# ---- block 1 ----
$ cat config.mk
export PLATFORM = sky130hd
export DESIGN_NAME = tl_ul_arbiter2
export DESIGN_NICKNAME = d
export VERILOG_FILES = /design/src/rtl/tl_ul_pkg.sv /design/src/rtl/tl_inflight_ctr.sv /design/src/rtl/tl_ul_arbiter2.sv
export SDC_FILE = /design/constraint.sdc
export NUM_CORES = 1
export LEC_CHECK = 0
export ABC_AREA = 1
export CAP_MARGIN = 20
export CORE_AREA = 2 2 119 121
export CTS_CLUSTER_DIAMETER = 150
export DETAILED_ROUTE_END_ITERATION = 8
export DIE_AREA = 0 0 121 123
export PLACE_DENSITY = 0.64
export SYNTH_ARGS = -nofsm -noshare
export SYNTH_HDL_FRONTEND = slang
export SYNTH_HIERARCHICAL = 1
export SYNTH_SLANG_ARGS = --single-unit
$ cat constraint.sdc
create_clock -name clock -period 1.9 [get_ports clock]
set_input_delay 0.38 -clock clock [delete_from_list [all_inputs] [get_ports clock]]
set_output_delay 0.38 -clock clock [all_outputs]
set_load 0.01 [all_outputs]
$ cat src/rtl/tl_ul_pkg.sv
// tl_ul_pkg: TileLink-UL opcodes, widths and the A-channel field bundle shared by the arbiter
package tl_ul_pkg;
    localparam int DATA_W = 32;
    localparam int MASK_W = 4;

    typedef enum logic [2:0] {
        PUT_FULL_DATA    = 3'd0,
        PUT_PARTIAL_DATA = 3'd1,
        GET              = 3'd4
    } a_opcode_e;

    typedef enum logic [2:0] {
        ACCESS_ACK      = 3'd0,
        ACCESS_ACK_DATA = 3'd1
    } d_opcode_e;

    typedef struct packed {
        logic [2:0]        opcode;
        logic [2:0]        param;
        logic [1:0]        size;
        logic              source;
        logic [MASK_W-1:0] mask;
        logic [DATA_W-1:0] data;
    } a_hdr_t;
endpackage

$ cat src/rtl/tl_inflight_ctr.sv
// tl_inflight_ctr: per-master outstanding-request counter that never wraps below zero
module tl_inflight_ctr #(
    parameter int MAX = 2,
    parameter int W   = $clog2(MAX + 1)
) (
    input  logic         clock,
    input  logic         reset,
    input  logic         inc,
    input  logic         dec,
    output logic [W-1:0] cnt,
    output logic         full,
    output logic         zero,
    output logic         underflow
);
    logic [W-1:0] cnt_q, cnt_d;

    always_comb begin
        zero      = cnt_q == '0;
        full      = cnt_q == W'(MAX);
        underflow = dec && zero;
        cnt       = cnt_q;
        cnt_d     = (inc && !dec) ? cnt_q + 1'b1 : (dec && !inc && !zero) ? cnt_q - 1'b1 : cnt_q;
    end

    always_ff @(posedge clock or posedge reset) begin
        if (reset) cnt_q <= '0;
        else       cnt_q <= cnt_d;
    end
endmodule

$ cat src/rtl/tl_ul_arbiter2.sv
// tl_ul_arbiter2: round-robin two-master TileLink-UL arbiter with source tagging and in-flight caps
module tl_ul_arbiter2
    import tl_ul_pkg::*;
#(
    parameter int MAX_INFLIGHT = 2,
    parameter int ADDR_W       = 12
) (
    input  logic              clock,
    input  logic              reset,
    input  logic              m0_a_valid,
    output logic              m0_a_ready,
    input  logic [2:0]        m0_a_opcode,
    input  logic [2:0]        m0_a_param,
    input  logic [1:0]        m0_a_size,
    input  logic              m0_a_source,
    input  logic [ADDR_W-1:0] m0_a_address,
    input  logic [MASK_W-1:0] m0_a_mask,
    input  logic [DATA_W-1:0] m0_a_data,
    output logic              m0_d_valid,
    input  logic              m0_d_ready,
    output logic [2:0]        m0_d_opcode,
    output logic [1:0]        m0_d_size,
    output logic              m0_d_source,
    output logic              m0_d_denied,
    output logic [DATA_W-1:0] m0_d_data,
    input  logic              m1_a_valid,
    output logic              m1_a_ready,
    input  logic [2:0]        m1_a_opcode,
    input  logic [2:0]        m1_a_param,
    input  logic [1:0]        m1_a_size,
    input  logic              m1_a_source,
    input  logic [ADDR_W-1:0] m1_a_address,
    input  logic [MASK_W-1:0] m1_a_mask,
    input  logic [DATA_W-1:0] m1_a_data,
    output logic              m1_d_valid,
    input  logic              m1_d_ready,
    output logic [2:0]        m1_d_opcode,
    output logic [1:0]        m1_d_size,
    output logic              m1_d_source,
    output logic              m1_d_denied,
    output logic [DATA_W-1:0] m1_d_data,
    output logic              s_a_valid,
    input  logic              s_a_ready,
    output logic [2:0]        s_a_opcode,
    output logic [2:0]        s_a_param,
    output logic [1:0]        s_a_size,
    output logic [1:0]        s_a_source,
    output logic [ADDR_W-1:0] s_a_address,
    output logic [MASK_W-1:0] s_a_mask,
    output logic [DATA_W-1:0] s_a_data,
    input  logic              s_d_valid,
    output logic              s_d_ready,
    input  logic [2:0]        s_d_opcode,
    input  logic [1:0]        s_d_size,
    input  logic [1:0]        s_d_source,
    input  logic              s_d_denied,
    input  logic [DATA_W-1:0] s_d_data,
    output logic              idle,
    output logic              d_unexpected
);
    localparam int CW = $clog2(MAX_INFLIGHT + 1);

    a_hdr_t            hdr [2];
    a_hdr_t            sel_hdr;
    logic [ADDR_W-1:0] addr [2];
    logic [CW-1:0]     cnt [2];
    logic [1:0]        elig, full, zero, unf, inc, dec;
    logic              grant, d_sel, a_fire, d_fire;
    logic              grant_q, grant_d, last_q, last_d, locked_q, locked_d;
    logic              d_unexpected_q, d_unexpected_d;

    assign hdr[0]  = '{m0_a_opcode, m0_a_param, m0_a_size, m0_a_source, m0_a_mask, m0_a_data};
    assign hdr[1]  = '{m1_a_opcode, m1_a_param, m1_a_size, m1_a_source, m1_a_mask, m1_a_data};
    assign addr[0] = m0_a_address;
    assign addr[1] = m1_a_address;
    assign elig    = {m1_a_valid && !full[1], m0_a_valid && !full[0]};

    always_comb begin
        // a presented-but-unaccepted request keeps its grant so its fields cannot change
        grant          = locked_q ? grant_q : (&elig) ? !last_q : elig[1];
        sel_hdr        = hdr[grant];
        s_a_valid      = !reset && elig[grant];
        s_a_opcode     = sel_hdr.opcode;
        s_a_param      = sel_hdr.param;
        s_a_size       = sel_hdr.size;
        s_a_source     = {grant, sel_hdr.source};
        s_a_address    = addr[grant];
        s_a_mask       = sel_hdr.mask;
        s_a_data       = sel_hdr.data;
        m0_a_ready     = !reset && !grant && s_a_ready && elig[0];
        m1_a_ready     = !reset && grant && s_a_ready && elig[1];
        d_sel          = s_d_source[1];
        m0_d_valid     = !reset && s_d_valid && !d_sel;
        m1_d_valid     = !reset && s_d_valid && d_sel;
        s_d_ready      = !reset && (d_sel ? m1_d_ready : m0_d_ready);
        m0_d_opcode    = s_d_opcode;
        m0_d_size      = s_d_size;
        m0_d_source    = s_d_source[0];
        m0_d_denied    = s_d_denied;
        m0_d_data      = s_d_data;
        m1_d_opcode    = s_d_opcode;
        m1_d_size      = s_d_size;
        m1_d_source    = s_d_source[0];
        m1_d_denied    = s_d_denied;
        m1_d_data      = s_d_data;
        a_fire         = s_a_valid && s_a_ready;
        d_fire         = s_d_valid && s_d_ready;
        inc            = {a_fire && grant, a_fire && !grant};
        dec            = {d_fire && d_sel, d_fire && !d_sel};
        grant_d        = grant;
        last_d         = a_fire ? grant : last_q;
        locked_d       = s_a_valid && !s_a_ready;
        d_unexpected_d = d_unexpected_q || |unf;
        idle           = &zero;
        d_unexpected   = d_unexpected_q;
    end

    always_ff @(posedge clock or posedge reset) begin
        if (reset) begin
            grant_q        <= 1'b0;
            last_q         <= 1'b1;
            locked_q       <= 1'b0;
            d_unexpected_q <= 1'b0;
        end else begin
            grant_q        <= grant_d;
            last_q         <= last_d;
            locked_q       <= locked_d;
            d_unexpected_q <= d_unexpected_d;
        end
    end

    for (genvar g = 0; g < 2; g++) begin : g_ctr
        tl_inflight_ctr #(.MAX(MAX_INFLIGHT), .W(CW)) u_ctr (
            .clock     (clock),
            .reset     (reset),
            .inc       (inc[g]),
            .dec       (dec[g]),
            .cnt       (cnt[g]),
            .full      (full[g]),
            .zero      (zero[g]),
            .underflow (unf[g])
        );
        a_cnt_le_max: assert property (@(posedge clock) disable iff (reset) cnt[g] <= CW'(MAX_INFLIGHT));
    end
endmodule

# ---- block 2 ----
## src/rtl/timer_seq_pkg.sv

```systemverilog
// Shared widths and FSM encoding for the cascaded-slice interval timer.
package timer_seq_pkg;

    localparam int CNT_W      = 8;
    localparam int SLICE_W    = 4;
    localparam int PRESCALE_W = 4;

    typedef enum logic [1:0] {
        ST_IDLE   = 2'd0,
        ST_LOAD   = 2'd1,
        ST_RUN    = 2'd2,
        ST_EXPIRE = 2'd3
    } state_t;

endpackage

```

## src/rtl/cnt4_slice.sv

```systemverilog
// 4-bit synchronous counter slice (163-style): sync clear > sync load > count,
// with ripple-carry output RCO = ENT & (Q == 15) for cascading.
module cnt4_slice
    import timer_seq_pkg::*;
(
    input  logic               CLK,
    input  logic               RESET_L,
    input  logic               CLR_L,
    input  logic               LD_L,
    input  logic               ENP,
    input  logic               ENT,
    input  logic [SLICE_W-1:0] D,
    output logic [SLICE_W-1:0] Q,
    output logic               RCO
);

    always_ff @(posedge CLK or negedge RESET_L) begin
        if (!RESET_L) begin
            Q <= '0;
        end else if (!CLR_L) begin
            Q <= '0;
        end else if (!LD_L) begin
            Q <= D;
        end else if (ENP && ENT) begin
            Q <= Q + 1'b1;
        end
    end

    assign RCO = ENT && (Q == '1);

endmodule

```

## src/rtl/timer_seq_ctrl.sv

```systemverilog
// Interval timer sequencer over cascaded cnt4_slice counters: loads ~PRESET, counts to FF.
// Optional build macro TIMER_SEQ_PRESCALE_EN adds a divide-by-16 prescaler slice.
module timer_seq_ctrl
    import timer_seq_pkg::*;
(
    input  logic             CLK,
    input  logic             RESET_L,
    input  logic             START,
    input  logic             STOP,
    input  logic             MODE,
    input  logic [CNT_W-1:0] PRESET,
    output logic [CNT_W-1:0] CNT,
    output logic             BUSY,
    output logic             DONE
);

    state_t             state;
    logic [CNT_W-1:0]   preset_n;
    logic [SLICE_W-1:0] q_lo;
    logic [SLICE_W-1:0] q_hi;
    logic               rco_lo;
    logic               rco_hi;
    logic               run;
    logic               stop_act;
    logic               clr_l;
    logic               ld_l;
    logic               tick;
    logic               tick_last;
    logic               cnt_en;
    logic               expire;

    assign preset_n = ~PRESET;
    assign run      = (state == ST_RUN);
    assign stop_act = STOP && (state != ST_IDLE);
    assign clr_l    = !stop_act;
    assign ld_l     = (state != ST_LOAD);

`ifdef TIMER_SEQ_PRESCALE_EN
    logic [PRESCALE_W-1:0] q_pre;
    logic                  rco_pre;

    cnt4_slice u_pre (
        .CLK     (CLK),
        .RESET_L (RESET_L),
        .CLR_L   (clr_l && ld_l),
        .LD_L    (1'b1),
        .ENP     (1'b1),
        .ENT     (run),
        .D       ('0),
        .Q       (q_pre),
        .RCO     (rco_pre)
    );

    // Main counter steps on the prescaler carry; expiry waits for a full 16-clock period at FF.
    assign tick      = rco_pre;
    assign tick_last = (q_pre == '1);
`else
    assign tick      = 1'b1;
    assign tick_last = 1'b1;
`endif

    // Cascaded RCO of the high slice marks CNT == FF in RUN; it freezes the count (no wrap).
    assign cnt_en = tick && !rco_hi;
    assign expire = rco_hi && tick_last;

    cnt4_slice u_lo (
        .CLK     (CLK),
        .RESET_L (RESET_L),
        .CLR_L   (clr_l),
        .LD_L    (ld_l),
        .ENP     (cnt_en),
        .ENT     (run),
        .D       (preset_n[SLICE_W-1:0]),
        .Q       (q_lo),
        .RCO     (rco_lo)
    );

    cnt4_slice u_hi (
        .CLK     (CLK),
        .RESET_L (RESET_L),
        .CLR_L   (clr_l),
        .LD_L    (ld_l),
        .ENP     (cnt_en),
        .ENT     (rco_lo),
        .D       (preset_n[CNT_W-1:SLICE_W]),
        .Q       (q_hi),
        .RCO     (rco_hi)
    );

    assign CNT = {q_hi, q_lo};

    // Per-edge priority: STOP, then expiry, then START (ignored unless idle).
    always_ff @(posedge CLK or negedge RESET_L) begin
        if (!RESET_L) begin
            state <= ST_IDLE;
            BUSY  <= 1'b0;
            DONE  <= 1'b0;
        end else begin
            DONE <= 1'b0;
            case (state)
                ST_IDLE: begin
                    if (START && !STOP) begin
                        state <= ST_LOAD;
                        BUSY  <= 1'b1;
                    end
                end
                ST_LOAD: begin
                    if (STOP) begin
                        state <= ST_IDLE;
                        BUSY  <= 1'b0;
                    end else begin
                        state <= ST_RUN;
                    end
                end
                ST_RUN: begin
                    if (STOP) begin
                        state <= ST_IDLE;
                        BUSY  <= 1'b0;
                    end else if (expire) begin
                        state <= ST_EXPIRE;
                        DONE  <= 1'b1;
                    end
                end
                ST_EXPIRE: begin
                    if (STOP || !MODE) begin
                        state <= ST_IDLE;
                        BUSY  <= 1'b0;
                    end else begin
                        state <= ST_LOAD;
                    end
                end
                default: begin
                    state <= ST_IDLE;
                    BUSY  <= 1'b0;
                end
            endcase
        end
    end

endmodule
```

## config.mk

```make
export PLATFORM = sky130hd
export DESIGN_NAME = timer_seq_ctrl
export DESIGN_NICKNAME = d
export VERILOG_FILES = /design/src/rtl/timer_seq_pkg.sv /design/src/rtl/cnt4_slice.sv /design/src/rtl/timer_seq_ctrl.sv
export SDC_FILE = /design/constraint.sdc
export NUM_CORES = 1
export LEC_CHECK = 0
export CELL_PAD_IN_SITES_DETAIL_PLACEMENT = 0
export CELL_PAD_IN_SITES_GLOBAL_PLACEMENT = 1
export CORE_MARGIN = 4
export CORE_UTILIZATION = 32
export DETAILED_ROUTE_END_ITERATION = 16
export PLACE_DENSITY = 0.83
export REMOVE_ABC_BUFFERS = 1
export SYNTH_ARGS = -nofsm -noshare
export SYNTH_HDL_FRONTEND = slang
export SYNTH_SLANG_ARGS = --single-unit
export TNS_END_PERCENT = 100
```

## constraint.sdc

```tcl
create_clock -name CLK -period 1.84 [get_ports CLK]
set_input_delay 0.46 -clock CLK [delete_from_list [all_inputs] [get_ports CLK]]
set_output_delay 0.46 -clock CLK [all_outputs]
set_load 0.05 [all_outputs]
```


==> screenshots <==
Congestion heat map.
shot_01.png
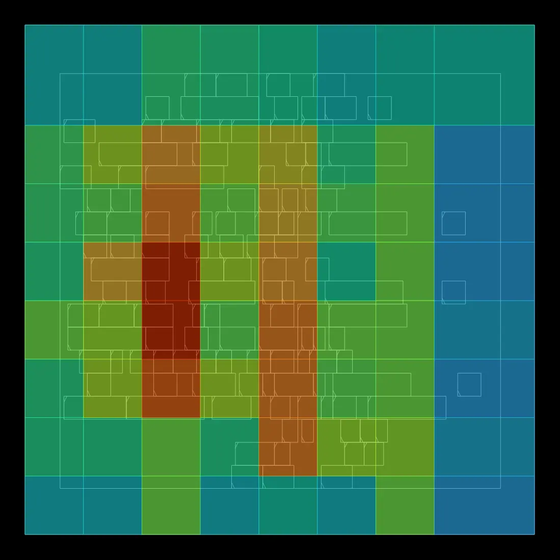
shot_02.png
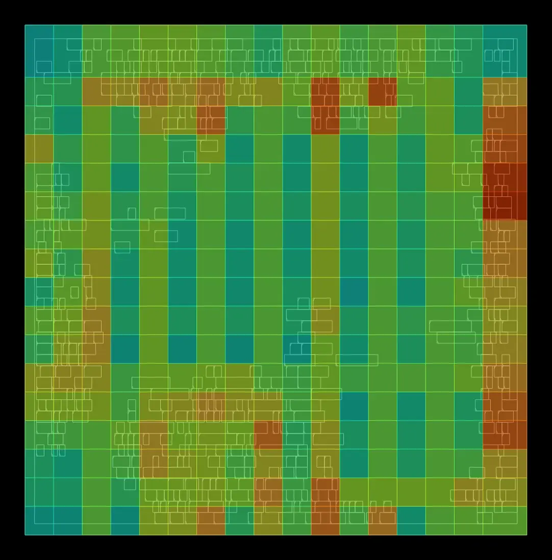
- block 2 = shot_01.png
- block 1 = shot_02.png
- highest utilization: shot_01.png

Block 1, gate-type map:
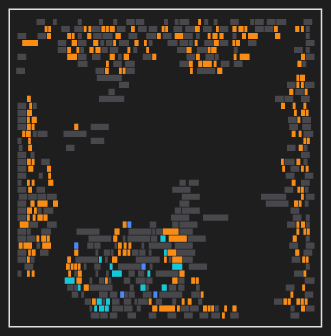
| family | color | cells |
|---|---|---|
| NAND gates | orange | 203 |
| NOR gates | cyan | 16 |
| inverting AOI/OAI gates | blue | 5 |

==> results_dict.tcl, block 1 <==
# flow metrics
set metrics [dict create \
    status "finished, violations left" \
    violations "setup timing" \
    setup_viol 61 \
    ant_nets 0 \
    cts_tree "yes" \
    buffer_area_share_pct 57.4 \
    final.setup.worst_slack_ns -0.280 \
    p_int_mw 2.41 \
    drcViolationCount 0 \
    antenna_found_initial 0 \
    h-tree-depth 1 \
    syn2layout_area_growth_pct 108 \
    slew_violations 0 \
    dpl-instance-area_mm2 0.00366 \
    drt_first_pass_iters 4 \
]
[block 1: metal layers]
metal,up-vias,part of all wire [%]
li1,1332,-
met1,1183,38
met2,144,47
met3,47,11
met4,0,4.2
met5,-,0
[block 1: registers in the layout, summed over array words and instances (netlist names)]
register / count
g_ctr.u_ctr/cnt: 4
d_unexpected: 1
grant_q: 1
last_q: 1
locked_q: 1
[block 1: what timing repair did]
item	CTS	global route
pin swaps	6	12
buffers inserted	19	10
setup endpoints to repair	67	67
gates resized	288	56
cloned	6	2
Block 2, gate-type map:
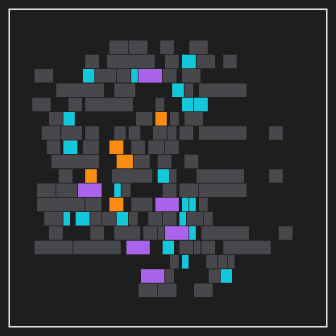
| family | color | cells |
|---|---|---|
| NOR gates | cyan | 20 |
| adder and majority cells | purple | 6 |
| AND and OR gates | orange | 5 |

==> results_dict.tcl, block 2 <==
# flow metrics
set metrics [dict create \
    status "finished, final reports clean" \
    cp_slowest_stage_delay_ns 0.38 \
    drv_cap 0 \
    final_area_mm2 0.00119 \
    top_power_group "combinational cells" \
    min_from "BUSY" \
    worstPathRequired_ns 2.00 \
    mux_area_share_pct 11.5 \
    adder_share_pct 8.63 \
    crit_end "u_hi.Q[1]" \
    drt_first_pass_iters 3 \
    rsz0062_at_grt "false" \
    ant_nets 0 \
    fin_util_pct 46.9 \
    wire_per_inst_um 12.6 \
    place_ws_ns -0.0495 \
    grt.overflow.total 0 \
    yosys-stat-cells 90 \
    grt_start_max_net_pins 13 \
    place_congestion 0.802 \
    antenna_found_initial 0 \
    seq_area_um2 300 \
    arrival_ns 1.87 \
    diodes 0 \
    swShare_pct 49.4 \
    powerDensity_mw_per_mm2 1960 \
    yosys.area_share.aoi_pct 18.4 \
    comb_power_share_pct 70.0 \
    edf_count 0 \
    cp_num_buf_inv 1 \
    comb_share_pct 45.8 \
]
-- block 2: layer usage --
metal,global-route usage [%],part of all wire (%),vias to the layer above
met3,4.32,5.9,4
met5,0,0,-
met2,18.8,48,16
li1,-,-,397
met1,14.6,45,364
met4,5.06,1.1,0
-- block 2: registers in the layout, indices dropped and copies added, names as in the netlist --
name    count
BUSY        1
DONE        1
state       2
u_hi.Q      4
u_lo.Q      4

# ---- block 3 ----
Block 3, register map, names as in the netlist:
The bar under the picture is 20 um long.
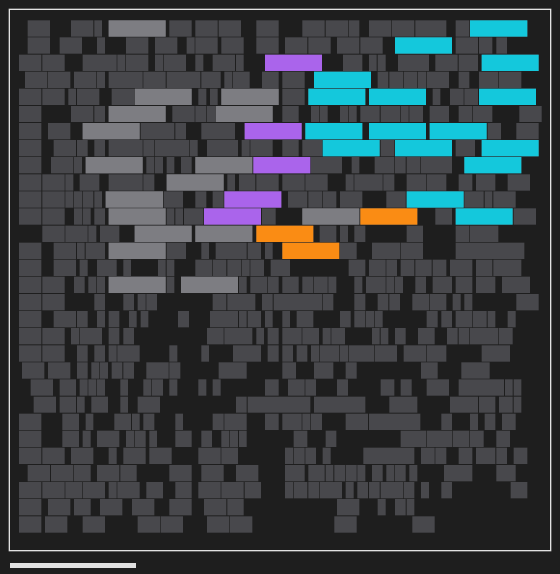

`src/rtl/src_sel_arb_if.sv`:
```
// Request/output bundle between the five requesters, the round-robin source
// arbiter and the downstream select mux stage.
interface src_sel_arb_if #(
    parameter int NUM_SRC = 5,
    parameter int DW      = 16
);
    logic [NUM_SRC-1:0]    req_vld;
    logic [NUM_SRC*DW-1:0] req_data;
    logic [NUM_SRC-1:0]    req_rdy;
    logic                  out_vld;
    logic [DW-1:0]         out_data;
    logic                  out_rdy;
    logic [NUM_SRC-1:0]    sel_onehot;
    logic [15:0]           gnt_cnt;

    // Requester/consumer side.
    modport master (
        output req_vld, req_data, out_rdy,
        input  req_rdy, out_vld, out_data, sel_onehot, gnt_cnt
    );

    // Arbiter side.
    modport slave (
        input  req_vld, req_data, out_rdy,
        output req_rdy, out_vld, out_data, sel_onehot, gnt_cnt
    );
endinterface

```
`src/rtl/src_sel_arb.sv`:
```
// Round-robin source arbiter with a registered output stage that drives the
// one-hot select for the downstream mux, plus a wrapping transfer counter.
module src_sel_arb #(
    parameter int NUM_SRC = 5,
    parameter int DW      = 16
) (
    input  logic         mclk,
    input  logic         mreset_n,
    src_sel_arb_if.slave bus
);
    localparam logic [3:0] NS_W     = 4'(NUM_SRC);
    localparam logic [2:0] PTR_LAST = 3'(NUM_SRC - 1);

    logic [2:0]         ptr;
    logic               out_vld_q;
    logic [DW-1:0]      out_data_q;
    logic [NUM_SRC-1:0] sel_q;
    logic [15:0]        gnt_cnt_q;

    logic               load_en;
    logic               win_found;
    logic [2:0]         win_idx;
    logic [2:0]         next_ptr;
    logic [3:0]         scan_sum;
    logic [DW-1:0]      win_data;
    logic [NUM_SRC-1:0] win_onehot;

    assign load_en = !out_vld_q || bus.out_rdy;

    // Scan from ptr upward with an explicit wrap; the first valid source wins.
    always_comb begin
        // NOTE: every always_comb output gets a default first so no latch is inferred.
        win_found = 1'b0;
        win_idx   = '0;
        scan_sum  = '0;
        for (int k = 0; k < NUM_SRC; k++) begin
            // NOTE: blocking assignments here; scan_sum is a running temporary.
            scan_sum = {1'b0, ptr} + 4'(k);
            if (scan_sum >= NS_W) scan_sum = scan_sum - NS_W;
            if (!win_found && bus.req_vld[scan_sum[2:0]]) begin
                win_found = 1'b1;
                win_idx   = scan_sum[2:0];
            end
        end
    end

    always_comb begin
        win_data   = '0;
        win_onehot = '0;
        for (int i = 0; i < NUM_SRC; i++) begin
            if (win_idx == 3'(i)) begin
                win_data      = bus.req_data[i*DW +: DW];
                win_onehot[i] = 1'b1;
            end
        end
    end

    assign next_ptr    = (win_idx == PTR_LAST) ? 3'd0 : win_idx + 3'd1;
    assign bus.req_rdy = (load_en && win_found) ? win_onehot : '0;

    // NOTE: non-blocking assignments for all state; every register is reset since there is no storage array.
    always_ff @(posedge mclk or negedge mreset_n) begin
        if (!mreset_n) begin
            ptr        <= '0;
            out_vld_q  <= 1'b0;
            out_data_q <= '0;
            sel_q      <= '0;
            gnt_cnt_q  <= '0;
        end else if (load_en) begin
            if (win_found) begin
                out_data_q <= win_data;
                sel_q      <= win_onehot;
                out_vld_q  <= 1'b1;
                ptr        <= next_ptr;
                gnt_cnt_q  <= gnt_cnt_q + 16'd1;
            end else begin
                // Empty or draining with nobody asking: go empty, keep last data.
                out_vld_q <= 1'b0;
                sel_q     <= '0;
            end
        end
    end

    assign bus.out_vld    = out_vld_q;
    assign bus.out_data   = out_data_q;
    assign bus.sel_onehot = sel_q;
    assign bus.gnt_cnt    = gnt_cnt_q;
endmodule

```
`src/flat_wrapper.sv`:
```
// flat-port wrapper written by rule: the top's interface ports become plain ports
module src_sel_arb_flat 
#(
    parameter int NUM_SRC = 5,
    parameter int DW      = 16
)
  (mclk, mreset_n, bus_req_vld, bus_req_data, bus_out_rdy, bus_req_rdy, bus_out_vld, bus_out_data, bus_sel_onehot, bus_gnt_cnt);
  src_sel_arb_if #(.NUM_SRC(NUM_SRC), .DW(DW)) bus_i ();
  input  logic mclk;
  input  logic mreset_n;
  input wire logic [$bits(bus_i.req_vld)-1:0] bus_req_vld;
  input wire logic [$bits(bus_i.req_data)-1:0] bus_req_data;
  input wire logic [$bits(bus_i.out_rdy)-1:0] bus_out_rdy;
  output wire logic [$bits(bus_i.req_rdy)-1:0] bus_req_rdy;
  output wire logic [$bits(bus_i.out_vld)-1:0] bus_out_vld;
  output wire logic [$bits(bus_i.out_data)-1:0] bus_out_data;
  output wire logic [$bits(bus_i.sel_onehot)-1:0] bus_sel_onehot;
  output wire logic [$bits(bus_i.gnt_cnt)-1:0] bus_gnt_cnt;
  assign bus_i.req_vld = bus_req_vld;
  assign bus_i.req_data = bus_req_data;
  assign bus_i.out_rdy = bus_out_rdy;
  assign bus_req_rdy = bus_i.req_rdy;
  assign bus_out_vld = bus_i.out_vld;
  assign bus_out_data = bus_i.out_data;
  assign bus_sel_onehot = bus_i.sel_onehot;
  assign bus_gnt_cnt = bus_i.gnt_cnt;
  src_sel_arb #(.NUM_SRC(NUM_SRC), .DW(DW)) u_core (.mclk(mclk), .mreset_n(mreset_n), .bus(bus_i));
endmodule
```
`config.mk`:
```
export PLATFORM = sky130hd
export DESIGN_NAME = src_sel_arb_flat
export DESIGN_NICKNAME = d
export VERILOG_FILES = /design/src/rtl/src_sel_arb_if.sv /design/src/rtl/src_sel_arb.sv /design/src/flat_wrapper.sv
export SDC_FILE = /design/constraint.sdc
export NUM_CORES = 1
export LEC_CHECK = 0
export CORE_UTILIZATION = 49
export CTS_CLUSTER_DIAMETER = 30
export DETAILED_ROUTE_END_ITERATION = 16
export PLACE_DENSITY_LB_ADDON = 0.25
export SYNTH_ARGS = -nofsm -noshare
export SYNTH_HDL_FRONTEND = slang
export SYNTH_SLANG_ARGS = --single-unit
```
`constraint.sdc`:
```
create_clock -name mclk -period 14.38 [get_ports mclk]
set_input_delay 2.876 -clock mclk [delete_from_list [all_inputs] [get_ports mclk]]
set_output_delay 2.876 -clock mclk [all_outputs]
set_load 0.02 [all_outputs]
```
# ---- block 4 ----
### src/rtl/regfile_mp.sv
// Multi-ported register file: two byte-masked write ports, two combinational read ports,
// optional same-cycle write forwarding and a per-register pending (result outstanding) bit.
module regfile_mp #(
  parameter int DATA_WIDTH = 32,
  parameter int ADDR_WIDTH = 5,
  parameter int ZERO_REG   = 1,
  parameter int BYPASS     = 0
) (
  input  logic                    clock,
  input  logic                    ctrl_reset,
  input  logic                    ctrl_writeEnA,
  input  logic                    ctrl_writeEnB,
  input  logic [ADDR_WIDTH-1:0]   ctrl_writeRegA,
  input  logic [ADDR_WIDTH-1:0]   ctrl_writeRegB,
  input  logic [DATA_WIDTH-1:0]   data_writeRegA,
  input  logic [DATA_WIDTH-1:0]   data_writeRegB,
  input  logic [DATA_WIDTH/8-1:0] ctrl_byteEnA,
  input  logic [DATA_WIDTH/8-1:0] ctrl_byteEnB,
  input  logic [ADDR_WIDTH-1:0]   ctrl_readRegA,
  input  logic [ADDR_WIDTH-1:0]   ctrl_readRegB,
  output logic [DATA_WIDTH-1:0]   data_readRegA,
  output logic [DATA_WIDTH-1:0]   data_readRegB,
  input  logic                    ctrl_reserveEn,
  input  logic [ADDR_WIDTH-1:0]   ctrl_reserveReg,
  output logic                    pendingA,
  output logic                    pendingB
);
  localparam int NB    = DATA_WIDTH / 8;
  localparam int DEPTH = 1 << ADDR_WIDTH;

  logic [DEPTH-1:0][DATA_WIDTH-1:0] r_regs;
  logic [DEPTH-1:0]                 r_pend;

  always_ff @(posedge clock) begin
    if (ctrl_reset) begin
      r_regs <= '0;
      r_pend <= '0;
    end else begin
      for (int i = 0; i < DEPTH; i++) begin
        if (ZERO_REG != 0 && i == 0) begin
          r_regs[i] <= '0;
          r_pend[i] <= 1'b0;
        end else begin
          // Port B has priority per byte when both ports target this register.
          for (int b = 0; b < NB; b++) begin
            if (ctrl_writeEnB && ctrl_writeRegB == ADDR_WIDTH'(i) && ctrl_byteEnB[b])
              r_regs[i][b*8 +: 8] <= data_writeRegB[b*8 +: 8];
            else if (ctrl_writeEnA && ctrl_writeRegA == ADDR_WIDTH'(i) && ctrl_byteEnA[b])
              r_regs[i][b*8 +: 8] <= data_writeRegA[b*8 +: 8];
          end
          // A new reservation outranks a completing write to the same register.
          if (ctrl_reserveEn && ctrl_reserveReg == ADDR_WIDTH'(i))
            r_pend[i] <= 1'b1;
          else if ((ctrl_writeEnA && ctrl_writeRegA == ADDR_WIDTH'(i)) ||
                   (ctrl_writeEnB && ctrl_writeRegB == ADDR_WIDTH'(i)))
            r_pend[i] <= 1'b0;
        end
      end
    end
  end

  function automatic logic [DATA_WIDTH-1:0] rd_data(input logic [ADDR_WIDTH-1:0] a);
    logic [DATA_WIDTH-1:0] v;
    v = r_regs[a];
    if (BYPASS != 0 && !ctrl_reset) begin
      for (int b = 0; b < NB; b++) begin
        if (ctrl_writeEnB && ctrl_writeRegB == a && ctrl_byteEnB[b])
          v[b*8 +: 8] = data_writeRegB[b*8 +: 8];
        else if (ctrl_writeEnA && ctrl_writeRegA == a && ctrl_byteEnA[b])
          v[b*8 +: 8] = data_writeRegA[b*8 +: 8];
      end
    end
    if (ZERO_REG != 0 && a == '0) v = '0;
    return v;
  endfunction

  logic w_zeroA, w_zeroB;

  always_comb begin
    w_zeroA       = (ZERO_REG != 0) && (ctrl_readRegA == '0);
    w_zeroB       = (ZERO_REG != 0) && (ctrl_readRegB == '0);
    data_readRegA = rd_data(ctrl_readRegA);
    data_readRegB = rd_data(ctrl_readRegB);
    pendingA      = r_pend[ctrl_readRegA] & ~w_zeroA;
    pendingB      = r_pend[ctrl_readRegB] & ~w_zeroB;
  end
endmodule

### config.mk
export PLATFORM = sky130hd
export DESIGN_NAME = regfile_mp
export DESIGN_NICKNAME = d
export VERILOG_FILES = /design/src/rtl/regfile_mp.sv
export SDC_FILE = /design/constraint.sdc
export NUM_CORES = 2
export LEC_CHECK = 0
export ABC_AREA = 1
export CAP_MARGIN = 20
export CORE_ASPECT_RATIO = 1.25
export CORE_MARGIN = 10
export CORE_UTILIZATION = 28
export DETAILED_ROUTE_END_ITERATION = 12
export PLACE_DENSITY = 0.47
export SLEW_MARGIN = 20
export SYNTH_ARGS = -nofsm -noshare
export SYNTH_HDL_FRONTEND = slang
export SYNTH_SLANG_ARGS = --single-unit
### constraint.sdc
create_clock -name clock -period 4 [get_ports clock]
set_clock_uncertainty 0.15 [all_clocks]
set_input_delay 0.6 -clock clock [delete_from_list [all_inputs] [get_ports clock]]
set_output_delay 0.6 -clock clock [all_outputs]
set_load 0.005 [all_outputs]
# ---- block 5 ----
**src/rtl/display_pkg.sv**
```systemverilog
`default_nettype none
// ---------------------------------------------------------------------------
// display_pkg : shared state encoding and pin constants for the scan controller
// Revision    : 1.0
// ---------------------------------------------------------------------------
package display_pkg;

  typedef enum logic [0:0] {
    LOAD = 1'b0,
    SCAN = 1'b1
  } state_t;

  // Segment bit positions on the segment bus (a is the MSB, the point the LSB)
  localparam int SEG_A = 7;
  localparam int SEG_B = 6;
  localparam int SEG_C = 5;
  localparam int SEG_D = 4;
  localparam int SEG_E = 3;
  localparam int SEG_F = 2;
  localparam int SEG_G = 1;
  localparam int SEG_P = 0;

  localparam logic [7:0] DIGIT_OFF    = 8'hFF;
  localparam logic [7:0] SEG_OFF      = 8'hFF;
  localparam logic [7:0] SEG_DOT_ONLY = ~(8'd1 << SEG_P);

endpackage
`default_nettype wire

```
**src/rtl/hex_to_seg7.sv**
```systemverilog
`default_nettype none
// ---------------------------------------------------------------------------
// hex_to_seg7 : nibble to active-low a..g glyph (bit 6 = a, bit 0 = g)
// Revision    : 1.0
// ---------------------------------------------------------------------------
module hex_to_seg7 (
  input  logic [3:0] nibble,
  output logic [6:0] glyph
);

  always_comb begin
    glyph = 7'b1111111;
    case (nibble)
      4'h0: glyph = 7'b0000001;
      4'h1: glyph = 7'b1001111;
      4'h2: glyph = 7'b0010010;
      4'h3: glyph = 7'b0000110;
      4'h4: glyph = 7'b1001100;
      4'h5: glyph = 7'b0100100;
      4'h6: glyph = 7'b0100000;
      4'h7: glyph = 7'b0001111;
      4'h8: glyph = 7'b0000000;
      4'h9: glyph = 7'b0000100;
      4'hA: glyph = 7'b0001000;
      4'hB: glyph = 7'b1100000;
      4'hC: glyph = 7'b0110001;
      4'hD: glyph = 7'b1000010;
      4'hE: glyph = 7'b0110000;
      4'hF: glyph = 7'b0111000;
      default: glyph = 7'b1111111;
    endcase
  end

endmodule
`default_nettype wire

```
**src/rtl/display_scan_controller.sv**
```systemverilog
`default_nettype none
// ---------------------------------------------------------------------------
// display_scan_controller : frame-coherent PWM scan of four seven-segment digits
// Revision                : 1.0
// ---------------------------------------------------------------------------
module display_scan_controller
  import display_pkg::*;
#(
  parameter int TICK_DIV = 625
) (
  input  logic        clock,
  input  logic        reset,
  input  logic [15:0] value,
  input  logic [3:0]  dots,
  input  logic [2:0]  bright,
  input  logic        lz_blank,
  output logic [7:0]  digit,
  output logic [7:0]  segment,
  output logic        frame_start
);

  localparam int PW = (TICK_DIV > 1) ? $clog2(TICK_DIV) : 1;

  state_t        r_state;
  logic [PW-1:0] r_presc;
  logic [2:0]    r_sub;
  logic [1:0]    r_idx;

  logic [15:0]   r_value_s;
  logic [3:0]    r_dots_s;
  logic [2:0]    r_bright_s;
  logic          r_lz_blank_s;

  logic          w_tick;
  logic [3:0]    w_nibble;
  logic [6:0]    w_glyph;
  logic [3:0]    w_blank;
  logic          w_dot;
  logic          w_lit;
  logic [7:0]    w_digit;
  logic [7:0]    w_seg;

  assign w_tick   = (r_presc == PW'(TICK_DIV - 1));
  assign w_nibble = r_value_s[{r_idx, 2'b00} +: 4];
  assign w_dot    = r_dots_s[r_idx];

  // A digit is a leading zero only if it and every digit to its left are zero
  assign w_blank[0] = 1'b0;
  assign w_blank[1] = r_lz_blank_s && (r_value_s[15:4]  == 12'h000);
  assign w_blank[2] = r_lz_blank_s && (r_value_s[15:8]  == 8'h00);
  assign w_blank[3] = r_lz_blank_s && (r_value_s[15:12] == 4'h0);

  hex_to_seg7 u_hex_to_seg7 (
    .nibble (w_nibble),
    .glyph  (w_glyph)
  );

  assign w_lit   = (r_state == SCAN) && (r_sub < r_bright_s) &&
                   !(w_blank[r_idx] && !w_dot);
  assign w_digit = ~(8'd1 << r_idx);
  assign w_seg   = w_blank[r_idx] ? SEG_DOT_ONLY : {w_glyph, ~w_dot};

  always_ff @(posedge clock or posedge reset) begin
    if (reset) begin
      r_state      <= LOAD;
      r_presc      <= '0;
      r_sub        <= '0;
      r_idx        <= '0;
      r_value_s    <= '0;
      r_dots_s     <= '0;
      r_bright_s   <= '0;
      r_lz_blank_s <= 1'b0;
      digit        <= DIGIT_OFF;
      segment      <= SEG_OFF;
      frame_start  <= 1'b0;
    end else begin
      frame_start <= 1'b0;
      digit       <= w_lit ? w_digit : DIGIT_OFF;
      segment     <= w_lit ? w_seg   : SEG_OFF;
      case (r_state)
        LOAD: begin
          r_value_s    <= value;
          r_dots_s     <= dots;
          r_bright_s   <= bright;
          r_lz_blank_s <= lz_blank;
          frame_start  <= 1'b1;
          r_presc      <= '0;
          r_sub        <= '0;
          r_idx        <= '0;
          r_state      <= SCAN;
        end
        SCAN: begin
          if (w_tick) begin
            r_presc <= '0;
            r_sub   <= r_sub + 3'd1;
            if (r_sub == 3'd7) begin
              r_idx <= r_idx + 2'd1;
              if (r_idx == 2'd3) begin
                r_state <= LOAD;
              end
            end
          end else begin
            r_presc <= r_presc + PW'(1);
          end
        end
        default: r_state <= LOAD;
      endcase
    end
  end

endmodule
`default_nettype wire
```
**config.mk**
```make
export PLATFORM = sky130hd
export DESIGN_NAME = display_scan_controller
export DESIGN_NICKNAME = d
export VERILOG_FILES = /design/src/rtl/display_pkg.sv /design/src/rtl/hex_to_seg7.sv /design/src/rtl/display_scan_controller.sv
export SDC_FILE = /design/constraint.sdc
export NUM_CORES = 1
export LEC_CHECK = 0
export ABC_AREA = 1
export CORE_ASPECT_RATIO = 0.9
export CORE_MARGIN = 2
export CORE_UTILIZATION = 30
export CTS_BUF_LIST = sky130_fd_sc_hd__clkbuf_8
export CTS_CLUSTER_SIZE = 40
export DETAILED_ROUTE_END_ITERATION = 8
export GPL_ROUTABILITY_DRIVEN = 0
export GPL_TIMING_DRIVEN = 0
export PLACE_DENSITY_LB_ADDON = 0.1
export SLEW_MARGIN = 20
export SYNTH_ARGS = -nofsm -noshare
export SYNTH_HDL_FRONTEND = slang
export SYNTH_SLANG_ARGS = --single-unit
```
**constraint.sdc**
```tcl
create_clock -name clock -period 2.4 [get_ports clock]
set_input_delay 0.24 -clock clock [delete_from_list [all_inputs] [get_ports clock]]
set_output_delay 0.24 -clock clock [all_outputs]
set_load 0.005 [all_outputs]
```
# ---- block 6 ----
===== src/rtl/reset_sequencer.sv =====
// reset_sequencer
// Turns one asynchronous active-low reset into three ordered groups of
// active-low reset outputs: RESETS first, then STARTS, then DELAYS. Each group
// releases a programmable number of clock cycles after the one before it.
// All outputs clear asynchronously and release synchronously.
//
// Optional feature (compile-time macro RESET_SEQ_SW_REQ_EN):
//   Adds the sw_req input. While sw_req is sampled high, the sequencer holds
//   every output in reset. The sequence reruns from the first edge that
//   samples sw_req low. It does not wait for the reset synchronizer again.
//   reset_n always overrides sw_req.

module reset_sequencer #(
  parameter int RESETS       = 1,
  parameter int STARTS       = 0,
  parameter int DELAYS       = 0,
  parameter int SYNC_STAGES  = 2,
  parameter int RESET_CYCLES = 10,
  parameter int START_CYCLES = 10,
  parameter int DELAY_CYCLES = 10
) (
  input  logic                             clk,
  input  logic                             reset_n,
`ifdef RESET_SEQ_SW_REQ_EN
  input  logic                             sw_req,
`endif
  output logic [RESETS+STARTS+DELAYS-1:0]  rst_out_n,
  output logic                             done
);

  localparam int W       = RESETS + STARTS + DELAYS;
  localparam int MAX_RS  = (RESET_CYCLES > START_CYCLES) ? RESET_CYCLES : START_CYCLES;
  localparam int MAX_CYC = (MAX_RS > DELAY_CYCLES) ? MAX_RS : DELAY_CYCLES;
  localparam int CW      = $clog2(MAX_CYC + 1);

  // The state register's HOLD exit acts as the final synchronizer stage.
  // That is why the explicit chain is one flop shorter than SYNC_STAGES.
  localparam int SL = SYNC_STAGES - 1;

  // Parameter sanity: refuse to elaborate nonsensical configurations.
  if (RESETS < 1) begin : g_err_resets
    $error("reset_sequencer: RESETS must be >= 1");
  end
  if (STARTS < 0 || DELAYS < 0) begin : g_err_widths
    $error("reset_sequencer: STARTS and DELAYS must be >= 0");
  end
  if (SYNC_STAGES < 2) begin : g_err_sync
    $error("reset_sequencer: SYNC_STAGES must be >= 2");
  end
  if (RESET_CYCLES < 1 || START_CYCLES < 1 || DELAY_CYCLES < 1) begin : g_err_cycles
    $error("reset_sequencer: all *_CYCLES parameters must be >= 1");
  end

  // Builds a W-bit mask with n ones starting at bit lo.
  // An empty group (n == 0) yields an all-zero mask, so no zero-width slice is needed.
  function automatic logic [W-1:0] group_mask(input int lo, input int n);
    logic [W-1:0] m;
    m = '0;
    for (int i = 0; i < n; i++) begin
      m[lo + i] = 1'b1;
    end
    return m;
  endfunction

  localparam logic [W-1:0]  MASK_R   = group_mask(0, RESETS);
  localparam logic [W-1:0]  MASK_S   = group_mask(RESETS, STARTS);
  localparam logic [W-1:0]  MASK_D   = group_mask(RESETS + STARTS, DELAYS);

  // The counter starts at 0 on the entry edge and is compared before the increment.
  // It therefore reaches the count N on the edge where it holds N-1.
  localparam logic [CW-1:0] LAST_R   = CW'(RESET_CYCLES - 1);
  localparam logic [CW-1:0] LAST_S   = CW'(START_CYCLES - 1);
  localparam logic [CW-1:0] LAST_D   = CW'(DELAY_CYCLES - 1);
  localparam logic [CW-1:0] CNT_ONE  = CW'(1);
  localparam logic [SL-1:0] SYNC_ONE = SL'(1);

  typedef enum logic [2:0] {
    S_HOLD   = 3'd0,
    S_WAIT_R = 3'd1,
    S_WAIT_S = 3'd2,
    S_WAIT_D = 3'd3,
    S_DONE   = 3'd4
  } state_t;

  // Empty groups are skipped at elaboration time. Their wait states are then never entered.
  localparam state_t AFTER_R = (STARTS > 0) ? S_WAIT_S :
                               (DELAYS > 0) ? S_WAIT_D : S_DONE;
  localparam state_t AFTER_S = (DELAYS > 0) ? S_WAIT_D : S_DONE;

  logic [SL-1:0] r_sync;
  logic          w_sync_ready;
  state_t        r_state;
  logic [CW-1:0] r_cnt;
  logic [W-1:0]  r_rst_out;
  logic          r_done;

  // Deassertion synchronizer: clears instantly with reset_n and shifts in ones afterwards.
  // NOTE: sequential state uses non-blocking (<=) so all flops update from pre-edge values.
  always_ff @(posedge clk or negedge reset_n) begin
    if (!reset_n) begin
      r_sync <= '0;
    end else begin
      r_sync <= (r_sync << 1) | SYNC_ONE;
    end
  end

  assign w_sync_ready = r_sync[SL-1];

  // Release sequencer: walks the groups in order and registers every output.
  always_ff @(posedge clk or negedge reset_n) begin
    if (!reset_n) begin
      r_state   <= S_HOLD;
      r_cnt     <= '0;
      r_rst_out <= '0;
      r_done    <= 1'b0;
    end
`ifdef RESET_SEQ_SW_REQ_EN
    else if (sw_req) begin
      r_state   <= S_HOLD;
      r_cnt     <= '0;
      r_rst_out <= '0;
      r_done    <= 1'b0;
    end
`endif
    else begin
      case (r_state)
        S_HOLD: begin
          if (w_sync_ready) begin
            r_state <= S_WAIT_R;
          end
        end

        S_WAIT_R: begin
          if (r_cnt == LAST_R) begin
            r_cnt     <= '0;
            r_rst_out <= r_rst_out | MASK_R;
            r_state   <= AFTER_R;
            r_done    <= (AFTER_R == S_DONE);
          end else begin
            r_cnt <= r_cnt + CNT_ONE;
          end
        end

        S_WAIT_S: begin
          if (r_cnt == LAST_S) begin
            r_cnt     <= '0;
            r_rst_out <= r_rst_out | MASK_S;
            r_state   <= AFTER_S;
            r_done    <= (AFTER_S == S_DONE);
          end else begin
            r_cnt <= r_cnt + CNT_ONE;
          end
        end

        S_WAIT_D: begin
          if (r_cnt == LAST_D) begin
            r_cnt     <= '0;
            r_rst_out <= r_rst_out | MASK_D;
            r_state   <= S_DONE;
            r_done    <= 1'b1;
          end else begin
            r_cnt <= r_cnt + CNT_ONE;
          end
        end

        S_DONE: begin
          r_done <= 1'b1;
        end

        // NOTE: unused encodings fall back to a safe state instead of locking up.
        default: begin
          r_state   <= S_HOLD;
          r_cnt     <= '0;
          r_rst_out <= '0;
          r_done    <= 1'b0;
        end
      endcase
    end
  end

  assign rst_out_n = r_rst_out;
  assign done      = r_done;

endmodule

===== config.mk =====
export PLATFORM = sky130hd
export DESIGN_NAME = reset_sequencer
export DESIGN_NICKNAME = d
export VERILOG_FILES = /design/src/rtl/reset_sequencer.sv
export SDC_FILE = /design/constraint.sdc
export NUM_CORES = 1
export LEC_CHECK = 0
export CORE_AREA = 3 3 40 42
export DETAILED_ROUTE_END_ITERATION = 7
export DIE_AREA = 0 0 43 45
export MAX_ROUTING_LAYER = met4
export REMOVE_ABC_BUFFERS = 1
export SLEW_MARGIN = 30
export SYNTH_ARGS = -nofsm -noshare
export SYNTH_HDL_FRONTEND = slang
export SYNTH_SLANG_ARGS = --single-unit
export TNS_END_PERCENT = 1

===== constraint.sdc =====
create_clock -name clk -period 1.77 [get_ports clk]
set_input_delay 0.177 -clock clk [delete_from_list [all_inputs] [get_ports clk]]
set_output_delay 0.177 -clock clk [all_outputs]
set_load 0.005 [all_outputs]

# ---- block 7 ----
**config.mk**
```make
export PLATFORM = sky130hd
export DESIGN_NAME = aes_host_seq
export DESIGN_NICKNAME = d
export VERILOG_FILES = /design/src/rtl/aes_host_seq.sv
export SDC_FILE = /design/constraint.sdc
export NUM_CORES = 2
export LEC_CHECK = 0
export CAP_MARGIN = 25
export CORE_AREA = 2 2 375 377
export CTS_CLUSTER_SIZE = 10
export DETAILED_ROUTE_END_ITERATION = 16
export DIE_AREA = 0 0 377 379
export GPL_TIMING_DRIVEN = 0
export REMOVE_ABC_BUFFERS = 1
export SLEW_MARGIN = 20
export SYNTH_ARGS = -nofsm -noshare
export SYNTH_HDL_FRONTEND = slang
export SYNTH_SLANG_ARGS = --single-unit
```
**constraint.sdc**
```tcl
create_clock -name CLK -period 1.7 [get_ports CLK]
set_input_delay 0.17 -clock CLK [delete_from_list [all_inputs] [get_ports CLK]]
set_output_delay 0.17 -clock CLK [all_outputs]
set_load 0.1 [all_outputs]
```
**src/rtl/aes_host_seq.sv**
```systemverilog
// Host-side sequencer for the Custom_AES core: issues key/data, collects
// ciphertext, checks against golden, watches for hangs, counts failed runs.
module aes_host_seq #(
    parameter int TIMEOUT_CYC = 64,
    parameter int CNT_W       = 16
) (
    input  logic             CLK,
    input  logic             RST,
    input  logic             start,
    input  logic             chain,
    input  logic [CNT_W-1:0] num_blocks,
    input  logic [127:0]     key_cfg,
    input  logic [127:0]     pt_cfg,
    input  logic [127:0]     golden,
    output logic             EN,
    output logic [127:0]     Kin,
    output logic [127:0]     Din,
    output logic             KDrdy,
    input  logic [127:0]     Dout,
    input  logic             Dvld,
    input  logic             BSY,
    output logic             busy,
    output logic             done,
    output logic             pass,
    output logic             hang,
    output logic [127:0]     last_ct,
    output logic [CNT_W-1:0] blk_cnt,
    output logic [CNT_W-1:0] err_cnt
);

    localparam int WD_W = $clog2(TIMEOUT_CYC + 1);

    typedef enum logic [2:0] {
        S_IDLE,
        S_ISSUE,
        S_WAIT,
        S_NEXT,
        S_FIN
    } state_t;

    state_t           state;
    state_t           state_nxt;
    logic [127:0]     pt_q;
    logic [127:0]     gold_q;
    logic             chain_q;
    logic [CNT_W-1:0] nblk_q;
    logic [WD_W-1:0]  wd_q;
    logic             timeout;
    logic             last_blk;

    // KDrdy cycle plus TIMEOUT_CYC-1 WAIT cycles: FIN lands TIMEOUT_CYC after KDrdy
    assign timeout  = (wd_q == WD_W'(TIMEOUT_CYC - 2));
    assign last_blk = (blk_cnt == nblk_q);

    always_ff @(posedge CLK) begin
        if (RST) begin
            state <= S_IDLE;
        end else begin
            state <= state_nxt;
        end
    end

    always_comb begin
        state_nxt = state;
        unique case (state)
            S_IDLE: begin
                if (start) begin
                    state_nxt = S_ISSUE;
                end
            end
            S_ISSUE: begin
                if (!BSY) begin
                    state_nxt = S_WAIT;
                end
            end
            S_WAIT: begin
                if (Dvld) begin
                    state_nxt = S_NEXT;
                end else if (timeout) begin
                    state_nxt = S_FIN;
                end
            end
            S_NEXT: begin
                state_nxt = last_blk ? S_FIN : S_ISSUE;
            end
            S_FIN: begin
                state_nxt = S_IDLE;
            end
            default: begin
                state_nxt = S_IDLE;
            end
        endcase
    end

    always_comb begin
        KDrdy = 1'b0;
        done  = 1'b0;
        busy  = 1'b0;
        unique case (state)
            S_ISSUE: begin
                KDrdy = !BSY && !RST;
                busy  = 1'b1;
            end
            S_WAIT, S_NEXT: begin
                busy = 1'b1;
            end
            S_FIN: begin
                done = 1'b1;
            end
            default: begin
            end
        endcase
    end

    always_ff @(posedge CLK) begin
        if (RST) begin
            EN      <= 1'b0;
            Kin     <= '0;
            Din     <= '0;
            pt_q    <= '0;
            gold_q  <= '0;
            chain_q <= 1'b0;
            nblk_q  <= '0;
            wd_q    <= '0;
            pass    <= 1'b0;
            hang    <= 1'b0;
            last_ct <= '0;
            blk_cnt <= '0;
            err_cnt <= '0;
        end else begin
            EN <= 1'b1;
            unique case (state)
                S_IDLE: begin
                    if (start) begin
                        Kin     <= key_cfg;
                        Din     <= pt_cfg;
                        pt_q    <= pt_cfg;
                        gold_q  <= golden;
                        chain_q <= chain;
                        nblk_q  <= (num_blocks == '0) ? CNT_W'(1)
                                                      : num_blocks;
                        blk_cnt <= '0;
                        pass    <= 1'b0;
                        hang    <= 1'b0;
                    end
                end
                S_ISSUE: begin
                    if (!BSY) begin
                        wd_q <= '0;
                    end
                end
                S_WAIT: begin
                    wd_q <= wd_q + WD_W'(1);
                    if (Dvld) begin
                        last_ct <= Dout;
                        blk_cnt <= blk_cnt + CNT_W'(1);
                    end else if (timeout) begin
                        hang <= 1'b1;
                        pass <= 1'b0;
                    end
                end
                S_NEXT: begin
                    if (last_blk) begin
                        pass <= (last_ct == gold_q);
                    end else begin
                        Din <= chain_q ? last_ct : pt_q;
                    end
                end
                S_FIN: begin
                    if (!pass && (err_cnt != '1)) begin
                        err_cnt <= err_cnt + CNT_W'(1);
                    end
                end
                default: begin
                end
            endcase
        end
    end

endmodule

```
Block 5, layout detail:
The bar under the picture is 10 um long. Region (14, 12) to (39, 37) um. Cells in gray, sequential cells in the stronger gray; small squares are vias.
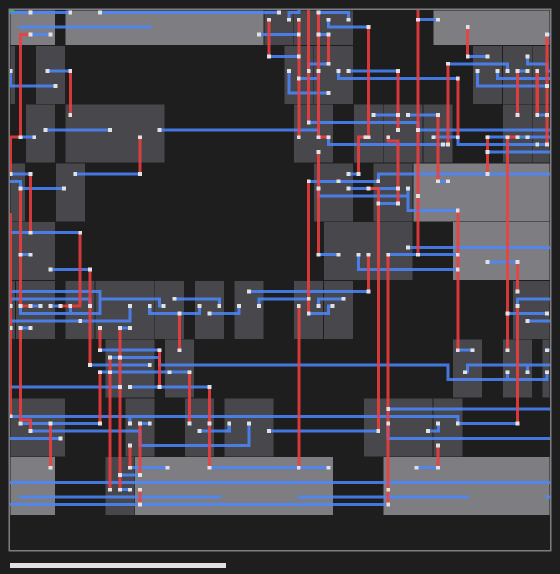
| layer | color |
|---|---|
| met3 | green |
| met2 | red |
| met1 | blue |
most frequent: nand2_1 (9), inv_1 (8), nor2_1 (7)
netlist names of flops here include: r_presc (5)
sequential cells in the window: 5
cells with their middle in the window: 45

==> results_dict.tcl, block 5 <==
# flow metrics
set metrics [dict create \
    nFillCells 951 \
    layout-drive-gt1-share_pct 17.1 \
    path_delay_family "simple AND/OR/NAND/NOR gates" \
    dpl-instance-area_mm2 0.00340 \
    status "finished, final reports clean" \
    cp_num_buf_inv 3 \
    largest_area_cell "dfrtp_1" \
    port_buffers 38 \
    seq_area_mm2 0.00134 \
    grt_usage_pct 13.0 \
    use_met2_pct 19.5 \
    tns_ns 0 \
    syn_area_per_cell_um2 8.45 \
    crit_end "segment[7]" \
    drcViolationCount 0 \
    reg2regPathDepth 10 \
    skew_ns 0.00621 \
    crit_top_cell "nand3_1" \
    critPathKind "reg2reg" \
    drt_first_pass_iters 4 \
    ys_sh_xor_pct 0.613 \
    ys_types 30 \
    slew_headroom_pct 56.3 \
    layout_top_cells "105 x nand2_1, 41 x dfrtp_1, 38 x clkdlybuf4s50_1, 31 x nand3_1, 28 x inv_1" \
    cts_hold_buffers 0 \
    worstSkewPairLatency_ns 0.31 \
    largest_reg_flops 16 \
    edf_count 0 \
    cts_setup_buffers 0 \
    yosysMostFrequentCell "nand2_1" \
    inverters 32 \
    crit_fanout 10 \
    buffer_area_share_pct 13.6 \
    numCtsBuffers 5 \
    grt.met3_usage_pct 2.48 \
    regMostFlops "r_value_s" \
    final_area_mm2 0.00349 \
    fin_util_pct 37.9 \
    antenna_found_initial 0 \
    mux_area_share_pct 0 \
    adder_share_pct 7.01 \
    cts.reportedPaths.clkPinSlew_ns 0.10 \
    worst_pin_slew_ns 0.656 \
]
-- block 5: kinds of logic (layout without fill, tap and decap cells) --
group	after synthesis	after routing
compound gates	21	21
xor+xnor	2	2
fa+ha+maj	16	16
buf+inv	46	92
flops	53	53
other cells	1	4
simple gates	199	199
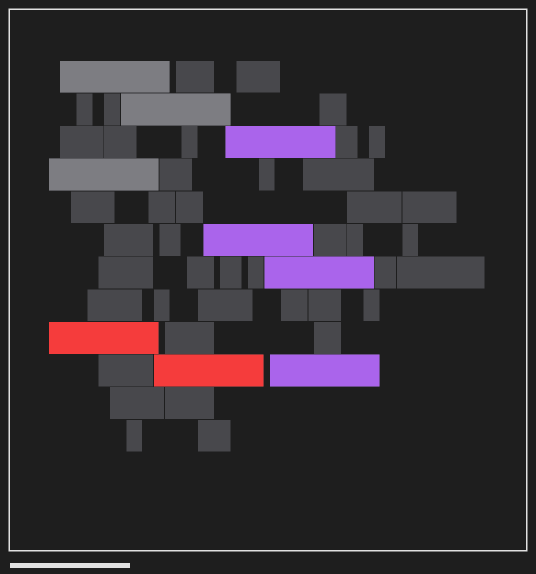
Block 6: register map, names as in the netlist
The bar under the picture is 10 um long.
| name in the netlist | color | placed flops |
|---|---|---|
| r_state | red | 2 |
| r_cnt | purple | 4 |
not colored: 3

==> results_dict.tcl, block 6 <==
# flow metrics
set metrics [dict create \
    regMostFlops "r_cnt" \
    grt.overflow.total 0 \
    crit_fanout 4 \
    fmax_mhz 656 \
    clockBufferDepth 2 \
    synth-seq-area-share_pct 44.1 \
    fp.coreArea_mm2 0.00128 \
    dpl-instance-area_um2 551 \
    comb_share_pct 44.7 \
    log.warning_count 29 \
    grt_start_max_net_pins 10 \
    topCombFamilyByArea "AND-OR/OR-AND gates" \
    end_kind "flop" \
    synthDominantCellAreaShare_pct 44.1 \
    final_area_um2 577 \
    synthSimpleGateAreaFrac_pct 14.2 \
    nets 60 \
    yosys.area_share.aoi_pct 16.4 \
    clock_sinks 9 \
    cts_setup_buffers 0 \
    seq_area_um2 225 \
    grt_pass1_vias 314 \
    worstPathRequired_ns 1.92 \
    cts-root-buf "clkbuf_4" \
    fin_crit_ns 1.52 \
    status "finished, final reports clean" \
    finalClockPeriodUsage_pct 86.1 \
    die_h_um 45 \
    drcViolationCount 0 \
    place_congestion 0.697 \
    fin_hold_ws_ns 0.210 \
    skew_ns 0.00558 \
    cp_num_buf_inv 1 \
    holdCritPathClass "in2async" \
    critPathSlowestCell "dfrtp_1" \
    syn_area_um2 510 \
    largest_area_cell "dfrtp_1" \
    ant_nets 0 \
    path_delay_family "flip-flops" \
    lay_top_count "dfrtp_1" \
    syn_area_per_cell_um2 11.1 \
    grt_usage_pct 9.83 \
]
==> block 6: per-layer routing <==
layer,vias to the layer above,routed length [um],track usage [%]
met4,0,17,5.42
met2,5,323,13.5
met1,153,391,13.3
met3,2,16,2.39
met5,-,0,-
li1,166,-,-
==> block 6: worst reg2reg max path: stages (launching register included) <==
cell	delay [ns]
dfrtp_1	0.37
inv_1	0.08
ha_1	0.22
nor2b_1	0.16
a211oi_2	0.24
mux2_1	0.34
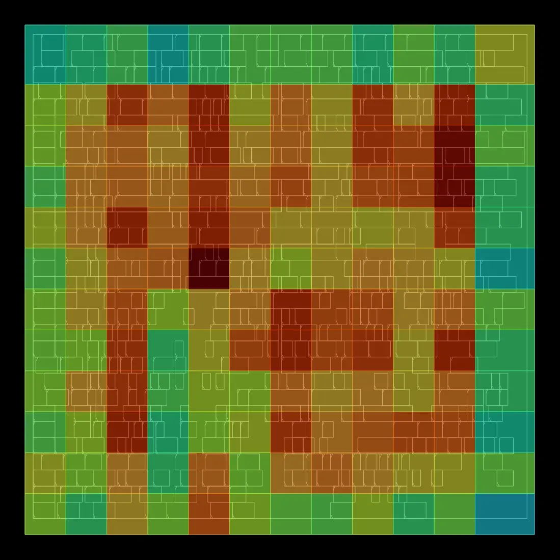
Block 3: congestion heat map
routed wire length per instance: 17.3 um
Total GRT Usage: 30.7%

About 'register map, names as in the netlist' of block 3:
| name in the netlist | color | placed flops |
|---|---|---|
| u_core.bus.sel_onehot | purple | 5 |
| u_core.bus.gnt_cnt | cyan | 16 |
| u_core.ptr | orange | 3 |
not colored: 17

==> results_dict.tcl, block 3 <==
# flow metrics
set metrics [dict create \
    arrival_ns 7.07 \
    yosys-stat-cells 428 \
    status "finished, final reports clean" \
    met3_length_um 827 \
    buffer_area_share_pct 27.1 \
    dr_wl_met2_mm 5.48 \
    grt.busiest_layer "met2" \
    skew_ns 0.00553 \
    grt_start_max_net_pins 42 \
    layout-drive-gt1-share_pct 5.90 \
    place_congestion 0.912 \
    use_met1_pct 37.6 \
    numCtsBuffers 5 \
    vias 3772 \
    ys_seq_elements 41 \
    crit_end "bus_req_rdy[2]" \
    seq_area_mm2 0.00103 \
    cts.reportedPaths.clkPinSlew_ns 0.08 \
    critPathKind "in2out" \
    clock_sinks 41 \
    finalClockPeriodUsage_pct 69.2 \
    cts-root-buf "clkbuf_8" \
    grt.overflow.total 0 \
    die_w_um 85.9 \
    reg2regPathDepth 18 \
    antenna_found_initial 0 \
    via_per_inst 5.91 \
    hpwl_mm 8.33 \
    worst-path-stages 11 \
    clkCellAreaFrac_pct 2.38 \
    async_flop_share_pct 100 \
    rsz0062_at_grt "false" \
    ys_types 54 \
    slew_headroom_pct 30.8 \
    setup_viol 0 \
    syn_nets 531 \
    seq_area_share_pct 21.0 \
    fmax_mhz 101 \
    fin_util_pct 72.0 \
    largest_area_cell "dfrtp_1" \
    cts_resized 0 \
    dieArea_mm2 0.00738 \
    adder_share_pct 5.66 \
    port_buffers 130 \
    min_path_cells 1 \
    grt.met3_usage_pct 5.97 \
    fp.coreArea_mm2 0.00679 \
    worstSetupStartpointType "input pin" \
    layout_top_cells "129 x clkdlybuf4s50_1, 46 x a21oi_1, 46 x nor2_1, 44 x nand2_1, 41 x dfrtp_1" \
    cp_slowest_stage_delay_ns 0.81 \
    syn_area_mm2 0.00345 \
    rows 30 \
    tns_ns 0 \
    worst_r2r_startpoint "u_core.ptr[1]" \
    wl_mm 11.0 \
    largest_class "logic gates" \
    top_layer "met4" \
    comb_share_pct 44.8 \
    inverters 29 \
    drcViolationCount 0 \
]
-- block 3: metrics by stage --
stage	setup slack (ns)	std cells	instance area, um2
2_1_floorplan	6.11	428	3450
5_1_grt	4.21	638	4890
6_report	4.43	638	4890
4_1_cts	4.50	638	4890
3_3_place_gp	4.63	630	4770
3_5_place_dp	4.50	630	4770
-- block 3: flip-flops by register name, indices dropped and copies added (netlist names) --
register / flops
u_core.bus.out_data: 16
u_core.ptr: 3
u_core.bus.out_vld: 1
u_core.bus.sel_onehot: 5
u_core.bus.gnt_cnt: 16
Block 4, register map, names as in the netlist:
The bar under the picture is 100 um long.
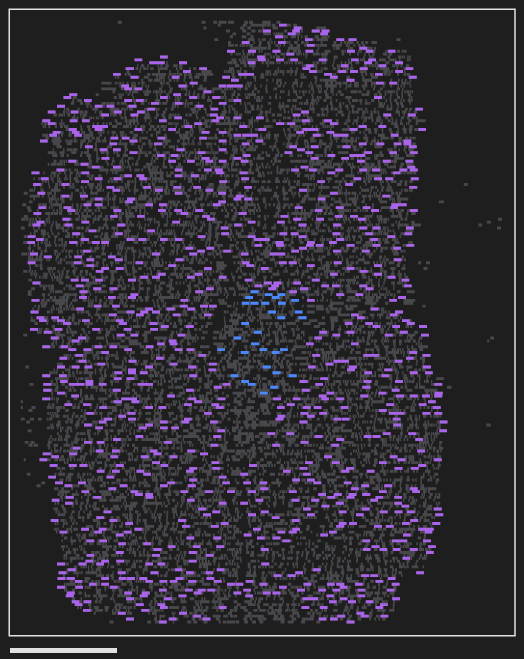
| name in the netlist | color | placed flops | where |
|---|---|---|---|
| r_regs | purple | 992 | spread over the die |
| r_pend | blue | 31 | middle |

Block 4, congestion heat map:
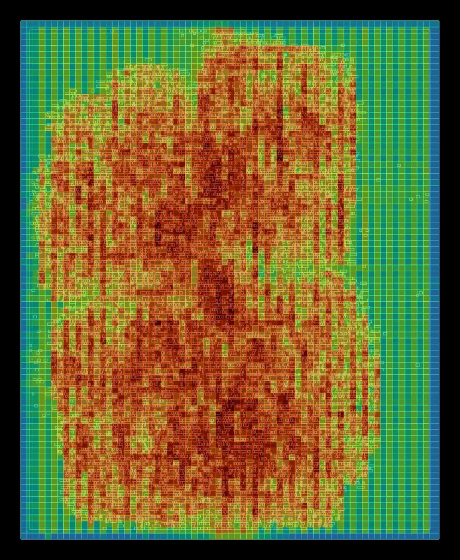
GR Layer Usage met1: 37.0%
routed wire length per instance: 26.8 um
Total GRT Usage: 30.0%
routing usage on met2: 46.8%
fin util: 32.8%

==> results_dict.tcl, block 4 <==
# flow metrics
set metrics [dict create \
    status "finished, final reports clean" \
    ys_types 29 \
    buffer_area_share_pct 8.79 \
    nNonClkBuffers 740 \
    final_area_mm2 0.0840 \
    netlist_instances 13100 \
    ys_warn_count 0 \
    top_cells_by_count "5,304 x nand2_1, 1,970 x nand3_1, 1,023 x dfxtp_1" \
    grt_pass1_wl_mm 618 \
    numCtsBuffers 120 \
    grt_start_max_net_pins 164 \
    clkCellAreaFrac_pct 5.08 \
    top_layer "met5" \
    logic_area_mm2 0.0449 \
    largest_class "logic gates" \
    holdCritPathClass "in2reg" \
    dieArea_mm2 0.278 \
    arrival_ns 3.08 \
    rows 208 \
    critPathKind "in2out" \
    hold_end "r_regs[607]" \
    diodes 12 \
    worst_pin_slew_ns 1.27 \
    io_pins 168 \
]
==> block 4: worst max-delay path: stages <==
cell and delay (ns):
buf_8 0.16, inv_8 0.15, buf_12 0.32, nand2_1 0.09, nand3_1 0.09, nand3_1 0.16, nand2_1 0.20, nand2_1 0.10
nand2_1 0.29, inv_1 0.08, nand2_1 0.13, clkdlybuf4s50_1 0.57
==> block 4: cells by family (layout without fill, tap and decap cells) <==
kind of cell           Yosys count  count (layout)  synth area share, %
AOI/OAI and AO/OA             1577            1577                 11.1
DFF                           1023            1023                 28.5
and+or+nand+nor               8742            8742                 51.1
buffers and inverters         1724            1676                 9.36
other                            0              12                    0
Block 7, clock distribution:
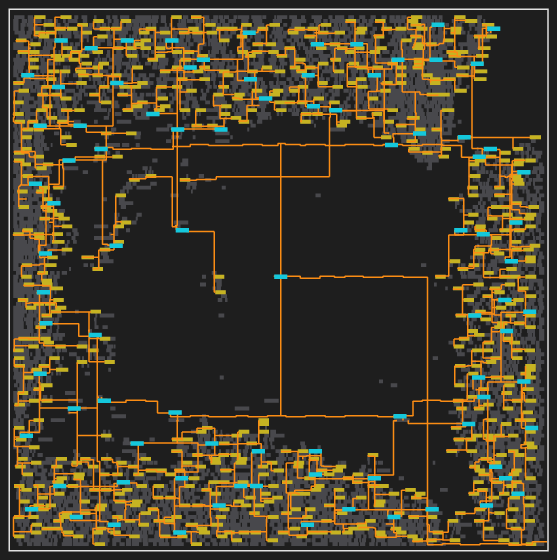
[clock wires] orange | length: 11,600 um
[cells driving clock nets] cyan | count: 88
[flip-flops] yellow | count: 702
flops lie: spread over the die
routed clock nets: 89

Block 7, congestion heat map:
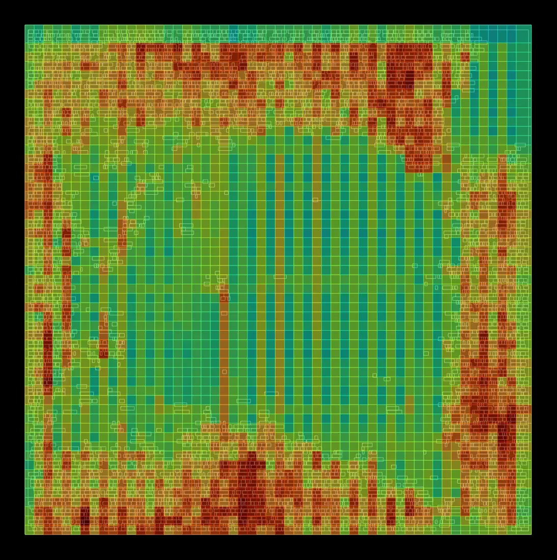
routing usage on met2: 31.8%
GR Layer Usage met1: 22.7%

==> results_dict.tcl, block 7 <==
# flow metrics
set metrics [dict create \
    h-tree-depth 3 \
    synth.area.top_cells "dfxtp_1 49%, nand2_1 17%, a21oi_1 12%" \
    arrival_ns 3.04 \
    lay_top_count "nand2_1" \
    clockBufferDepth 3 \
    hold_viol 0 \
    drv_cap 0 \
    worstSetupStartpointType "flop" \
    crit_fanout 7 \
    status "finished, violations left" \
    top_layer "met5" \
    async_flop_share_pct 0 \
    reg2regPathDepth 15 \
    drt_first_pass_iters 8 \
    final.setup.worst_slack_ns -0.727 \
    worst_r2r_startpoint "state[0]" \
    grt_pass1_wl_mm 204 \
    cp-startpoint "state[0]" \
    place_ws_ns -3.09 \
    port_buffers 955 \
    seq_area_mm2 0.0142 \
    netlist_instances 3574 \
    clock_sinks 702 \
    path_delay_family "buffers and inverters" \
    ff_count 702 \
    mux_area_share_pct 4.65 \
    yosysMostFrequentCell "nand2_1" \
    adder_share_pct 0.176 \
    reg2reg_to "Kin[125]" \
    io_pins 956 \
    slew_headroom_pct 32.4 \
    rsz0062_at_grt "true" \
    worstSkewPairLatency_ns 0.69 \
    yosys.area_share.aoi_pct 15.7 \
    critPathSlowestCell "dfxtp_4" \
    violations "setup timing" \
    wl_mm 156 \
    topCombFamilyByArea "simple AND/OR/NAND/NOR gates" \
    buffer_area_share_pct 33.7 \
    nets 5642 \
    m1WireLength_mm 60.4 \
    cts.reportedPaths.clkPinSlew_ns 0.06 \
    grt_start_max_net_pins 121 \
    cp_num_buf_inv 12 \
    worst_pin_slew_ns 1.02 \
    drcViolationCount 0 \
    edf_count 0 \
    setup_viol 677 \
    grt.met3_usage_pct 6.29 \
    numCtsBuffers 88 \
    log.warning_count 43 \
    finalClockPeriodUsage_pct 143 \
    path_cells "nor4b_4, buf_4, buf_8, buf_12, buf_8, buf_8, buf_8, buf_8, buf_8, buf_6, buf_6, buf_12, buf_8, nand2_1, a21oi_1" \
    hold_end "last_ct[32]" \
    inverters 4 \
    grt_pass1_vias 30600 \
    cts-root-buf "clkbuf_16" \
    fin_hold_ws_ns 0.0625 \
    met3_length_mm 14.3 \
]
## block 7: cells by family after synthesis
family          Yosys count
fa+ha+maj                 4
simple gates           1481
buf+inv                 272
mux                     132
flops                   702
xor+xnor                170
compound gates          813
## block 7: per-stage QoR
step / util [%] / TNS, ns
final: 38.4 / -261.79
after global routing: 38.4 / -289.40
after CTS: 36.1 / -345.47
after detailed placement: 29.5 / -909.18
after global placement: 28.2 / -
after floorplan: - / -

# ---- block 8 ----
[src/rtl/ecc_scrub_ctrl.sv]
// ecc_scrub_ctrl: background SECDED scrubber driving a shared codec and a codeword SRAM port.
// Optional sticky uncorrectable-error interrupt is built when SCRUB_IRQ_EN is defined.
module ecc_scrub_ctrl #(
  parameter int DATA_WIDTH = 8,
  parameter int ADDR_WIDTH = 8,
  parameter int DEPTH      = 256,
  parameter int INTERVAL   = 16
) (
  input  logic                  clk,
  input  logic                  rst,
  input  logic                  scrub_en,
  input  logic                  scrub_pause,
  output logic                  mem_req,
  output logic                  mem_we,
  output logic [ADDR_WIDTH-1:0] mem_addr,
  output logic [31:0]           mem_wdata,
  input  logic                  mem_ack,
  input  logic [31:0]           mem_rdata,
  output logic                  cod_decode_en,
  output logic                  cod_encode_en,
  output logic [31:0]           cod_codeword,
  output logic [DATA_WIDTH-1:0] cod_data,
  input  logic [DATA_WIDTH-1:0] cod_data_out,
  input  logic [31:0]           cod_codeword_out,
  input  logic                  cod_err_det,
  input  logic                  cod_err_corr,
  output logic                  busy,
  output logic                  pass_done,
  output logic [15:0]           corr_cnt,
  output logic [15:0]           uncorr_cnt,
  output logic [ADDR_WIDTH-1:0] last_uncorr_addr,
  output logic                  irq
);
  localparam int CW = (INTERVAL > 1) ? $clog2(INTERVAL) : 1;
  typedef enum logic [3:0] {
    S_IDLE, S_WAIT, S_RD, S_DEC, S_CHK, S_ENC, S_WBW, S_WB, S_NXT
  } state_e;
  state_e                state_q, state_d;
  logic [ADDR_WIDTH-1:0] addr_q, addr_d, last_q, last_d;
  logic [CW-1:0]         cnt_q, cnt_d;
  logic [31:0]           cw_q, cw_d, wd_q, wd_d;
  logic [DATA_WIDTH-1:0] dat_q, dat_d;
  logic [15:0]           corr_q, corr_d, uncorr_q, uncorr_d;
  logic                  at_end, uncorr_hit;
  assign at_end     = addr_q == ADDR_WIDTH'(DEPTH - 1);
  assign uncorr_hit = state_q == S_CHK && cod_err_det && !cod_err_corr;
  always_comb begin
    state_d  = state_q;
    addr_d   = addr_q;
    cnt_d    = cnt_q;
    cw_d     = cw_q;
    dat_d    = dat_q;
    wd_d     = wd_q;
    corr_d   = corr_q;
    uncorr_d = uncorr_q;
    last_d   = last_q;
    case (state_q)
      S_IDLE: if (scrub_en) begin
        state_d = S_WAIT;
        cnt_d   = CW'(INTERVAL - 1);
      end
      S_WAIT: if (!scrub_en) state_d = S_IDLE;
        else if (cnt_q != '0) cnt_d = cnt_q - CW'(1);
        else if (!scrub_pause) state_d = S_RD;
      S_RD: if (mem_ack) begin
        cw_d    = mem_rdata;
        state_d = S_DEC;
      end
      S_DEC: state_d = S_CHK;
      S_CHK: begin
        dat_d   = cod_data_out;
        state_d = (cod_err_det && cod_err_corr) ? S_ENC : S_NXT;
        if (cod_err_det && cod_err_corr) corr_d = corr_q + 16'(corr_q != 16'hFFFF);
        if (uncorr_hit) begin
          uncorr_d = uncorr_q + 16'(uncorr_q != 16'hFFFF);
          last_d   = addr_q;
        end
      end
      S_ENC: state_d = S_WBW;
      S_WBW: begin
        wd_d    = cod_codeword_out;
        state_d = S_WB;
      end
      S_WB: if (mem_ack) state_d = S_NXT;
      S_NXT: begin
        addr_d  = at_end ? '0 : addr_q + ADDR_WIDTH'(1);
        state_d = scrub_en ? S_WAIT : S_IDLE;
        cnt_d   = CW'(INTERVAL - 1);
      end
      default: state_d = S_IDLE;
    endcase
  end
  always_ff @(posedge clk) begin
    if (rst) begin
      state_q  <= S_IDLE;
      addr_q   <= '0;
      cnt_q    <= '0;
      cw_q     <= '0;
      dat_q    <= '0;
      wd_q     <= '0;
      corr_q   <= '0;
      uncorr_q <= '0;
      last_q   <= '0;
    end else begin
      state_q  <= state_d;
      addr_q   <= addr_d;
      cnt_q    <= cnt_d;
      cw_q     <= cw_d;
      dat_q    <= dat_d;
      wd_q     <= wd_d;
      corr_q   <= corr_d;
      uncorr_q <= uncorr_d;
      last_q   <= last_d;
    end
  end
  // Datapath outputs are gated by state so idle buses read as zero.
  assign mem_req          = state_q == S_RD || state_q == S_WB;
  assign mem_we           = state_q == S_WB;
  assign mem_addr         = mem_req ? addr_q : '0;
  assign mem_wdata        = mem_we ? wd_q : '0;
  assign cod_decode_en    = state_q == S_DEC;
  assign cod_encode_en    = state_q == S_ENC;
  assign cod_codeword     = (state_q == S_DEC || state_q == S_CHK) ? cw_q : '0;
  assign cod_data         = cod_encode_en ? dat_q : '0;
  assign busy             = !(state_q == S_IDLE || state_q == S_WAIT);
  assign pass_done        = state_q == S_NXT && at_end;
  assign corr_cnt         = corr_q;
  assign uncorr_cnt       = uncorr_q;
  assign last_uncorr_addr = last_q;
`ifdef SCRUB_IRQ_EN
  logic irq_q, irq_d;
  assign irq_d = (state_q == S_IDLE && !scrub_en) ? 1'b0 : (irq_q || uncorr_hit);
  always_ff @(posedge clk) begin
    if (rst) irq_q <= 1'b0;
    else irq_q <= irq_d;
  end
  assign irq = irq_q;
`else
  assign irq = 1'b0;
`endif
endmodule
[config.mk]
export PLATFORM = sky130hd
export DESIGN_NAME = ecc_scrub_ctrl
export DESIGN_NICKNAME = d
export VERILOG_FILES = /design/src/rtl/ecc_scrub_ctrl.sv
export SDC_FILE = /design/constraint.sdc
export NUM_CORES = 1
export LEC_CHECK = 0
export CORE_MARGIN = 3
export CORE_UTILIZATION = 49
export DETAILED_ROUTE_END_ITERATION = 16
export GPL_TIMING_DRIVEN = 0
export PLACE_DENSITY = 0.9
export RECOVER_POWER = 50
export SYNTH_ARGS = -nofsm -noshare
export SYNTH_HDL_FRONTEND = slang
export SYNTH_SLANG_ARGS = --single-unit
[constraint.sdc]
create_clock -name clk -period 3.9 [get_ports clk]
set_input_delay 0.78 -clock clk [delete_from_list [all_inputs] [get_ports clk]]
set_output_delay 0.78 -clock clk [all_outputs]
set_load 0.05 [all_outputs]
# ---- block 9 ----
**config.mk**
```make
export PLATFORM = sky130hd
export DESIGN_NAME = store_buffer
export DESIGN_NICKNAME = d
export VERILOG_FILES = /design/src/rtl/store_buffer.sv
export SDC_FILE = /design/constraint.sdc
export NUM_CORES = 1
export LEC_CHECK = 0
export ABC_AREA = 1
export CAP_MARGIN = 20
export CORE_ASPECT_RATIO = 0.8
export CORE_UTILIZATION = 45
export CTS_CLUSTER_DIAMETER = 30
export CTS_CLUSTER_SIZE = 25
export DETAILED_ROUTE_END_ITERATION = 7
export GPL_ROUTABILITY_DRIVEN = 0
export PLACE_DENSITY = 0.66
export SYNTH_ARGS = -nofsm -noshare
export SYNTH_HDL_FRONTEND = slang
export SYNTH_SLANG_ARGS = --single-unit
```
**constraint.sdc**
```tcl
create_clock -name CLK -period 11.9 [get_ports CLK]
set_input_delay 2.38 -clock CLK [delete_from_list [all_inputs] [get_ports CLK]]
set_output_delay 2.38 -clock CLK [all_outputs]
set_load 0.1 [all_outputs]
```
**src/rtl/store_buffer.sv**
```systemverilog
// rtl/store_buffer.sv - posted-write store FIFO between MEM alignment and the data memory port
module store_buffer #(
  parameter int DEPTH = 4,
  parameter int PTR_W = 2
) (
  input  logic        CLK,
  input  logic        RESETn,
  input  logic [3:0]  StoreMaskM,
  input  logic [31:0] StoreAddrM,
  input  logic [31:0] StoreDataM,
  input  logic        LoadReqM,
  input  logic [31:0] LoadAddrM,
  input  logic        MemAck,
  output logic        StoreStall,
  output logic        LoadHazard,
  output logic        MemReq,
  output logic [31:0] MemAddr,
  output logic [3:0]  MemMask,
  output logic [31:0] MemWData,
  output logic        Empty
);

  localparam logic [PTR_W:0] FullCount = DEPTH[PTR_W:0];

  logic [29:0]      entryAddr [DEPTH];
  logic [3:0]       entryMask [DEPTH];
  logic [31:0]      entryData [DEPTH];
  logic [DEPTH-1:0] entryValid;

  logic [PTR_W-1:0] wrPtr;
  logic [PTR_W-1:0] rdPtr;
  logic [PTR_W-1:0] nextRdPtr;
  logic [PTR_W:0]   count;
  logic [PTR_W:0]   nextCount;

  logic [29:0] headAddr;
  logic [3:0]  headMask;
  logic [31:0] headData;
  logic [29:0] nextHeadAddr;
  logic [3:0]  nextHeadMask;
  logic [31:0] nextHeadData;

  logic storeOffered;
  logic enq;
  logic deq;
  logic wordHit;
  logic unusedAddrBits;

  // Byte offsets are irrelevant: storage and hazard matching are word-granular.
  assign unusedAddrBits = ^{StoreAddrM[1:0], LoadAddrM[1:0]};

  // Full is judged on the current count only, so a same-cycle drain never admits a store.
  assign storeOffered = |StoreMaskM;
  assign enq          = storeOffered && (count != FullCount);
  assign deq          = MemReq && MemAck;
  assign StoreStall   = storeOffered && (count == FullCount);
  assign Empty        = (count == '0);
  assign MemReq       = (count != '0);
  assign MemAddr      = {headAddr, 2'b00};
  assign MemMask      = headMask;
  assign MemWData     = headData;

  // Next-state bookkeeping shared by the pointer and head registers.
  always_comb begin
    nextRdPtr = deq ? rdPtr + PTR_W'(1) : rdPtr;
    nextCount = count + {{PTR_W{1'b0}}, enq} - {{PTR_W{1'b0}}, deq};
  end

  // Pick the entry that will be at the head after this edge; a store landing in an
  // empty (or just-emptied) buffer bypasses the array so it is presented one cycle later.
  always_comb begin
    nextHeadAddr = headAddr;
    nextHeadMask = 4'b0000;
    nextHeadData = headData;
    if (nextCount != '0) begin
      if (enq && (nextRdPtr == wrPtr)) begin
        nextHeadAddr = StoreAddrM[31:2];
        nextHeadMask = StoreMaskM;
        nextHeadData = StoreDataM;
      end else begin
        nextHeadAddr = entryAddr[nextRdPtr];
        nextHeadMask = entryMask[nextRdPtr];
        nextHeadData = entryData[nextRdPtr];
      end
    end
  end

  // Any valid pending store to the same word blocks the load, whatever its byte mask.
  always_comb begin
    wordHit = 1'b0;
    for (int i = 0; i < DEPTH; i++) begin
      if (entryValid[i] && (entryAddr[i] == LoadAddrM[31:2])) begin
        wordHit = 1'b1;
      end
    end
  end

  assign LoadHazard = LoadReqM && wordHit;

  // Entry payload; contents of free slots are don't-care so no reset is needed.
  always_ff @(posedge CLK) begin
    if (enq) begin
      entryAddr[wrPtr] <= StoreAddrM[31:2];
      entryMask[wrPtr] <= StoreMaskM;
      entryData[wrPtr] <= StoreDataM;
    end
  end

  // Per-entry valid bits; enqueue and dequeue never target the same slot in one cycle.
  always_ff @(posedge CLK) begin
    if (!RESETn) begin
      entryValid <= '0;
    end else begin
      if (enq) begin
        entryValid[wrPtr] <= 1'b1;
      end
      if (deq) begin
        entryValid[rdPtr] <= 1'b0;
      end
    end
  end

  // Pointers and occupancy; reset abandons everything including an unacked head.
  always_ff @(posedge CLK) begin
    if (!RESETn) begin
      wrPtr <= '0;
      rdPtr <= '0;
      count <= '0;
    end else begin
      if (enq) begin
        wrPtr <= wrPtr + PTR_W'(1);
      end
      rdPtr <= nextRdPtr;
      count <= nextCount;
    end
  end

  // Registered memory-side head; address and data hold their last values when empty.
  always_ff @(posedge CLK) begin
    if (!RESETn) begin
      headAddr <= '0;
      headMask <= '0;
      headData <= '0;
    end else begin
      headAddr <= nextHeadAddr;
      headMask <= nextHeadMask;
      headData <= nextHeadData;
    end
  end

endmodule

```
Block 9, gate-type map:
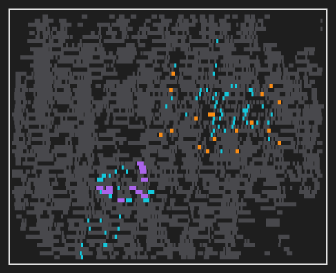
| family | color | cells |
|---|---|---|
| AND and OR gates | orange | 18 |
| adder and majority cells | purple | 11 |
| NOR gates | cyan | 73 |

==> results_dict.tcl, block 9 <==
# flow metrics
set metrics [dict create \
    slew_headroom_pct 28.5 \
    pg_comb_mw 2.90 \
    ant_nets 0 \
    status "finished, final reports clean" \
    clkPwrFrac_pct 29.0 \
    drt_first_pass_iters 5 \
    largest_area_cell "edfxtp_1" \
    top_power_group "combinational cells" \
    nNonClkBuffers 183 \
    grt_pass1_wl_mm 67.5 \
    first_iter_violations 1197 \
    cts_setup_buffers 0 \
    log.warning_count 38 \
    arrival_ns 5.44 \
    ys_warn_count 0 \
    cts_tree "yes" \
    fin_util_pct 59.4 \
    grt_pass1_vias 12300 \
    cp_slowest_stage_delay_ns 1.18 \
    wire_per_inst_um 17.9 \
    final.setup.worst_slack_ns 4.08 \
    initCoreUtil_pct 46.2 \
    cts_resized 0 \
]
-- block 9: worst min path at each step --
stage / end / cells past startpoint
2_1_floorplan: entryValid[3] / 2
3_3_place_gp: headAddr[16] / 2
3_5_place_dp: headAddr[5] / 2
6_report: headAddr[19] / 2
4_1_cts: headAddr[19] / 2
5_1_grt: headAddr[3] / 2
-- block 9: through the flow --
step,hold WS (ns),std cells
floorplan,0.453,1761
global placement,0.437,2333
detailed placement,0.439,2333
CTS,0.450,2459
global route,0.463,2462
finish,0.447,2462
Block 8, gate-type map:
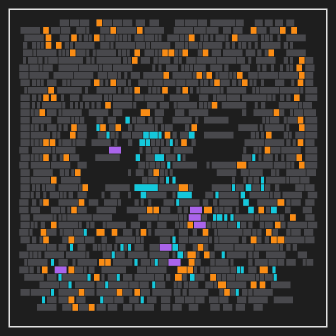
| family | color | cells |
|---|---|---|
| AND and OR gates | orange | 117 |
| adder and majority cells | purple | 7 |
| NOR gates | cyan | 63 |

Block 8, layout detail:
The bar under the picture is 10 um long. Region (16, 16) to (41, 41) um. Cells in gray, sequential cells in the stronger gray; small squares are vias.
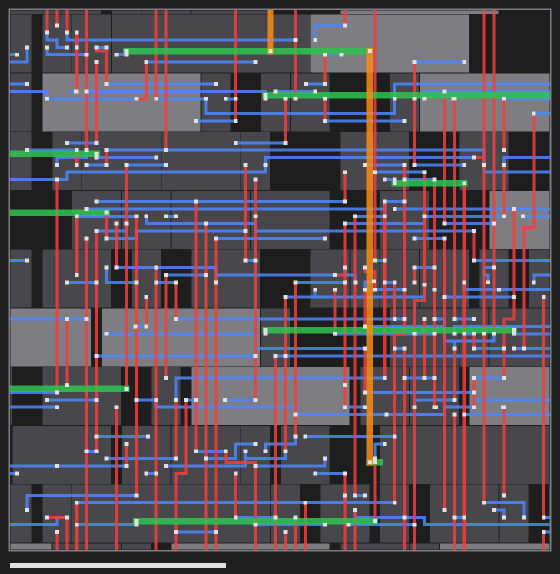
| layer | color |
|---|---|
| met2 | red |
| met3 | green |
| met4 | orange |
| met1 | blue |
sequential cells in the window: 7
cells with their middle in the window: 56
most frequent: nand2_1 (9), nor2_1 (7), dfxtp_1 (7)
netlist names of flops here include: addr_q (3), dat_q (2), last_uncorr_addr (2)

==> results_dict.tcl, block 8 <==
# flow metrics
set metrics [dict create \
    status "finished, final reports clean" \
    ys_warn_count 0 \
    finalClockPeriodUsage_pct 95.0 \
    ys_types 47 \
    grt_usage_pct 24.8 \
    clockBufferDepth 2 \
    first_iter_violations 404 \
    fin_crit_ns 3.70 \
    nets 1045 \
    min_from "cw_q[3]" \
    layout-drive-gt1-share_pct 4.63 \
    fp.coreArea_mm2 0.0115 \
    initCoreUtil_pct 50.4 \
    grt_pass1_vias 5511 \
    vias 5941 \
    ff_count 128 \
    worstSkewPairLatency_ns 0.41 \
    numCtsBuffers 17 \
    synth-seq-area-share_pct 44.1 \
    worstSetupStartpointType "flop" \
    p_clk_mw 1.52 \
]
==> block 8: logic make-up (layout without fill, tap and decap cells) <==
logic type | Yosys count | count (layout)
compound gates | 126 | 126
xor+xnor | 19 | 19
fa+ha+maj | 7 | 7
buf+inv | 56 | 292
flops | 128 | 128
mux | 15 | 15
other cells | 1 | 1
simple gates | 384 | 384
==> block 8: per-stage QoR <==
stage | std cells | hold slack [ns]
6_report | 1115 | 0.446
5_1_grt | 1115 | 0.462
4_1_cts | 1115 | 0.449
2_1_floorplan | 736 | 0.432
3_3_place_gp | 1083 | 0.437
3_5_place_dp | 1083 | 0.442

# ---- block 10 ----
Block 10, congestion heat map:
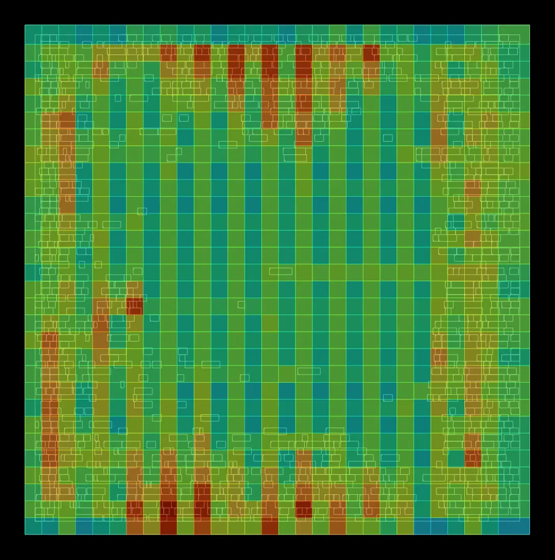

<file path="config.mk">
export PLATFORM = sky130hd
export DESIGN_NAME = mem_port_arbiter
export DESIGN_NICKNAME = d
export VERILOG_FILES = /design/src/rtl/mem_port_arbiter.sv
export SDC_FILE = /design/constraint.sdc
export NUM_CORES = 1
export LEC_CHECK = 0
export CORE_AREA = 4 4 202 204
export CTS_CLUSTER_DIAMETER = 150
export CTS_CLUSTER_SIZE = 24
export DETAILED_ROUTE_END_ITERATION = 7
export DIE_AREA = 0 0 206 208
export MAX_ROUTING_LAYER = met4
export SLEW_MARGIN = 20
export SYNTH_ARGS = -nofsm -noshare
export SYNTH_HDL_FRONTEND = slang
export SYNTH_SLANG_ARGS = --single-unit
</file>
<file path="constraint.sdc">
create_clock -name clk -period 3.53 [get_ports clk]
set_clock_uncertainty 0.05 [all_clocks]
set_input_delay 0.706 -clock clk [delete_from_list [all_inputs] [get_ports clk]]
set_output_delay 0.706 -clock clk [all_outputs]
set_load 0.005 [all_outputs]
</file>
<file path="src/rtl/mem_port_arbiter.sv">
// mem_port_arbiter
//   Shares one single-ported memory between the instruction fetch unit and
//   the load/store unit. At most one read is outstanding at a time. The LSU
//   normally wins over fetch. An optional starvation guard lets a waiting
//   fetch through after STARVE_LIMIT consecutive LSU grants.
//
//   Build option: define ARB_STARVE_GUARD_EN to enable the starvation guard.
//   When it is undefined, LSU priority is strict and the guard counter is
//   not built.
//
// Handshake: a requester holds req (and its address/data) until it sees gnt
//   high in the same cycle. gnt is combinational and is only given when the
//   memory is free: in IDLE, or in the cycle the outstanding read returns.
//   Responses (*_rvalid/*_rdata) are registered single-cycle pulses with no
//   back-pressure.
//
// Ports
//   clk, rst              clock, synchronous active-high reset
//   if_req/if_addr        fetch read request, byte address
//   if_flush              fetch redirect; kills undelivered fetch work
//   if_gnt                fetch request accepted this cycle
//   if_rvalid/if_rdata    fetch read response
//   ls_req/ls_wen         LSU request, 1 = store
//   ls_addr/ls_wdata      LSU byte address, store data
//   ls_gnt                LSU request accepted this cycle
//   ls_rvalid/ls_rdata    LSU load response
//   mem_ren/mem_wen       one-cycle memory read/write strobes
//   mem_addr/mem_wdata    doubleword-aligned address, store data
//   mem_rvalid/mem_rdata  memory read return

module mem_port_arbiter #(
    parameter int unsigned STARVE_LIMIT = 4
) (
    input  logic        clk,
    input  logic        rst,
    input  logic        if_req,
    input  logic [63:0] if_addr,
    input  logic        if_flush,
    output logic        if_gnt,
    output logic        if_rvalid,
    output logic [63:0] if_rdata,
    input  logic        ls_req,
    input  logic        ls_wen,
    input  logic [63:0] ls_addr,
    input  logic [63:0] ls_wdata,
    output logic        ls_gnt,
    output logic        ls_rvalid,
    output logic [63:0] ls_rdata,
    output logic        mem_ren,
    output logic        mem_wen,
    output logic [63:0] mem_addr,
    output logic [63:0] mem_wdata,
    input  logic        mem_rvalid,
    input  logic [63:0] mem_rdata
);

    // A limit of zero would let fetch pre-empt the LSU permanently.
    if (STARVE_LIMIT < 1) begin : g_limit_check
        $error("STARVE_LIMIT must be at least 1");
    end

    typedef enum logic [1:0] {
        IDLE    = 2'd0,
        BUSY_IF = 2'd1,
        BUSY_LS = 2'd2,
        DRAIN   = 2'd3   // flushed fetch read still in flight; swallow its data
    } state_t;

    state_t state;
    state_t state_next;

    logic can_grant;
    logic fetch_first;
    logic deliver_if;
    logic deliver_ls;

    // ------------------------------------------------------------------
    // Starvation guard
    // ------------------------------------------------------------------
`ifdef ARB_STARVE_GUARD_EN
    localparam int unsigned CNT_W = $clog2(STARVE_LIMIT + 1);

    logic [CNT_W-1:0] starve_cnt;

    assign fetch_first = (starve_cnt >= CNT_W'(STARVE_LIMIT));

    // Counts LSU wins over a live fetch request; saturates at the limit.
    always_ff @(posedge clk) begin
        if (rst || if_gnt || !if_req) begin
            starve_cnt <= '0;
        end else if (ls_gnt && !if_flush && !fetch_first) begin
            starve_cnt <= starve_cnt + CNT_W'(1);
        end
    end
`else
    assign fetch_first = 1'b0;
`endif

    // ------------------------------------------------------------------
    // State register
    // ------------------------------------------------------------------
    always_ff @(posedge clk) begin
        if (rst) begin
            state <= IDLE;
        end else begin
            state <= state_next;
        end
    end

    // ------------------------------------------------------------------
    // Next-state logic
    // ------------------------------------------------------------------
    always_comb begin
        state_next = state;
        unique case (state)
            IDLE:    state_next = IDLE;
            BUSY_IF: begin
                if (mem_rvalid)    state_next = IDLE;
                else if (if_flush) state_next = DRAIN;
            end
            BUSY_LS: if (mem_rvalid) state_next = IDLE;
            DRAIN:   if (mem_rvalid) state_next = IDLE;
            default: state_next = IDLE;
        endcase
        // A grant (possible in the return cycle) overrides the return to IDLE.
        if (if_gnt) begin
            state_next = BUSY_IF;
        end else if (ls_gnt && !ls_wen) begin
            state_next = BUSY_LS;
        end
    end

    // ------------------------------------------------------------------
    // Output logic (grants and response qualifiers)
    // ------------------------------------------------------------------
    always_comb begin
        // The memory is free in IDLE, or in the cycle a live read returns;
        // DRAIN never re-grants, even when its discarded data arrives.
        can_grant  = (state == IDLE) ||
                     (((state == BUSY_IF) || (state == BUSY_LS)) && mem_rvalid);
        if_gnt     = !rst && can_grant && if_req && !if_flush &&
                     (!ls_req || fetch_first);
        ls_gnt     = !rst && can_grant && ls_req && !if_gnt;
        deliver_if = (state == BUSY_IF) && mem_rvalid && !if_flush;
        deliver_ls = (state == BUSY_LS) && mem_rvalid;
    end

    // ------------------------------------------------------------------
    // Registered memory command and response outputs
    // ------------------------------------------------------------------
    always_ff @(posedge clk) begin
        if (rst) begin
            mem_ren   <= 1'b0;
            mem_wen   <= 1'b0;
            mem_addr  <= '0;
            mem_wdata <= '0;
            if_rvalid <= 1'b0;
            if_rdata  <= '0;
            ls_rvalid <= 1'b0;
            ls_rdata  <= '0;
        end else begin
            mem_ren   <= if_gnt || (ls_gnt && !ls_wen);
            mem_wen   <= ls_gnt && ls_wen;
            mem_addr  <= if_gnt ? (if_addr & ~64'h7) :
                         ls_gnt ? (ls_addr & ~64'h7) : '0;
            mem_wdata <= ls_gnt ? ls_wdata : '0;
            if_rvalid <= deliver_if;
            if_rdata  <= deliver_if ? mem_rdata : '0;
            ls_rvalid <= deliver_ls;
            ls_rdata  <= deliver_ls ? mem_rdata : '0;
        end
    end

endmodule

</file>
# ---- block 11 ----
<file path="config.mk">
export PLATFORM = sky130hd
export DESIGN_NAME = uart_tx_scheduler
export DESIGN_NICKNAME = d
export VERILOG_FILES = /design/src/rtl/uart_tx_scheduler.sv
export SDC_FILE = /design/constraint.sdc
export NUM_CORES = 1
export LEC_CHECK = 0
export CORE_MARGIN = 1.5
export CORE_UTILIZATION = 24
export CTS_CLUSTER_SIZE = 40
export DETAILED_ROUTE_END_ITERATION = 10
export PLACE_DENSITY = 0.54
export SETUP_SLACK_MARGIN = 0.1
export SKIP_CTS_REPAIR_TIMING = 1
export SYNTH_ARGS = -nofsm -noshare
export SYNTH_HDL_FRONTEND = slang
export SYNTH_SLANG_ARGS = --single-unit
</file>
<file path="constraint.sdc">
create_clock -name clk -period 4.3 [get_ports clk]
set_input_delay 1.29 -clock clk [delete_from_list [all_inputs] [get_ports clk]]
set_output_delay 1.29 -clock clk [all_outputs]
set_load 0.01 [all_outputs]
</file>
<file path="src/rtl/uart_tx_scheduler.sv">
// Two-requester UART transmitter: round-robin arbitration at frame boundaries,
// one bit per baud tick, back-to-back frames when a request is waiting.
module uart_tx_scheduler #(
    parameter int unsigned DATA_BITS = 8,
    parameter int unsigned STOP_BITS = 1
) (
    input  logic                 clk,
    input  logic                 reset,
    input  logic                 i_Baud_Tick,
    input  logic [1:0]           i_Req,
    input  logic [DATA_BITS-1:0] i_Data0,
    input  logic [DATA_BITS-1:0] i_Data1,
    output logic [1:0]           o_Grant,
    output logic                 o_Tx,
    output logic                 o_Busy,
    output logic                 o_Done
);
    localparam int unsigned CntW = $clog2(DATA_BITS + 1);
    localparam logic [CntW-1:0] LastBit = CntW'(DATA_BITS - 1);
    // STOP_BITS is 1 or 2, so a single bit counts stop periods.
    localparam logic LastStop = 1'(STOP_BITS - 1);

    typedef enum logic [1:0] {StIdle, StStart, StData, StStop} state_e;

    state_e               state_q, state_d;
    logic [DATA_BITS-1:0] shift_q, shift_d;
    logic [CntW-1:0]      bit_cnt_q, bit_cnt_d;
    logic                 stop_cnt_q, stop_cnt_d;
    logic                 ptr_q, ptr_d;
    logic                 tx_q, tx_d;
    logic [1:0]           grant_q, grant_d;
    logic                 done_q, done_d;
    logic                 last_stop;
    logic                 arb_en;
    logic                 pick;

    always_comb begin
        state_d    = state_q;
        shift_d    = shift_q;
        bit_cnt_d  = bit_cnt_q;
        stop_cnt_d = stop_cnt_q;
        ptr_d      = ptr_q;
        grant_d    = 2'b00;
        done_d     = 1'b0;
        last_stop  = (state_q == StStop) && (stop_cnt_q == LastStop);
        arb_en     = i_Baud_Tick && ((state_q == StIdle) || last_stop);
        // ptr_q holds the last grantee; on contention the other one wins.
        pick       = i_Req[1] && (!i_Req[0] || !ptr_q);

        if (i_Baud_Tick) begin
            unique case (state_q)
                StIdle: ;
                StStart: begin
                    state_d   = StData;
                    bit_cnt_d = '0;
                end
                StData: begin
                    shift_d   = shift_q >> 1;
                    bit_cnt_d = bit_cnt_q + 1'b1;
                    if (bit_cnt_q == LastBit) begin
                        state_d    = StStop;
                        stop_cnt_d = 1'b0;
                    end
                end
                StStop: begin
                    if (last_stop) begin
                        done_d  = 1'b1;
                        state_d = StIdle;
                    end else begin
                        stop_cnt_d = stop_cnt_q + 1'b1;
                    end
                end
                default: state_d = StIdle;
            endcase

            if (arb_en && (i_Req != 2'b00)) begin
                grant_d = pick ? 2'b10 : 2'b01;
                shift_d = pick ? i_Data1 : i_Data0;
                ptr_d   = pick;
                state_d = StStart;
            end
        end

        case (state_d)
            StStart: tx_d = 1'b0;
            StData:  tx_d = shift_d[0];
            default: tx_d = 1'b1;
        endcase
    end

    always_ff @(posedge clk) begin
        if (reset) begin
            state_q    <= StIdle;
            shift_q    <= '0;
            bit_cnt_q  <= '0;
            stop_cnt_q <= 1'b0;
            ptr_q      <= 1'b1;
            tx_q       <= 1'b1;
            grant_q    <= 2'b00;
            done_q     <= 1'b0;
        end else begin
            state_q    <= state_d;
            shift_q    <= shift_d;
            bit_cnt_q  <= bit_cnt_d;
            stop_cnt_q <= stop_cnt_d;
            ptr_q      <= ptr_d;
            tx_q       <= tx_d;
            grant_q    <= grant_d;
            done_q     <= done_d;
        end
    end

    assign o_Tx    = tx_q;
    assign o_Grant = grant_q;
    assign o_Done  = done_q;
    assign o_Busy  = (state_q != StIdle);

endmodule

</file>
# ---- block 12 ----
### src/rtl/mem_interface.sv
// MAR/MDR memory-access stage between the Mini SRC bus and a synchronous 512x32 RAM.
// Define MEM_ADDR_CHECK_EN to fault requests whose MAR has bits set above the RAM address range.
module mem_interface #(
    parameter int ADDR_W = 9,
    parameter int DATA_W = 32
) (
    input  logic              clock,
    input  logic              clear,
    input  logic [DATA_W-1:0] bus_in,
    input  logic              mar_in,
    input  logic              mdr_in,
    input  logic              mem_read,
    input  logic              mem_write,
    output logic              done,
    output logic              busy,
    output logic [DATA_W-1:0] mdr_out,
    output logic              ram_read,
    output logic              ram_write,
    output logic [ADDR_W-1:0] ram_address,
    output logic [DATA_W-1:0] ram_data_in,
    input  logic [DATA_W-1:0] ram_data_out,
    output logic              addr_err
);

`ifdef MEM_ADDR_CHECK_EN
    localparam int MAR_W = DATA_W;
`else
    localparam int MAR_W = ADDR_W;
`endif

    typedef enum logic [2:0] {
        IDLE,
        RD_ISSUE,
        RD_WAIT,
        RD_CAPT,
        WR_ISSUE,
        DONE
    } state_t;

    state_t            state;
    state_t            state_next;
    logic [MAR_W-1:0]  mar;
    logic [MAR_W-1:0]  mar_next;
    logic [DATA_W-1:0] mdr;
    logic              idle;
    logic              request;
    logic              fault;

    assign idle    = (state == IDLE);
    assign request = idle && (mem_read || mem_write);

    // A request accompanied by mar_in must see the address being loaded on the same edge.
    assign mar_next = (idle && mar_in) ? bus_in[MAR_W-1:0] : mar;

`ifdef MEM_ADDR_CHECK_EN
    assign fault = |mar_next[MAR_W-1:ADDR_W];
`else
    assign fault = 1'b0;
`endif

    always_ff @(posedge clock or negedge clear) begin
        if (!clear) begin
            state <= IDLE;
        end else begin
            state <= state_next;
        end
    end

    always_comb begin
        state_next = state;
        done       = 1'b0;
        busy       = 1'b1;
        ram_read   = 1'b0;
        ram_write  = 1'b0;
        case (state)
            IDLE: begin
                busy = 1'b0;
                if (request) begin
                    if (fault) begin
                        state_next = DONE;
                    end else if (mem_write) begin
                        state_next = WR_ISSUE;
                    end else begin
                        state_next = RD_ISSUE;
                    end
                end
            end
            RD_ISSUE: begin
                ram_read   = 1'b1;
                state_next = RD_WAIT;
            end
            RD_WAIT:  state_next = RD_CAPT;
            RD_CAPT:  state_next = DONE;
            WR_ISSUE: begin
                ram_write  = 1'b1;
                state_next = DONE;
            end
            DONE: begin
                done       = 1'b1;
                state_next = IDLE;
            end
            default: state_next = IDLE;
        endcase
    end

    always_ff @(posedge clock or negedge clear) begin
        if (!clear) begin
            mar <= '0;
        end else begin
            mar <= mar_next;
        end
    end

    // Read data lands in MDR one cycle after the RAM's registered output becomes valid.
    always_ff @(posedge clock or negedge clear) begin
        if (!clear) begin
            mdr <= '0;
        end else if (state == RD_CAPT) begin
            mdr <= ram_data_out;
        end else if (idle && mdr_in) begin
            mdr <= bus_in;
        end
    end

`ifdef MEM_ADDR_CHECK_EN
    logic addr_err_q;

    // The flag reflects the most recently accepted request and persists until the next one.
    always_ff @(posedge clock or negedge clear) begin
        if (!clear) begin
            addr_err_q <= 1'b0;
        end else if (request) begin
            addr_err_q <= fault;
        end
    end

    assign addr_err = addr_err_q;
`else
    assign addr_err = 1'b0;
`endif

    assign mdr_out     = mdr;
    assign ram_data_in = mdr;
    assign ram_address = mar[ADDR_W-1:0];

endmodule

### config.mk
export PLATFORM = sky130hd
export DESIGN_NAME = mem_interface
export DESIGN_NICKNAME = d
export VERILOG_FILES = /design/src/rtl/mem_interface.sv
export SDC_FILE = /design/constraint.sdc
export NUM_CORES = 1
export LEC_CHECK = 0
export CORE_UTILIZATION = 25
export CTS_CLUSTER_SIZE = 12
export DETAILED_ROUTE_END_ITERATION = 16
export SETUP_SLACK_MARGIN = 0.5
export SKIP_CTS_REPAIR_TIMING = 1
export SLEW_MARGIN = 5
export SYNTH_ARGS = -nofsm -noshare
export SYNTH_HDL_FRONTEND = slang
export SYNTH_SLANG_ARGS = --single-unit
### constraint.sdc
create_clock -name clock -period 2.3 [get_ports clock]
set_input_delay 0.23 -clock clock [delete_from_list [all_inputs] [get_ports clock]]
set_output_delay 0.23 -clock clock [all_outputs]
set_load 0.01 [all_outputs]
# ---- block 13 ----
**config.mk**
```make
export PLATFORM = sky130hd
export DESIGN_NAME = mux_scan_ctrl_flat
export DESIGN_NICKNAME = d
export VERILOG_FILES = /design/src/rtl/mux_scan_ctrl_if.sv /design/src/rtl/mux_scan_ctrl.sv /design/src/flat_wrapper.sv
export SDC_FILE = /design/constraint.sdc
export NUM_CORES = 1
export LEC_CHECK = 0
export ABC_CLOCK_PERIOD_IN_PS = 2900
export CORE_MARGIN = 4
export CORE_UTILIZATION = 35
export CTS_CLUSTER_DIAMETER = 100
export DETAILED_ROUTE_END_ITERATION = 10
export GPL_ROUTABILITY_DRIVEN = 0
export SYNTH_ARGS = -nofsm -noshare
export SYNTH_HDL_FRONTEND = slang
export SYNTH_SLANG_ARGS = --single-unit
```
**constraint.sdc**
```tcl
create_clock -name clk -period 2.9 [get_ports clk]
set_clock_uncertainty 0.1 [all_clocks]
set_input_delay 0.435 -clock clk [delete_from_list [all_inputs] [get_ports clk]]
set_output_delay 0.435 -clock clk [all_outputs]
set_load 0.01 [all_outputs]
```
**src/rtl/mux_scan_ctrl_if.sv**
```systemverilog
// Handshake/bus bundle between the scan controller and its 8:1 mux plus consumer.
// The master side is the controller; the slave side is the mux/consumer environment.
interface mux_scan_ctrl_if;
    logic       start;
    logic       mux_bit;
    logic       ready;
    logic [2:0] mux_sel;
    logic [7:0] data_out;
    logic       valid;
    logic       busy;

    modport master (
        input  start, mux_bit, ready,
        output mux_sel, data_out, valid, busy
    );

    modport slave (
        output start, mux_bit, ready,
        input  mux_sel, data_out, valid, busy
    );
endinterface

```
**src/rtl/mux_scan_ctrl.sv**
```systemverilog
// Walks an external 8:1 mux through selects 0..7, settling SETTLE_CYC cycles per bit, then holds the byte.
// Optional parity output is enabled by defining MUX_SCAN_PARITY_EN.
module mux_scan_ctrl #(
    parameter int SETTLE_CYC = 1
) (
    input  logic             clk,
    input  logic             rst_n,
    mux_scan_ctrl_if.master  bus
`ifdef MUX_SCAN_PARITY_EN
    ,
    output logic             parity_out
`endif
);

    typedef enum logic [1:0] {
        IDLE = 2'd0,
        SCAN = 2'd1,
        HOLD = 2'd2
    } state_t;

    // Settle count wraps at SETTLE_CYC-1; legal SETTLE_CYC range 1..4 fits two bits.
    localparam logic [1:0] CNT_LAST = 2'(SETTLE_CYC - 1);

    state_t     state;
    logic [2:0] idx;
    logic [1:0] cnt;
    logic [6:0] cap;
    logic [2:0] sel_q;
    logic [7:0] data_q;
    logic       valid_q;
    logic       busy_q;
    logic       par_q;

    assign bus.mux_sel  = sel_q;
    assign bus.data_out = data_q;
    assign bus.valid    = valid_q;
    assign bus.busy     = busy_q;

`ifdef MUX_SCAN_PARITY_EN
    assign parity_out = par_q;
`endif

    always_ff @(posedge clk or negedge rst_n) begin
        if (!rst_n) begin
            state   <= IDLE;
            idx     <= 3'd0;
            cnt     <= 2'd0;
            cap     <= 7'd0;
            sel_q   <= 3'd0;
            data_q  <= 8'h00;
            valid_q <= 1'b0;
            busy_q  <= 1'b0;
            par_q   <= 1'b0;
        end else begin
            case (state)
                IDLE: begin
                    if (bus.start) begin
                        state  <= SCAN;
                        idx    <= 3'd0;
                        cnt    <= 2'd0;
                        sel_q  <= 3'd0;
                        busy_q <= 1'b1;
                    end
                end

                SCAN: begin
                    // mux_bit is only looked at on the last settle cycle of each select.
                    if (cnt == CNT_LAST) begin
                        cnt <= 2'd0;
                        if (idx == 3'd7) begin
                            state   <= HOLD;
                            data_q  <= {bus.mux_bit, cap};
                            par_q   <= ^{bus.mux_bit, cap};
                            valid_q <= 1'b1;
                        end else begin
                            cap[idx] <= bus.mux_bit;
                            idx      <= idx + 3'd1;
                            sel_q    <= idx + 3'd1;
                        end
                    end else begin
                        cnt <= cnt + 2'd1;
                    end
                end

                HOLD: begin
                    // start is deliberately ignored here; only the consumer handshake leaves HOLD.
                    if (bus.ready) begin
                        state   <= IDLE;
                        idx     <= 3'd0;
                        sel_q   <= 3'd0;
                        valid_q <= 1'b0;
                        busy_q  <= 1'b0;
                    end
                end

                default: begin
                    state   <= IDLE;
                    idx     <= 3'd0;
                    cnt     <= 2'd0;
                    sel_q   <= 3'd0;
                    valid_q <= 1'b0;
                    busy_q  <= 1'b0;
                end
            endcase
        end
    end

endmodule
```
**src/flat_wrapper.sv**
```systemverilog
// flat-port wrapper written by rule: the top's interface ports become plain ports
module mux_scan_ctrl_flat 
#(
    parameter int SETTLE_CYC = 1
)
  (clk, rst_n, bus_start, bus_mux_bit, bus_ready, bus_mux_sel, bus_data_out, bus_valid, bus_busy);
  mux_scan_ctrl_if bus_i ();
  input  logic clk;
  input  logic rst_n;
  input wire logic [$bits(bus_i.start)-1:0] bus_start;
  input wire logic [$bits(bus_i.mux_bit)-1:0] bus_mux_bit;
  input wire logic [$bits(bus_i.ready)-1:0] bus_ready;
  output wire logic [$bits(bus_i.mux_sel)-1:0] bus_mux_sel;
  output wire logic [$bits(bus_i.data_out)-1:0] bus_data_out;
  output wire logic [$bits(bus_i.valid)-1:0] bus_valid;
  output wire logic [$bits(bus_i.busy)-1:0] bus_busy;
  assign bus_i.start = bus_start;
  assign bus_i.mux_bit = bus_mux_bit;
  assign bus_i.ready = bus_ready;
  assign bus_mux_sel = bus_i.mux_sel;
  assign bus_data_out = bus_i.data_out;
  assign bus_valid = bus_i.valid;
  assign bus_busy = bus_i.busy;
  mux_scan_ctrl #(.SETTLE_CYC(SETTLE_CYC)) u_core (.clk(clk), .rst_n(rst_n), .bus(bus_i));
endmodule
```
Block 11, gate-type map:
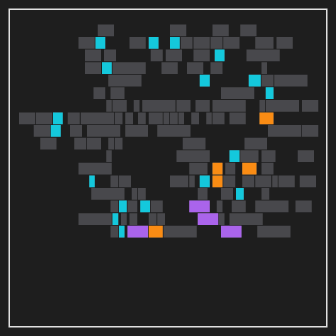
| family | color | cells |
|---|---|---|
| AND and OR gates | orange | 5 |
| adder and majority cells | purple | 4 |
| NOR gates | cyan | 18 |

Block 11, congestion heat map:
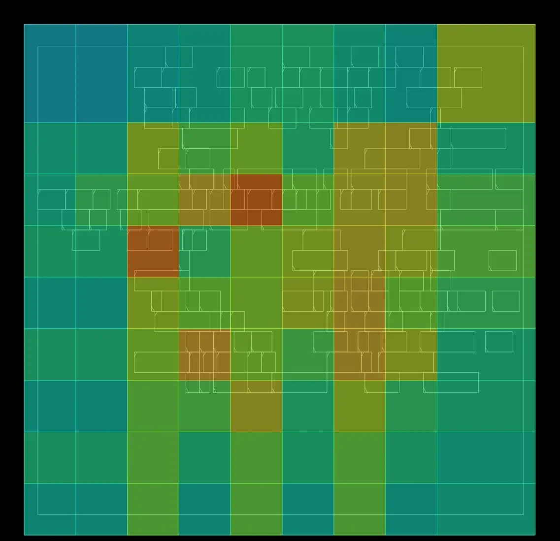
routed wire length per instance: 11.7 um
Total GRT Usage: 9.71%
fin util: 33.4%
routing usage on met2: 15.8%

==> results_dict.tcl, block 11 <==
# flow metrics
set metrics [dict create \
    cts_tree "yes" \
    largest_area_cell "dfxtp_1" \
    top_cells_by_count "20 x dfxtp_1, 11 x a211oi_1, 11 x nand2_1, 11 x nor2b_1, 8 x nand3_1" \
    fmax_mhz 329 \
    syn2layout_area_growth_pct 32.3 \
    place_congestion 0.802 \
    p_seq_share_pct 50.4 \
    status "finished, final reports clean" \
    layout_top_cells "25 x clkdlybuf4s50_1, 20 x dfxtp_1, 11 x nor2b_1, 11 x a211oi_1, 11 x nand2_1" \
    buffer_area_share_pct 19.0 \
    cp_num_buf_inv 1 \
    reg2reg_to "o_Tx" \
    met3_length_um 93 \
    use_met1_pct 12.3 \
    synth-seq-area-share_pct 39.1 \
    drt_first_pass_iters 4 \
    synthDominantCellAreaShare_pct 39.1 \
    p_clk_mw 0.118 \
    ys_area_mm2 0.00102 \
    slew_violations 0 \
    num_tap_cells 50 \
]
block 11: kinds of logic (layout without fill, tap and decap cells):
family | after synthesis | in the layout | synth area share, %
DFF | 20 | 20 | 39.1
buffers and inverters | 11 | 33 | 4.52
muxes | 1 | 1 | 0.978
and+or+nand+nor | 48 | 48 | 26.2
AOI/OAI and AO/OA | 32 | 32 | 24.3
adders and majority gates | 4 | 4 | 4.89
block 11: worst min-delay path, cell delays in order, from the launching register on:
cell and delay (ns):
dfxtp_1 0.33, nand2_1 0.06, a21oi_1 0.05
Block 13, layout detail:
The bar under the picture is 10 um long. Region (4, 4) to (29, 29) um. Cells in gray, sequential cells in the stronger gray; small squares are vias.
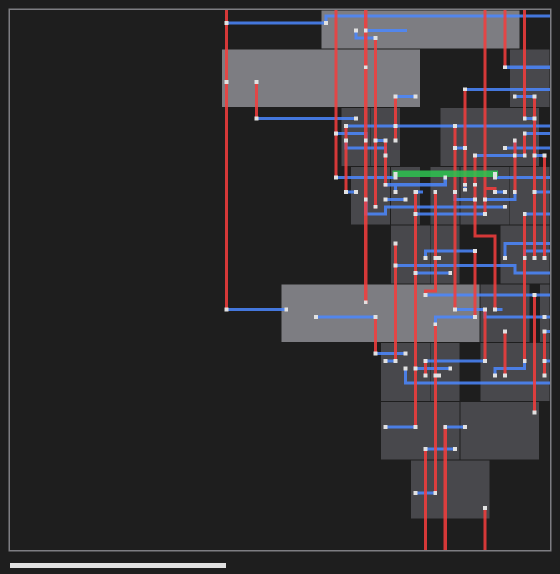
| layer | color |
|---|---|
| met3 | green |
| met1 | blue |
| met2 | red |
cells with their middle in the window: 21
sequential cells in the window: 3
most frequent: nand2_1 (3), clkdlybuf4s50_1 (3), dfrtp_1 (3)

==> results_dict.tcl, block 13 <==
# flow metrics
set metrics [dict create \
    drv_cap 0 \
    p_switching_mw 0.450 \
    numCtsBuffers 3 \
    syn_area_mm2 0.00110 \
    synth-seq-area-share_pct 54.6 \
    grt_pass1_wl_mm 3.43 \
    ys_area_mm2 0.00110 \
    wire_per_inst_um 13.1 \
    logic_area_um2 468 \
    critPathKind "reg2reg" \
    place_inst 142 \
    yosys.area_share.aoi_pct 7.28 \
    fin_hold_ws_ns 0.360 \
    final.setup.worst_slack_ns 0.673 \
    cts.reportedPaths.clkPinSlew_ns 0.13 \
    largest_class "flip-flops and latches" \
    top_layer "met4" \
    ys_sh_xor_pct 0 \
    grt_start_max_net_pins 25 \
    clkCellAreaFrac_pct 2.68 \
    hpwl_mm 1.42 \
    lay_top_count "dfrtp_1" \
    grt_pass1_vias 731 \
    cp_slowest_stage_delay_ns 0.49 \
    worst-path-stages 5 \
    initCoreUtil_pct 36.3 \
    yosys-stat-cells 82 \
    topCombFamilyByArea "multiplexers" \
    mux_area_share_pct 17.1 \
    place_ws_ns 0.697 \
    ys_warn_count 0 \
    fin_util_pct 44.7 \
    grt.met3_usage_pct 2.11 \
    log.warning_count 27 \
    largest_area_cell "dfrtp_1" \
    via_per_inst 4.84 \
    comb_share_pct 34.6 \
    instances_no_fill 146 \
    pg_comb_mw 0.588 \
    status "finished, final reports clean" \
    die_h_um 64.1 \
    critPathSlowestCell "dfrtp_1" \
    nNonClkBuffers 18 \
    largest_reg_flops 8 \
    p_int_mw 0.910 \
    fmax_mhz 449 \
    ys_types 26 \
]
[block 13: how the worst min path moves through the flow]
stage / startpoint / end / slack [ns] / cells after the start
5_1_grt: rst_n / u_core.cap[4] / 0.37 / 2
3_5_place_dp: u_core.bus.data_out[2] / u_core.bus.data_out[2] / 0.39 / 1
4_1_cts: rst_n / u_core.bus.data_out[2] / 0.36 / 2
2_1_floorplan: rst_n / u_core.bus.busy / 0.04 / 0
3_3_place_gp: u_core.cap[6] / u_core.bus.data_out[6] / 0.39 / 1
6_report: rst_n / u_core.cap[2] / 0.36 / 2
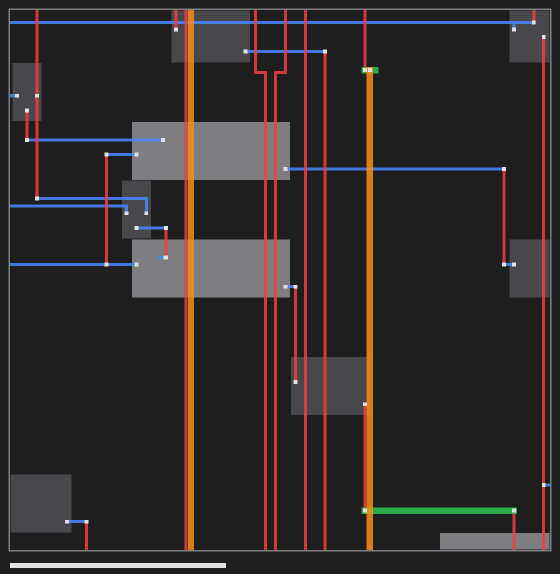
Block 10: layout detail
The bar under the picture is 10 um long. Region (39, 40) to (64, 65) um. Cells in gray, sequential cells in the stronger gray; small squares are vias.
| layer | color |
|---|---|
| met1 | blue |
| met2 | red |
| met4 | orange |
| met3 | green |
netlist names of flops here include: mem_addr (2)
most frequent: clkdlybuf4s50_1 (4), nor2_1 (2), dfxtp_1 (2)
cells with their middle in the window: 9
sequential cells in the window: 2

Block 10, port wiring:
The bar under the picture is 50 um long.
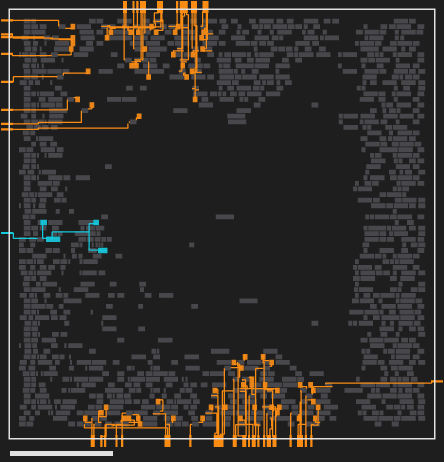
| port | color | bits | direction | edge | end cells | buffers | wire |
|---|---|---|---|---|---|---|---|
| if_flush | cyan | 1 | input | left | 4 | 1 | 76.6 um |
| ls_wdata | orange | 64 | input | 34 bottom, 21 top, 8 left, 1 right | 64 | 64 | 1,740 um |

About 'congestion heat map' of block 10:
met3 Usage GRT: 4.07%
routing usage on met2: 20.4%

==> results_dict.tcl, block 10 <==
# flow metrics
set metrics [dict create \
    syn_area_per_cell_um2 11.7 \
    grt_start_max_net_pins 71 \
    edf_count 0 \
    ys_warn_count 0 \
    port_buffers 515 \
    clock_buffers 15 \
    largest_area_cell "dfxtp_1" \
    min_path_cells 3 \
    ys_types 27 \
    io_pins 525 \
    ys_seq_elements 259 \
    largest_class "non-clock buffers" \
    worstPathRequired_ns 2.77 \
    status "finished, final reports clean" \
    clkPwrFrac_pct 31.4 \
    logic_gates 340 \
    finalClockPeriodUsage_pct 88.2 \
    cp-startpoint "if_flush" \
    seq-power_mw 3.03 \
    cts-root-buf "clkbuf_16" \
    place_inst 1651 \
    vias 6370 \
    worstSkewPairLatency_ns 0.49 \
    ff_type "dfxtp_1" \
    reg2regPathDepth 6 \
    r2r_slack_ns 1.43 \
    syn_area_mm2 0.00763 \
    place_congestion 0.804 \
    h-tree-depth 1 \
    drcViolationCount 0 \
    clkCellAreaFrac_pct 2.82 \
    fmax_mhz 321 \
    layout_top_cells "514 x clkdlybuf4s50_1, 259 x dfxtp_1, 129 x and2_1, 65 x and3_1, 62 x nor2_1" \
    wl_mm 26.6 \
    wire_per_inst_um 15.9 \
    comb_power_share_pct 12.3 \
]
-- block 10: logic make-up after synthesis --
| kind of cell | after synthesis | synth area share (%) |
|---|---|---|
| simple gates | 266 | 20.0 |
| fa+ha+maj | 4 | 0.656 |
| flops | 259 | 67.9 |
| buf+inv | 55 | 4.67 |
| other cells | 1 | 0.0491 |
| compound gates | 67 | 6.66 |
-- block 10: state kept, by name (all words and copies together), names as in the netlist --
register and count:
mem_wen 1, mem_wdata 64, mem_ren 1, if_rdata 64
ls_rvalid 1, state 2, if_rvalid 1, mem_addr 61
ls_rdata 64
Block 12, congestion heat map:
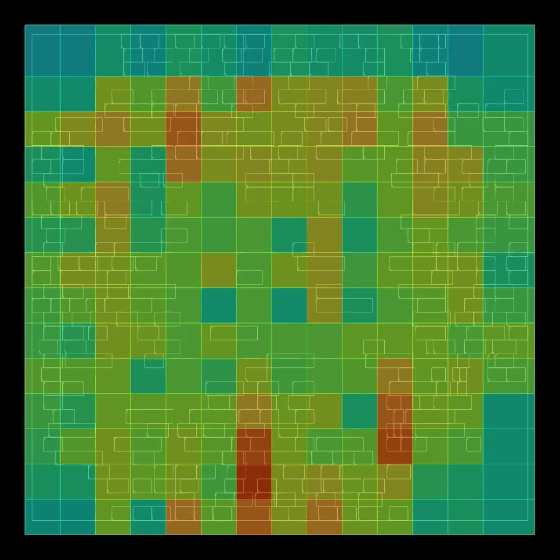
Total GRT Usage: 12.3%
busiest grt layer: met2
routing usage on met2: 21.9%

Block 12, gate-type map:
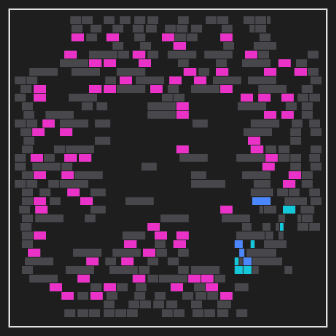
| family | color | cells | where |
|---|---|---|---|
| inverting AOI/OAI gates | blue | 4 | bottom right |
| multiplexers | magenta | 73 | spread over the die |
| NOR gates | cyan | 6 | bottom right |

==> results_dict.tcl, block 12 <==
# flow metrics
set metrics [dict create \
    yosysMostFrequentCell "mux2_2" \
    worstSkewPairLatency_ns 0.29 \
    status "finished, final reports clean" \
    cp_num_buf_inv 1 \
    worstSetupStartpointType "flop" \
    inverters 2 \
    mux_area_share_pct 34.4 \
    ys_seq_elements 44 \
    adder_share_pct 0 \
    yosys-stat-cells 179 \
    seq_area_mm2 0.00110 \
    clockBufferDepth 2 \
    edf_count 0 \
    dieArea_mm2 0.00995 \
    grt_start_max_net_pins 45 \
]
==> block 12: cells in the final DEF (no fill, tap or decap), drive strengths merged, types with 2 or more instances in the layout <==
master and count:
a21oi 2, buf 9, clkbuf 8, clkdlybuf4s50 142, dfrtp 44, dlymetal6s2s 3, inv 2, mux2 73
nand2 2, nor2 4, nor3b 2, o31ai 2
==> block 12: worst min-delay path, stage by stage <==
cell and delay (ns):
dlygate4sd3_1 0.52, buf_2 0.12, buf_12 0.24
==> block 12: per-layer routing <==
layer	global-route usage (%)	part of all wire (%)
met4	3.39	0.29
met5	0	0
met2	21.9	52
met3	3.30	6.5
met1	14.5	42

==> screenshots <==
Register map, names as in the netlist.
Plate I
The bar under the picture is 20 um long.
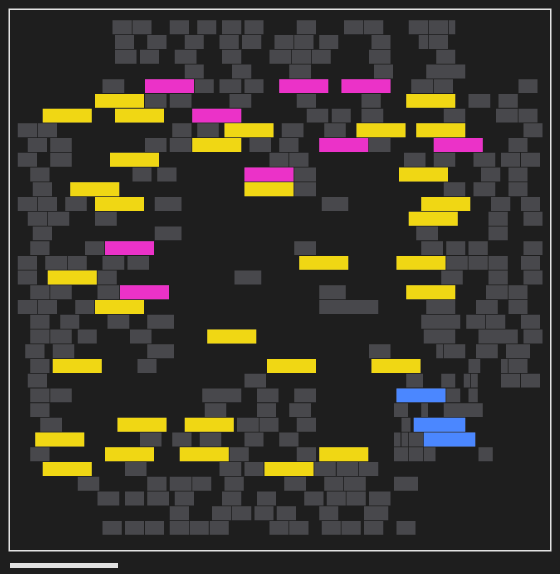
Plate II
The bar under the picture is 20 um long.
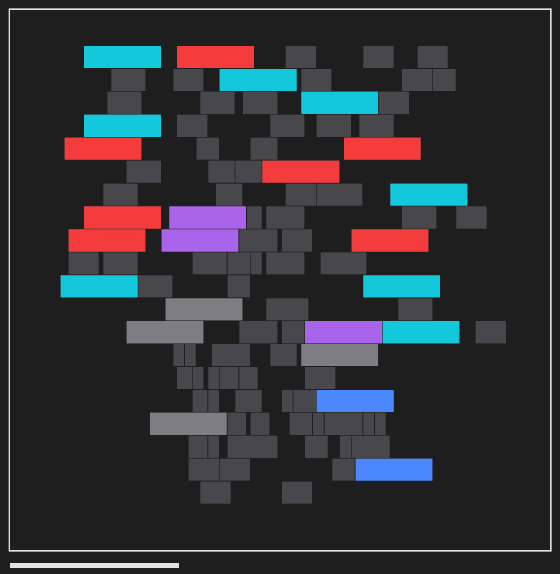
Plate III
The bar under the picture is 50 um long.
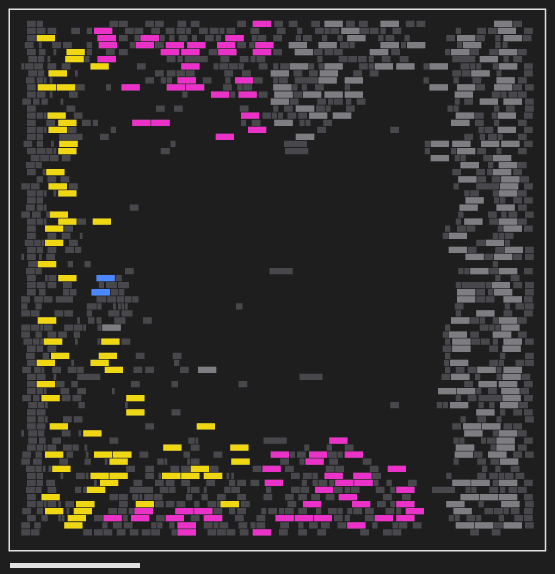
Plate IV
The bar under the picture is 20 um long.
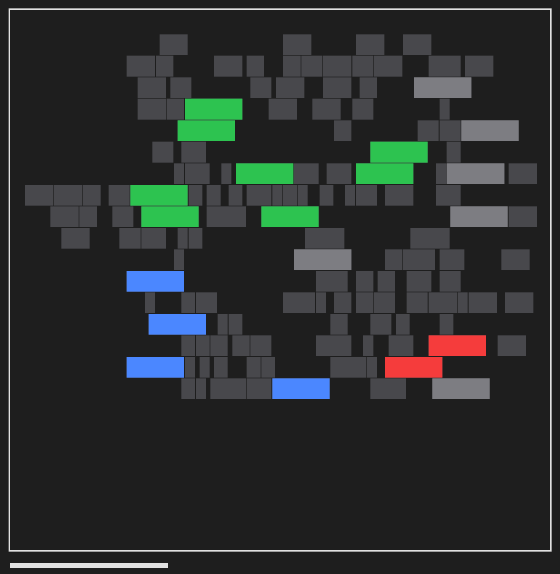
Block 13 is Plate II.
Block 11 is Plate IV.
Block 12 is Plate I.
Block 10 is Plate III.



## Gallery

Port wiring.
panel A
The bar under the picture is 100 um long.
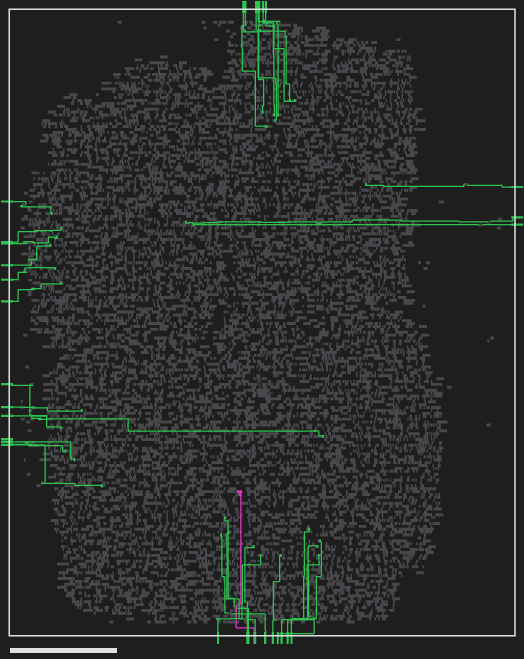
panel B
The bar under the picture is 100 um long.
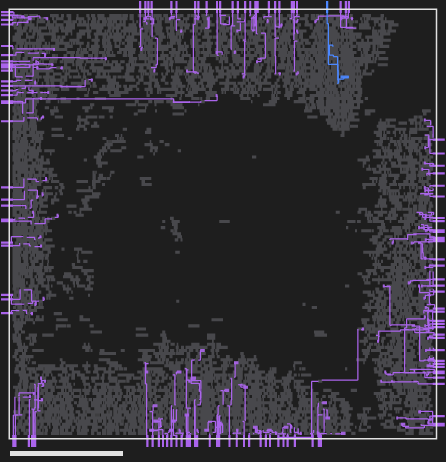
panel C
The bar under the picture is 20 um long.
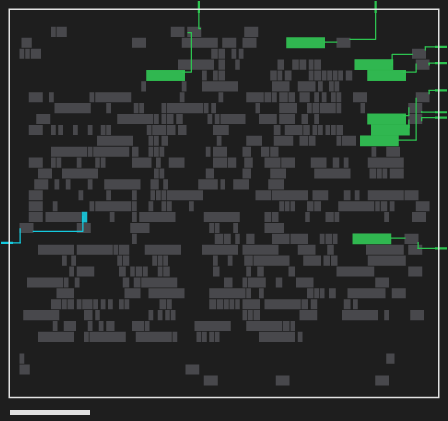
panel D
The bar under the picture is 20 um long.
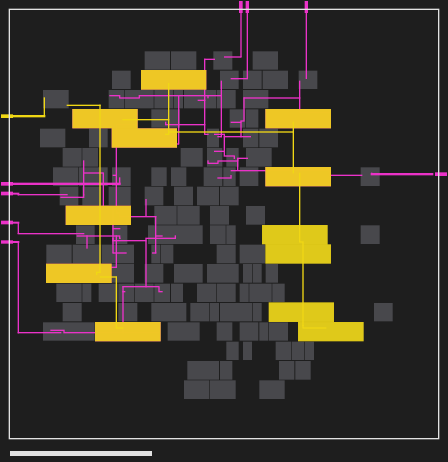
panel E
The bar under the picture is 20 um long.
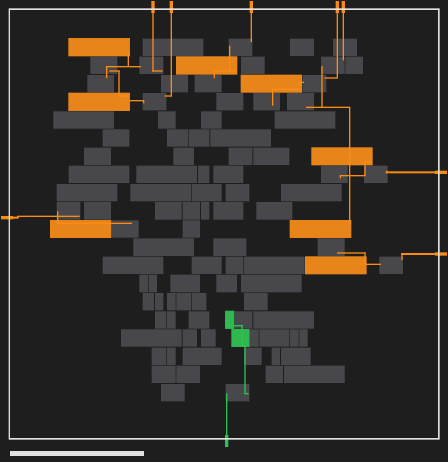
panel F
The bar under the picture is 50 um long.
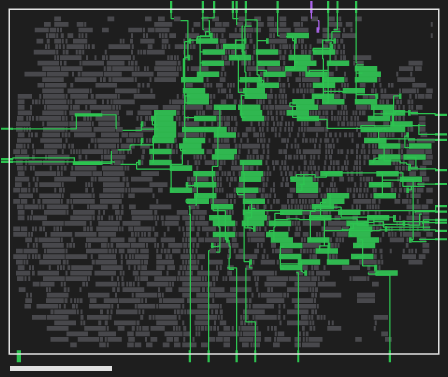
- panel F = block 9
- panel A = block 4
- panel D = block 2
- panel C = block 5
- panel B = block 7
- panel E = block 13

Key to panel E:
| port | color | bits | direction | edge | end cells | buffers | wire |
|---|---|---|---|---|---|---|---|
| bus_start | green | 1 | input | bottom | 2 | 1 | 20.4 um |
| bus_data_out | orange | 8 | output | 5 top, 2 right, 1 left | 8 | 8 | 161 um |


==> screenshots <==
Layout detail.
picture 1
The bar under the picture is 10 um long. Region (106, 134) to (131, 159) um. Cells in gray, sequential cells in the stronger gray; small squares are vias.
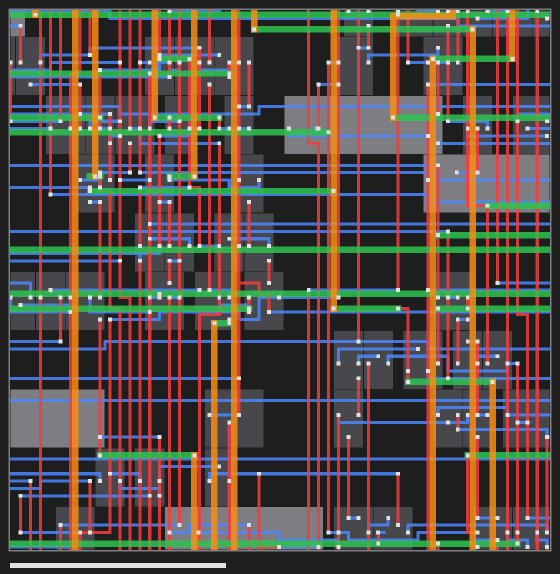
picture 2
The bar under the picture is 10 um long. Region (40, 30) to (65, 55) um. Cells in gray, sequential cells in the stronger gray; small squares are vias.
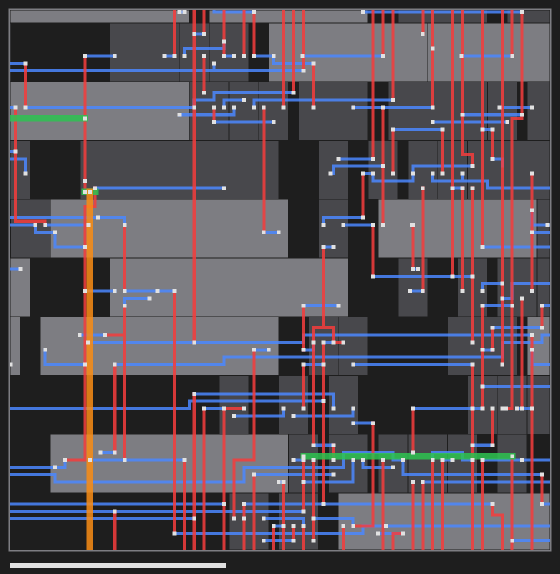
picture 3
The bar under the picture is 10 um long. Region (18, 18) to (43, 43) um. Cells in gray, sequential cells in the stronger gray; small squares are vias.
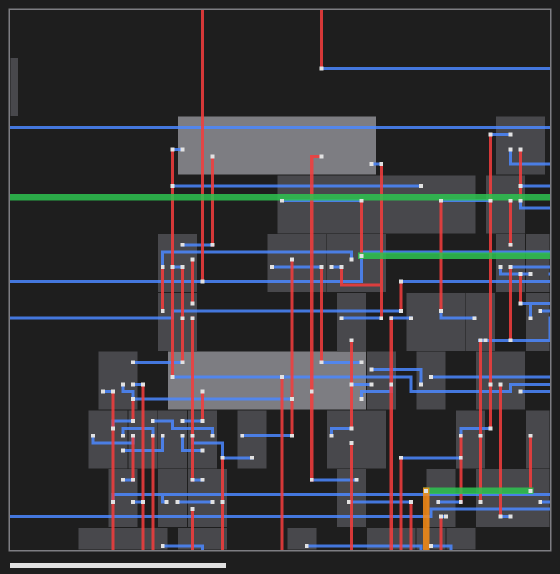
picture 4
The bar under the picture is 10 um long. Region (9, 9) to (34, 34) um. Cells in gray, sequential cells in the stronger gray; small squares are vias.
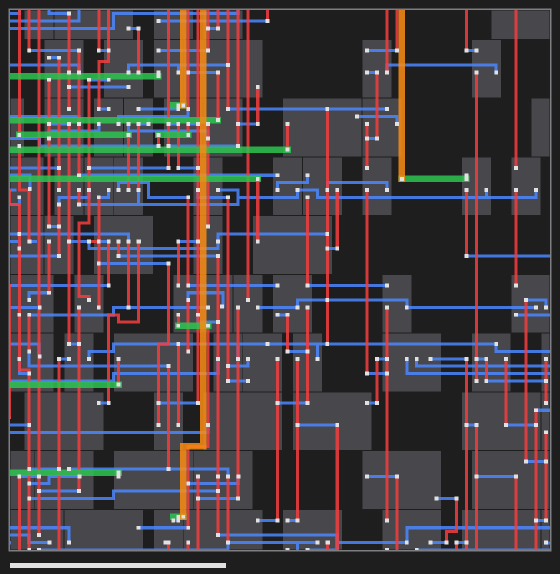
picture 5
The bar under the picture is 10 um long. Region (3, 3) to (28, 28) um. Cells in gray, sequential cells in the stronger gray; small squares are vias.
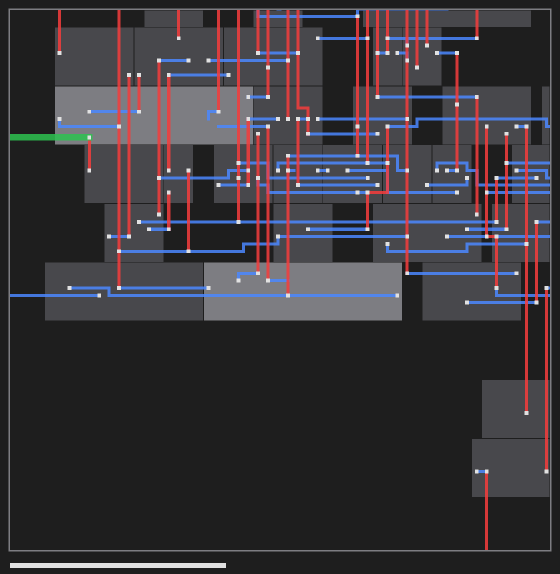
block 1: picture 3
block 9: picture 2
block 2: picture 5
block 3: picture 4
block 4: picture 1
- largest die: picture 1
- smallest die: picture 5

Power is estimated from default activity; no workload was simulated.
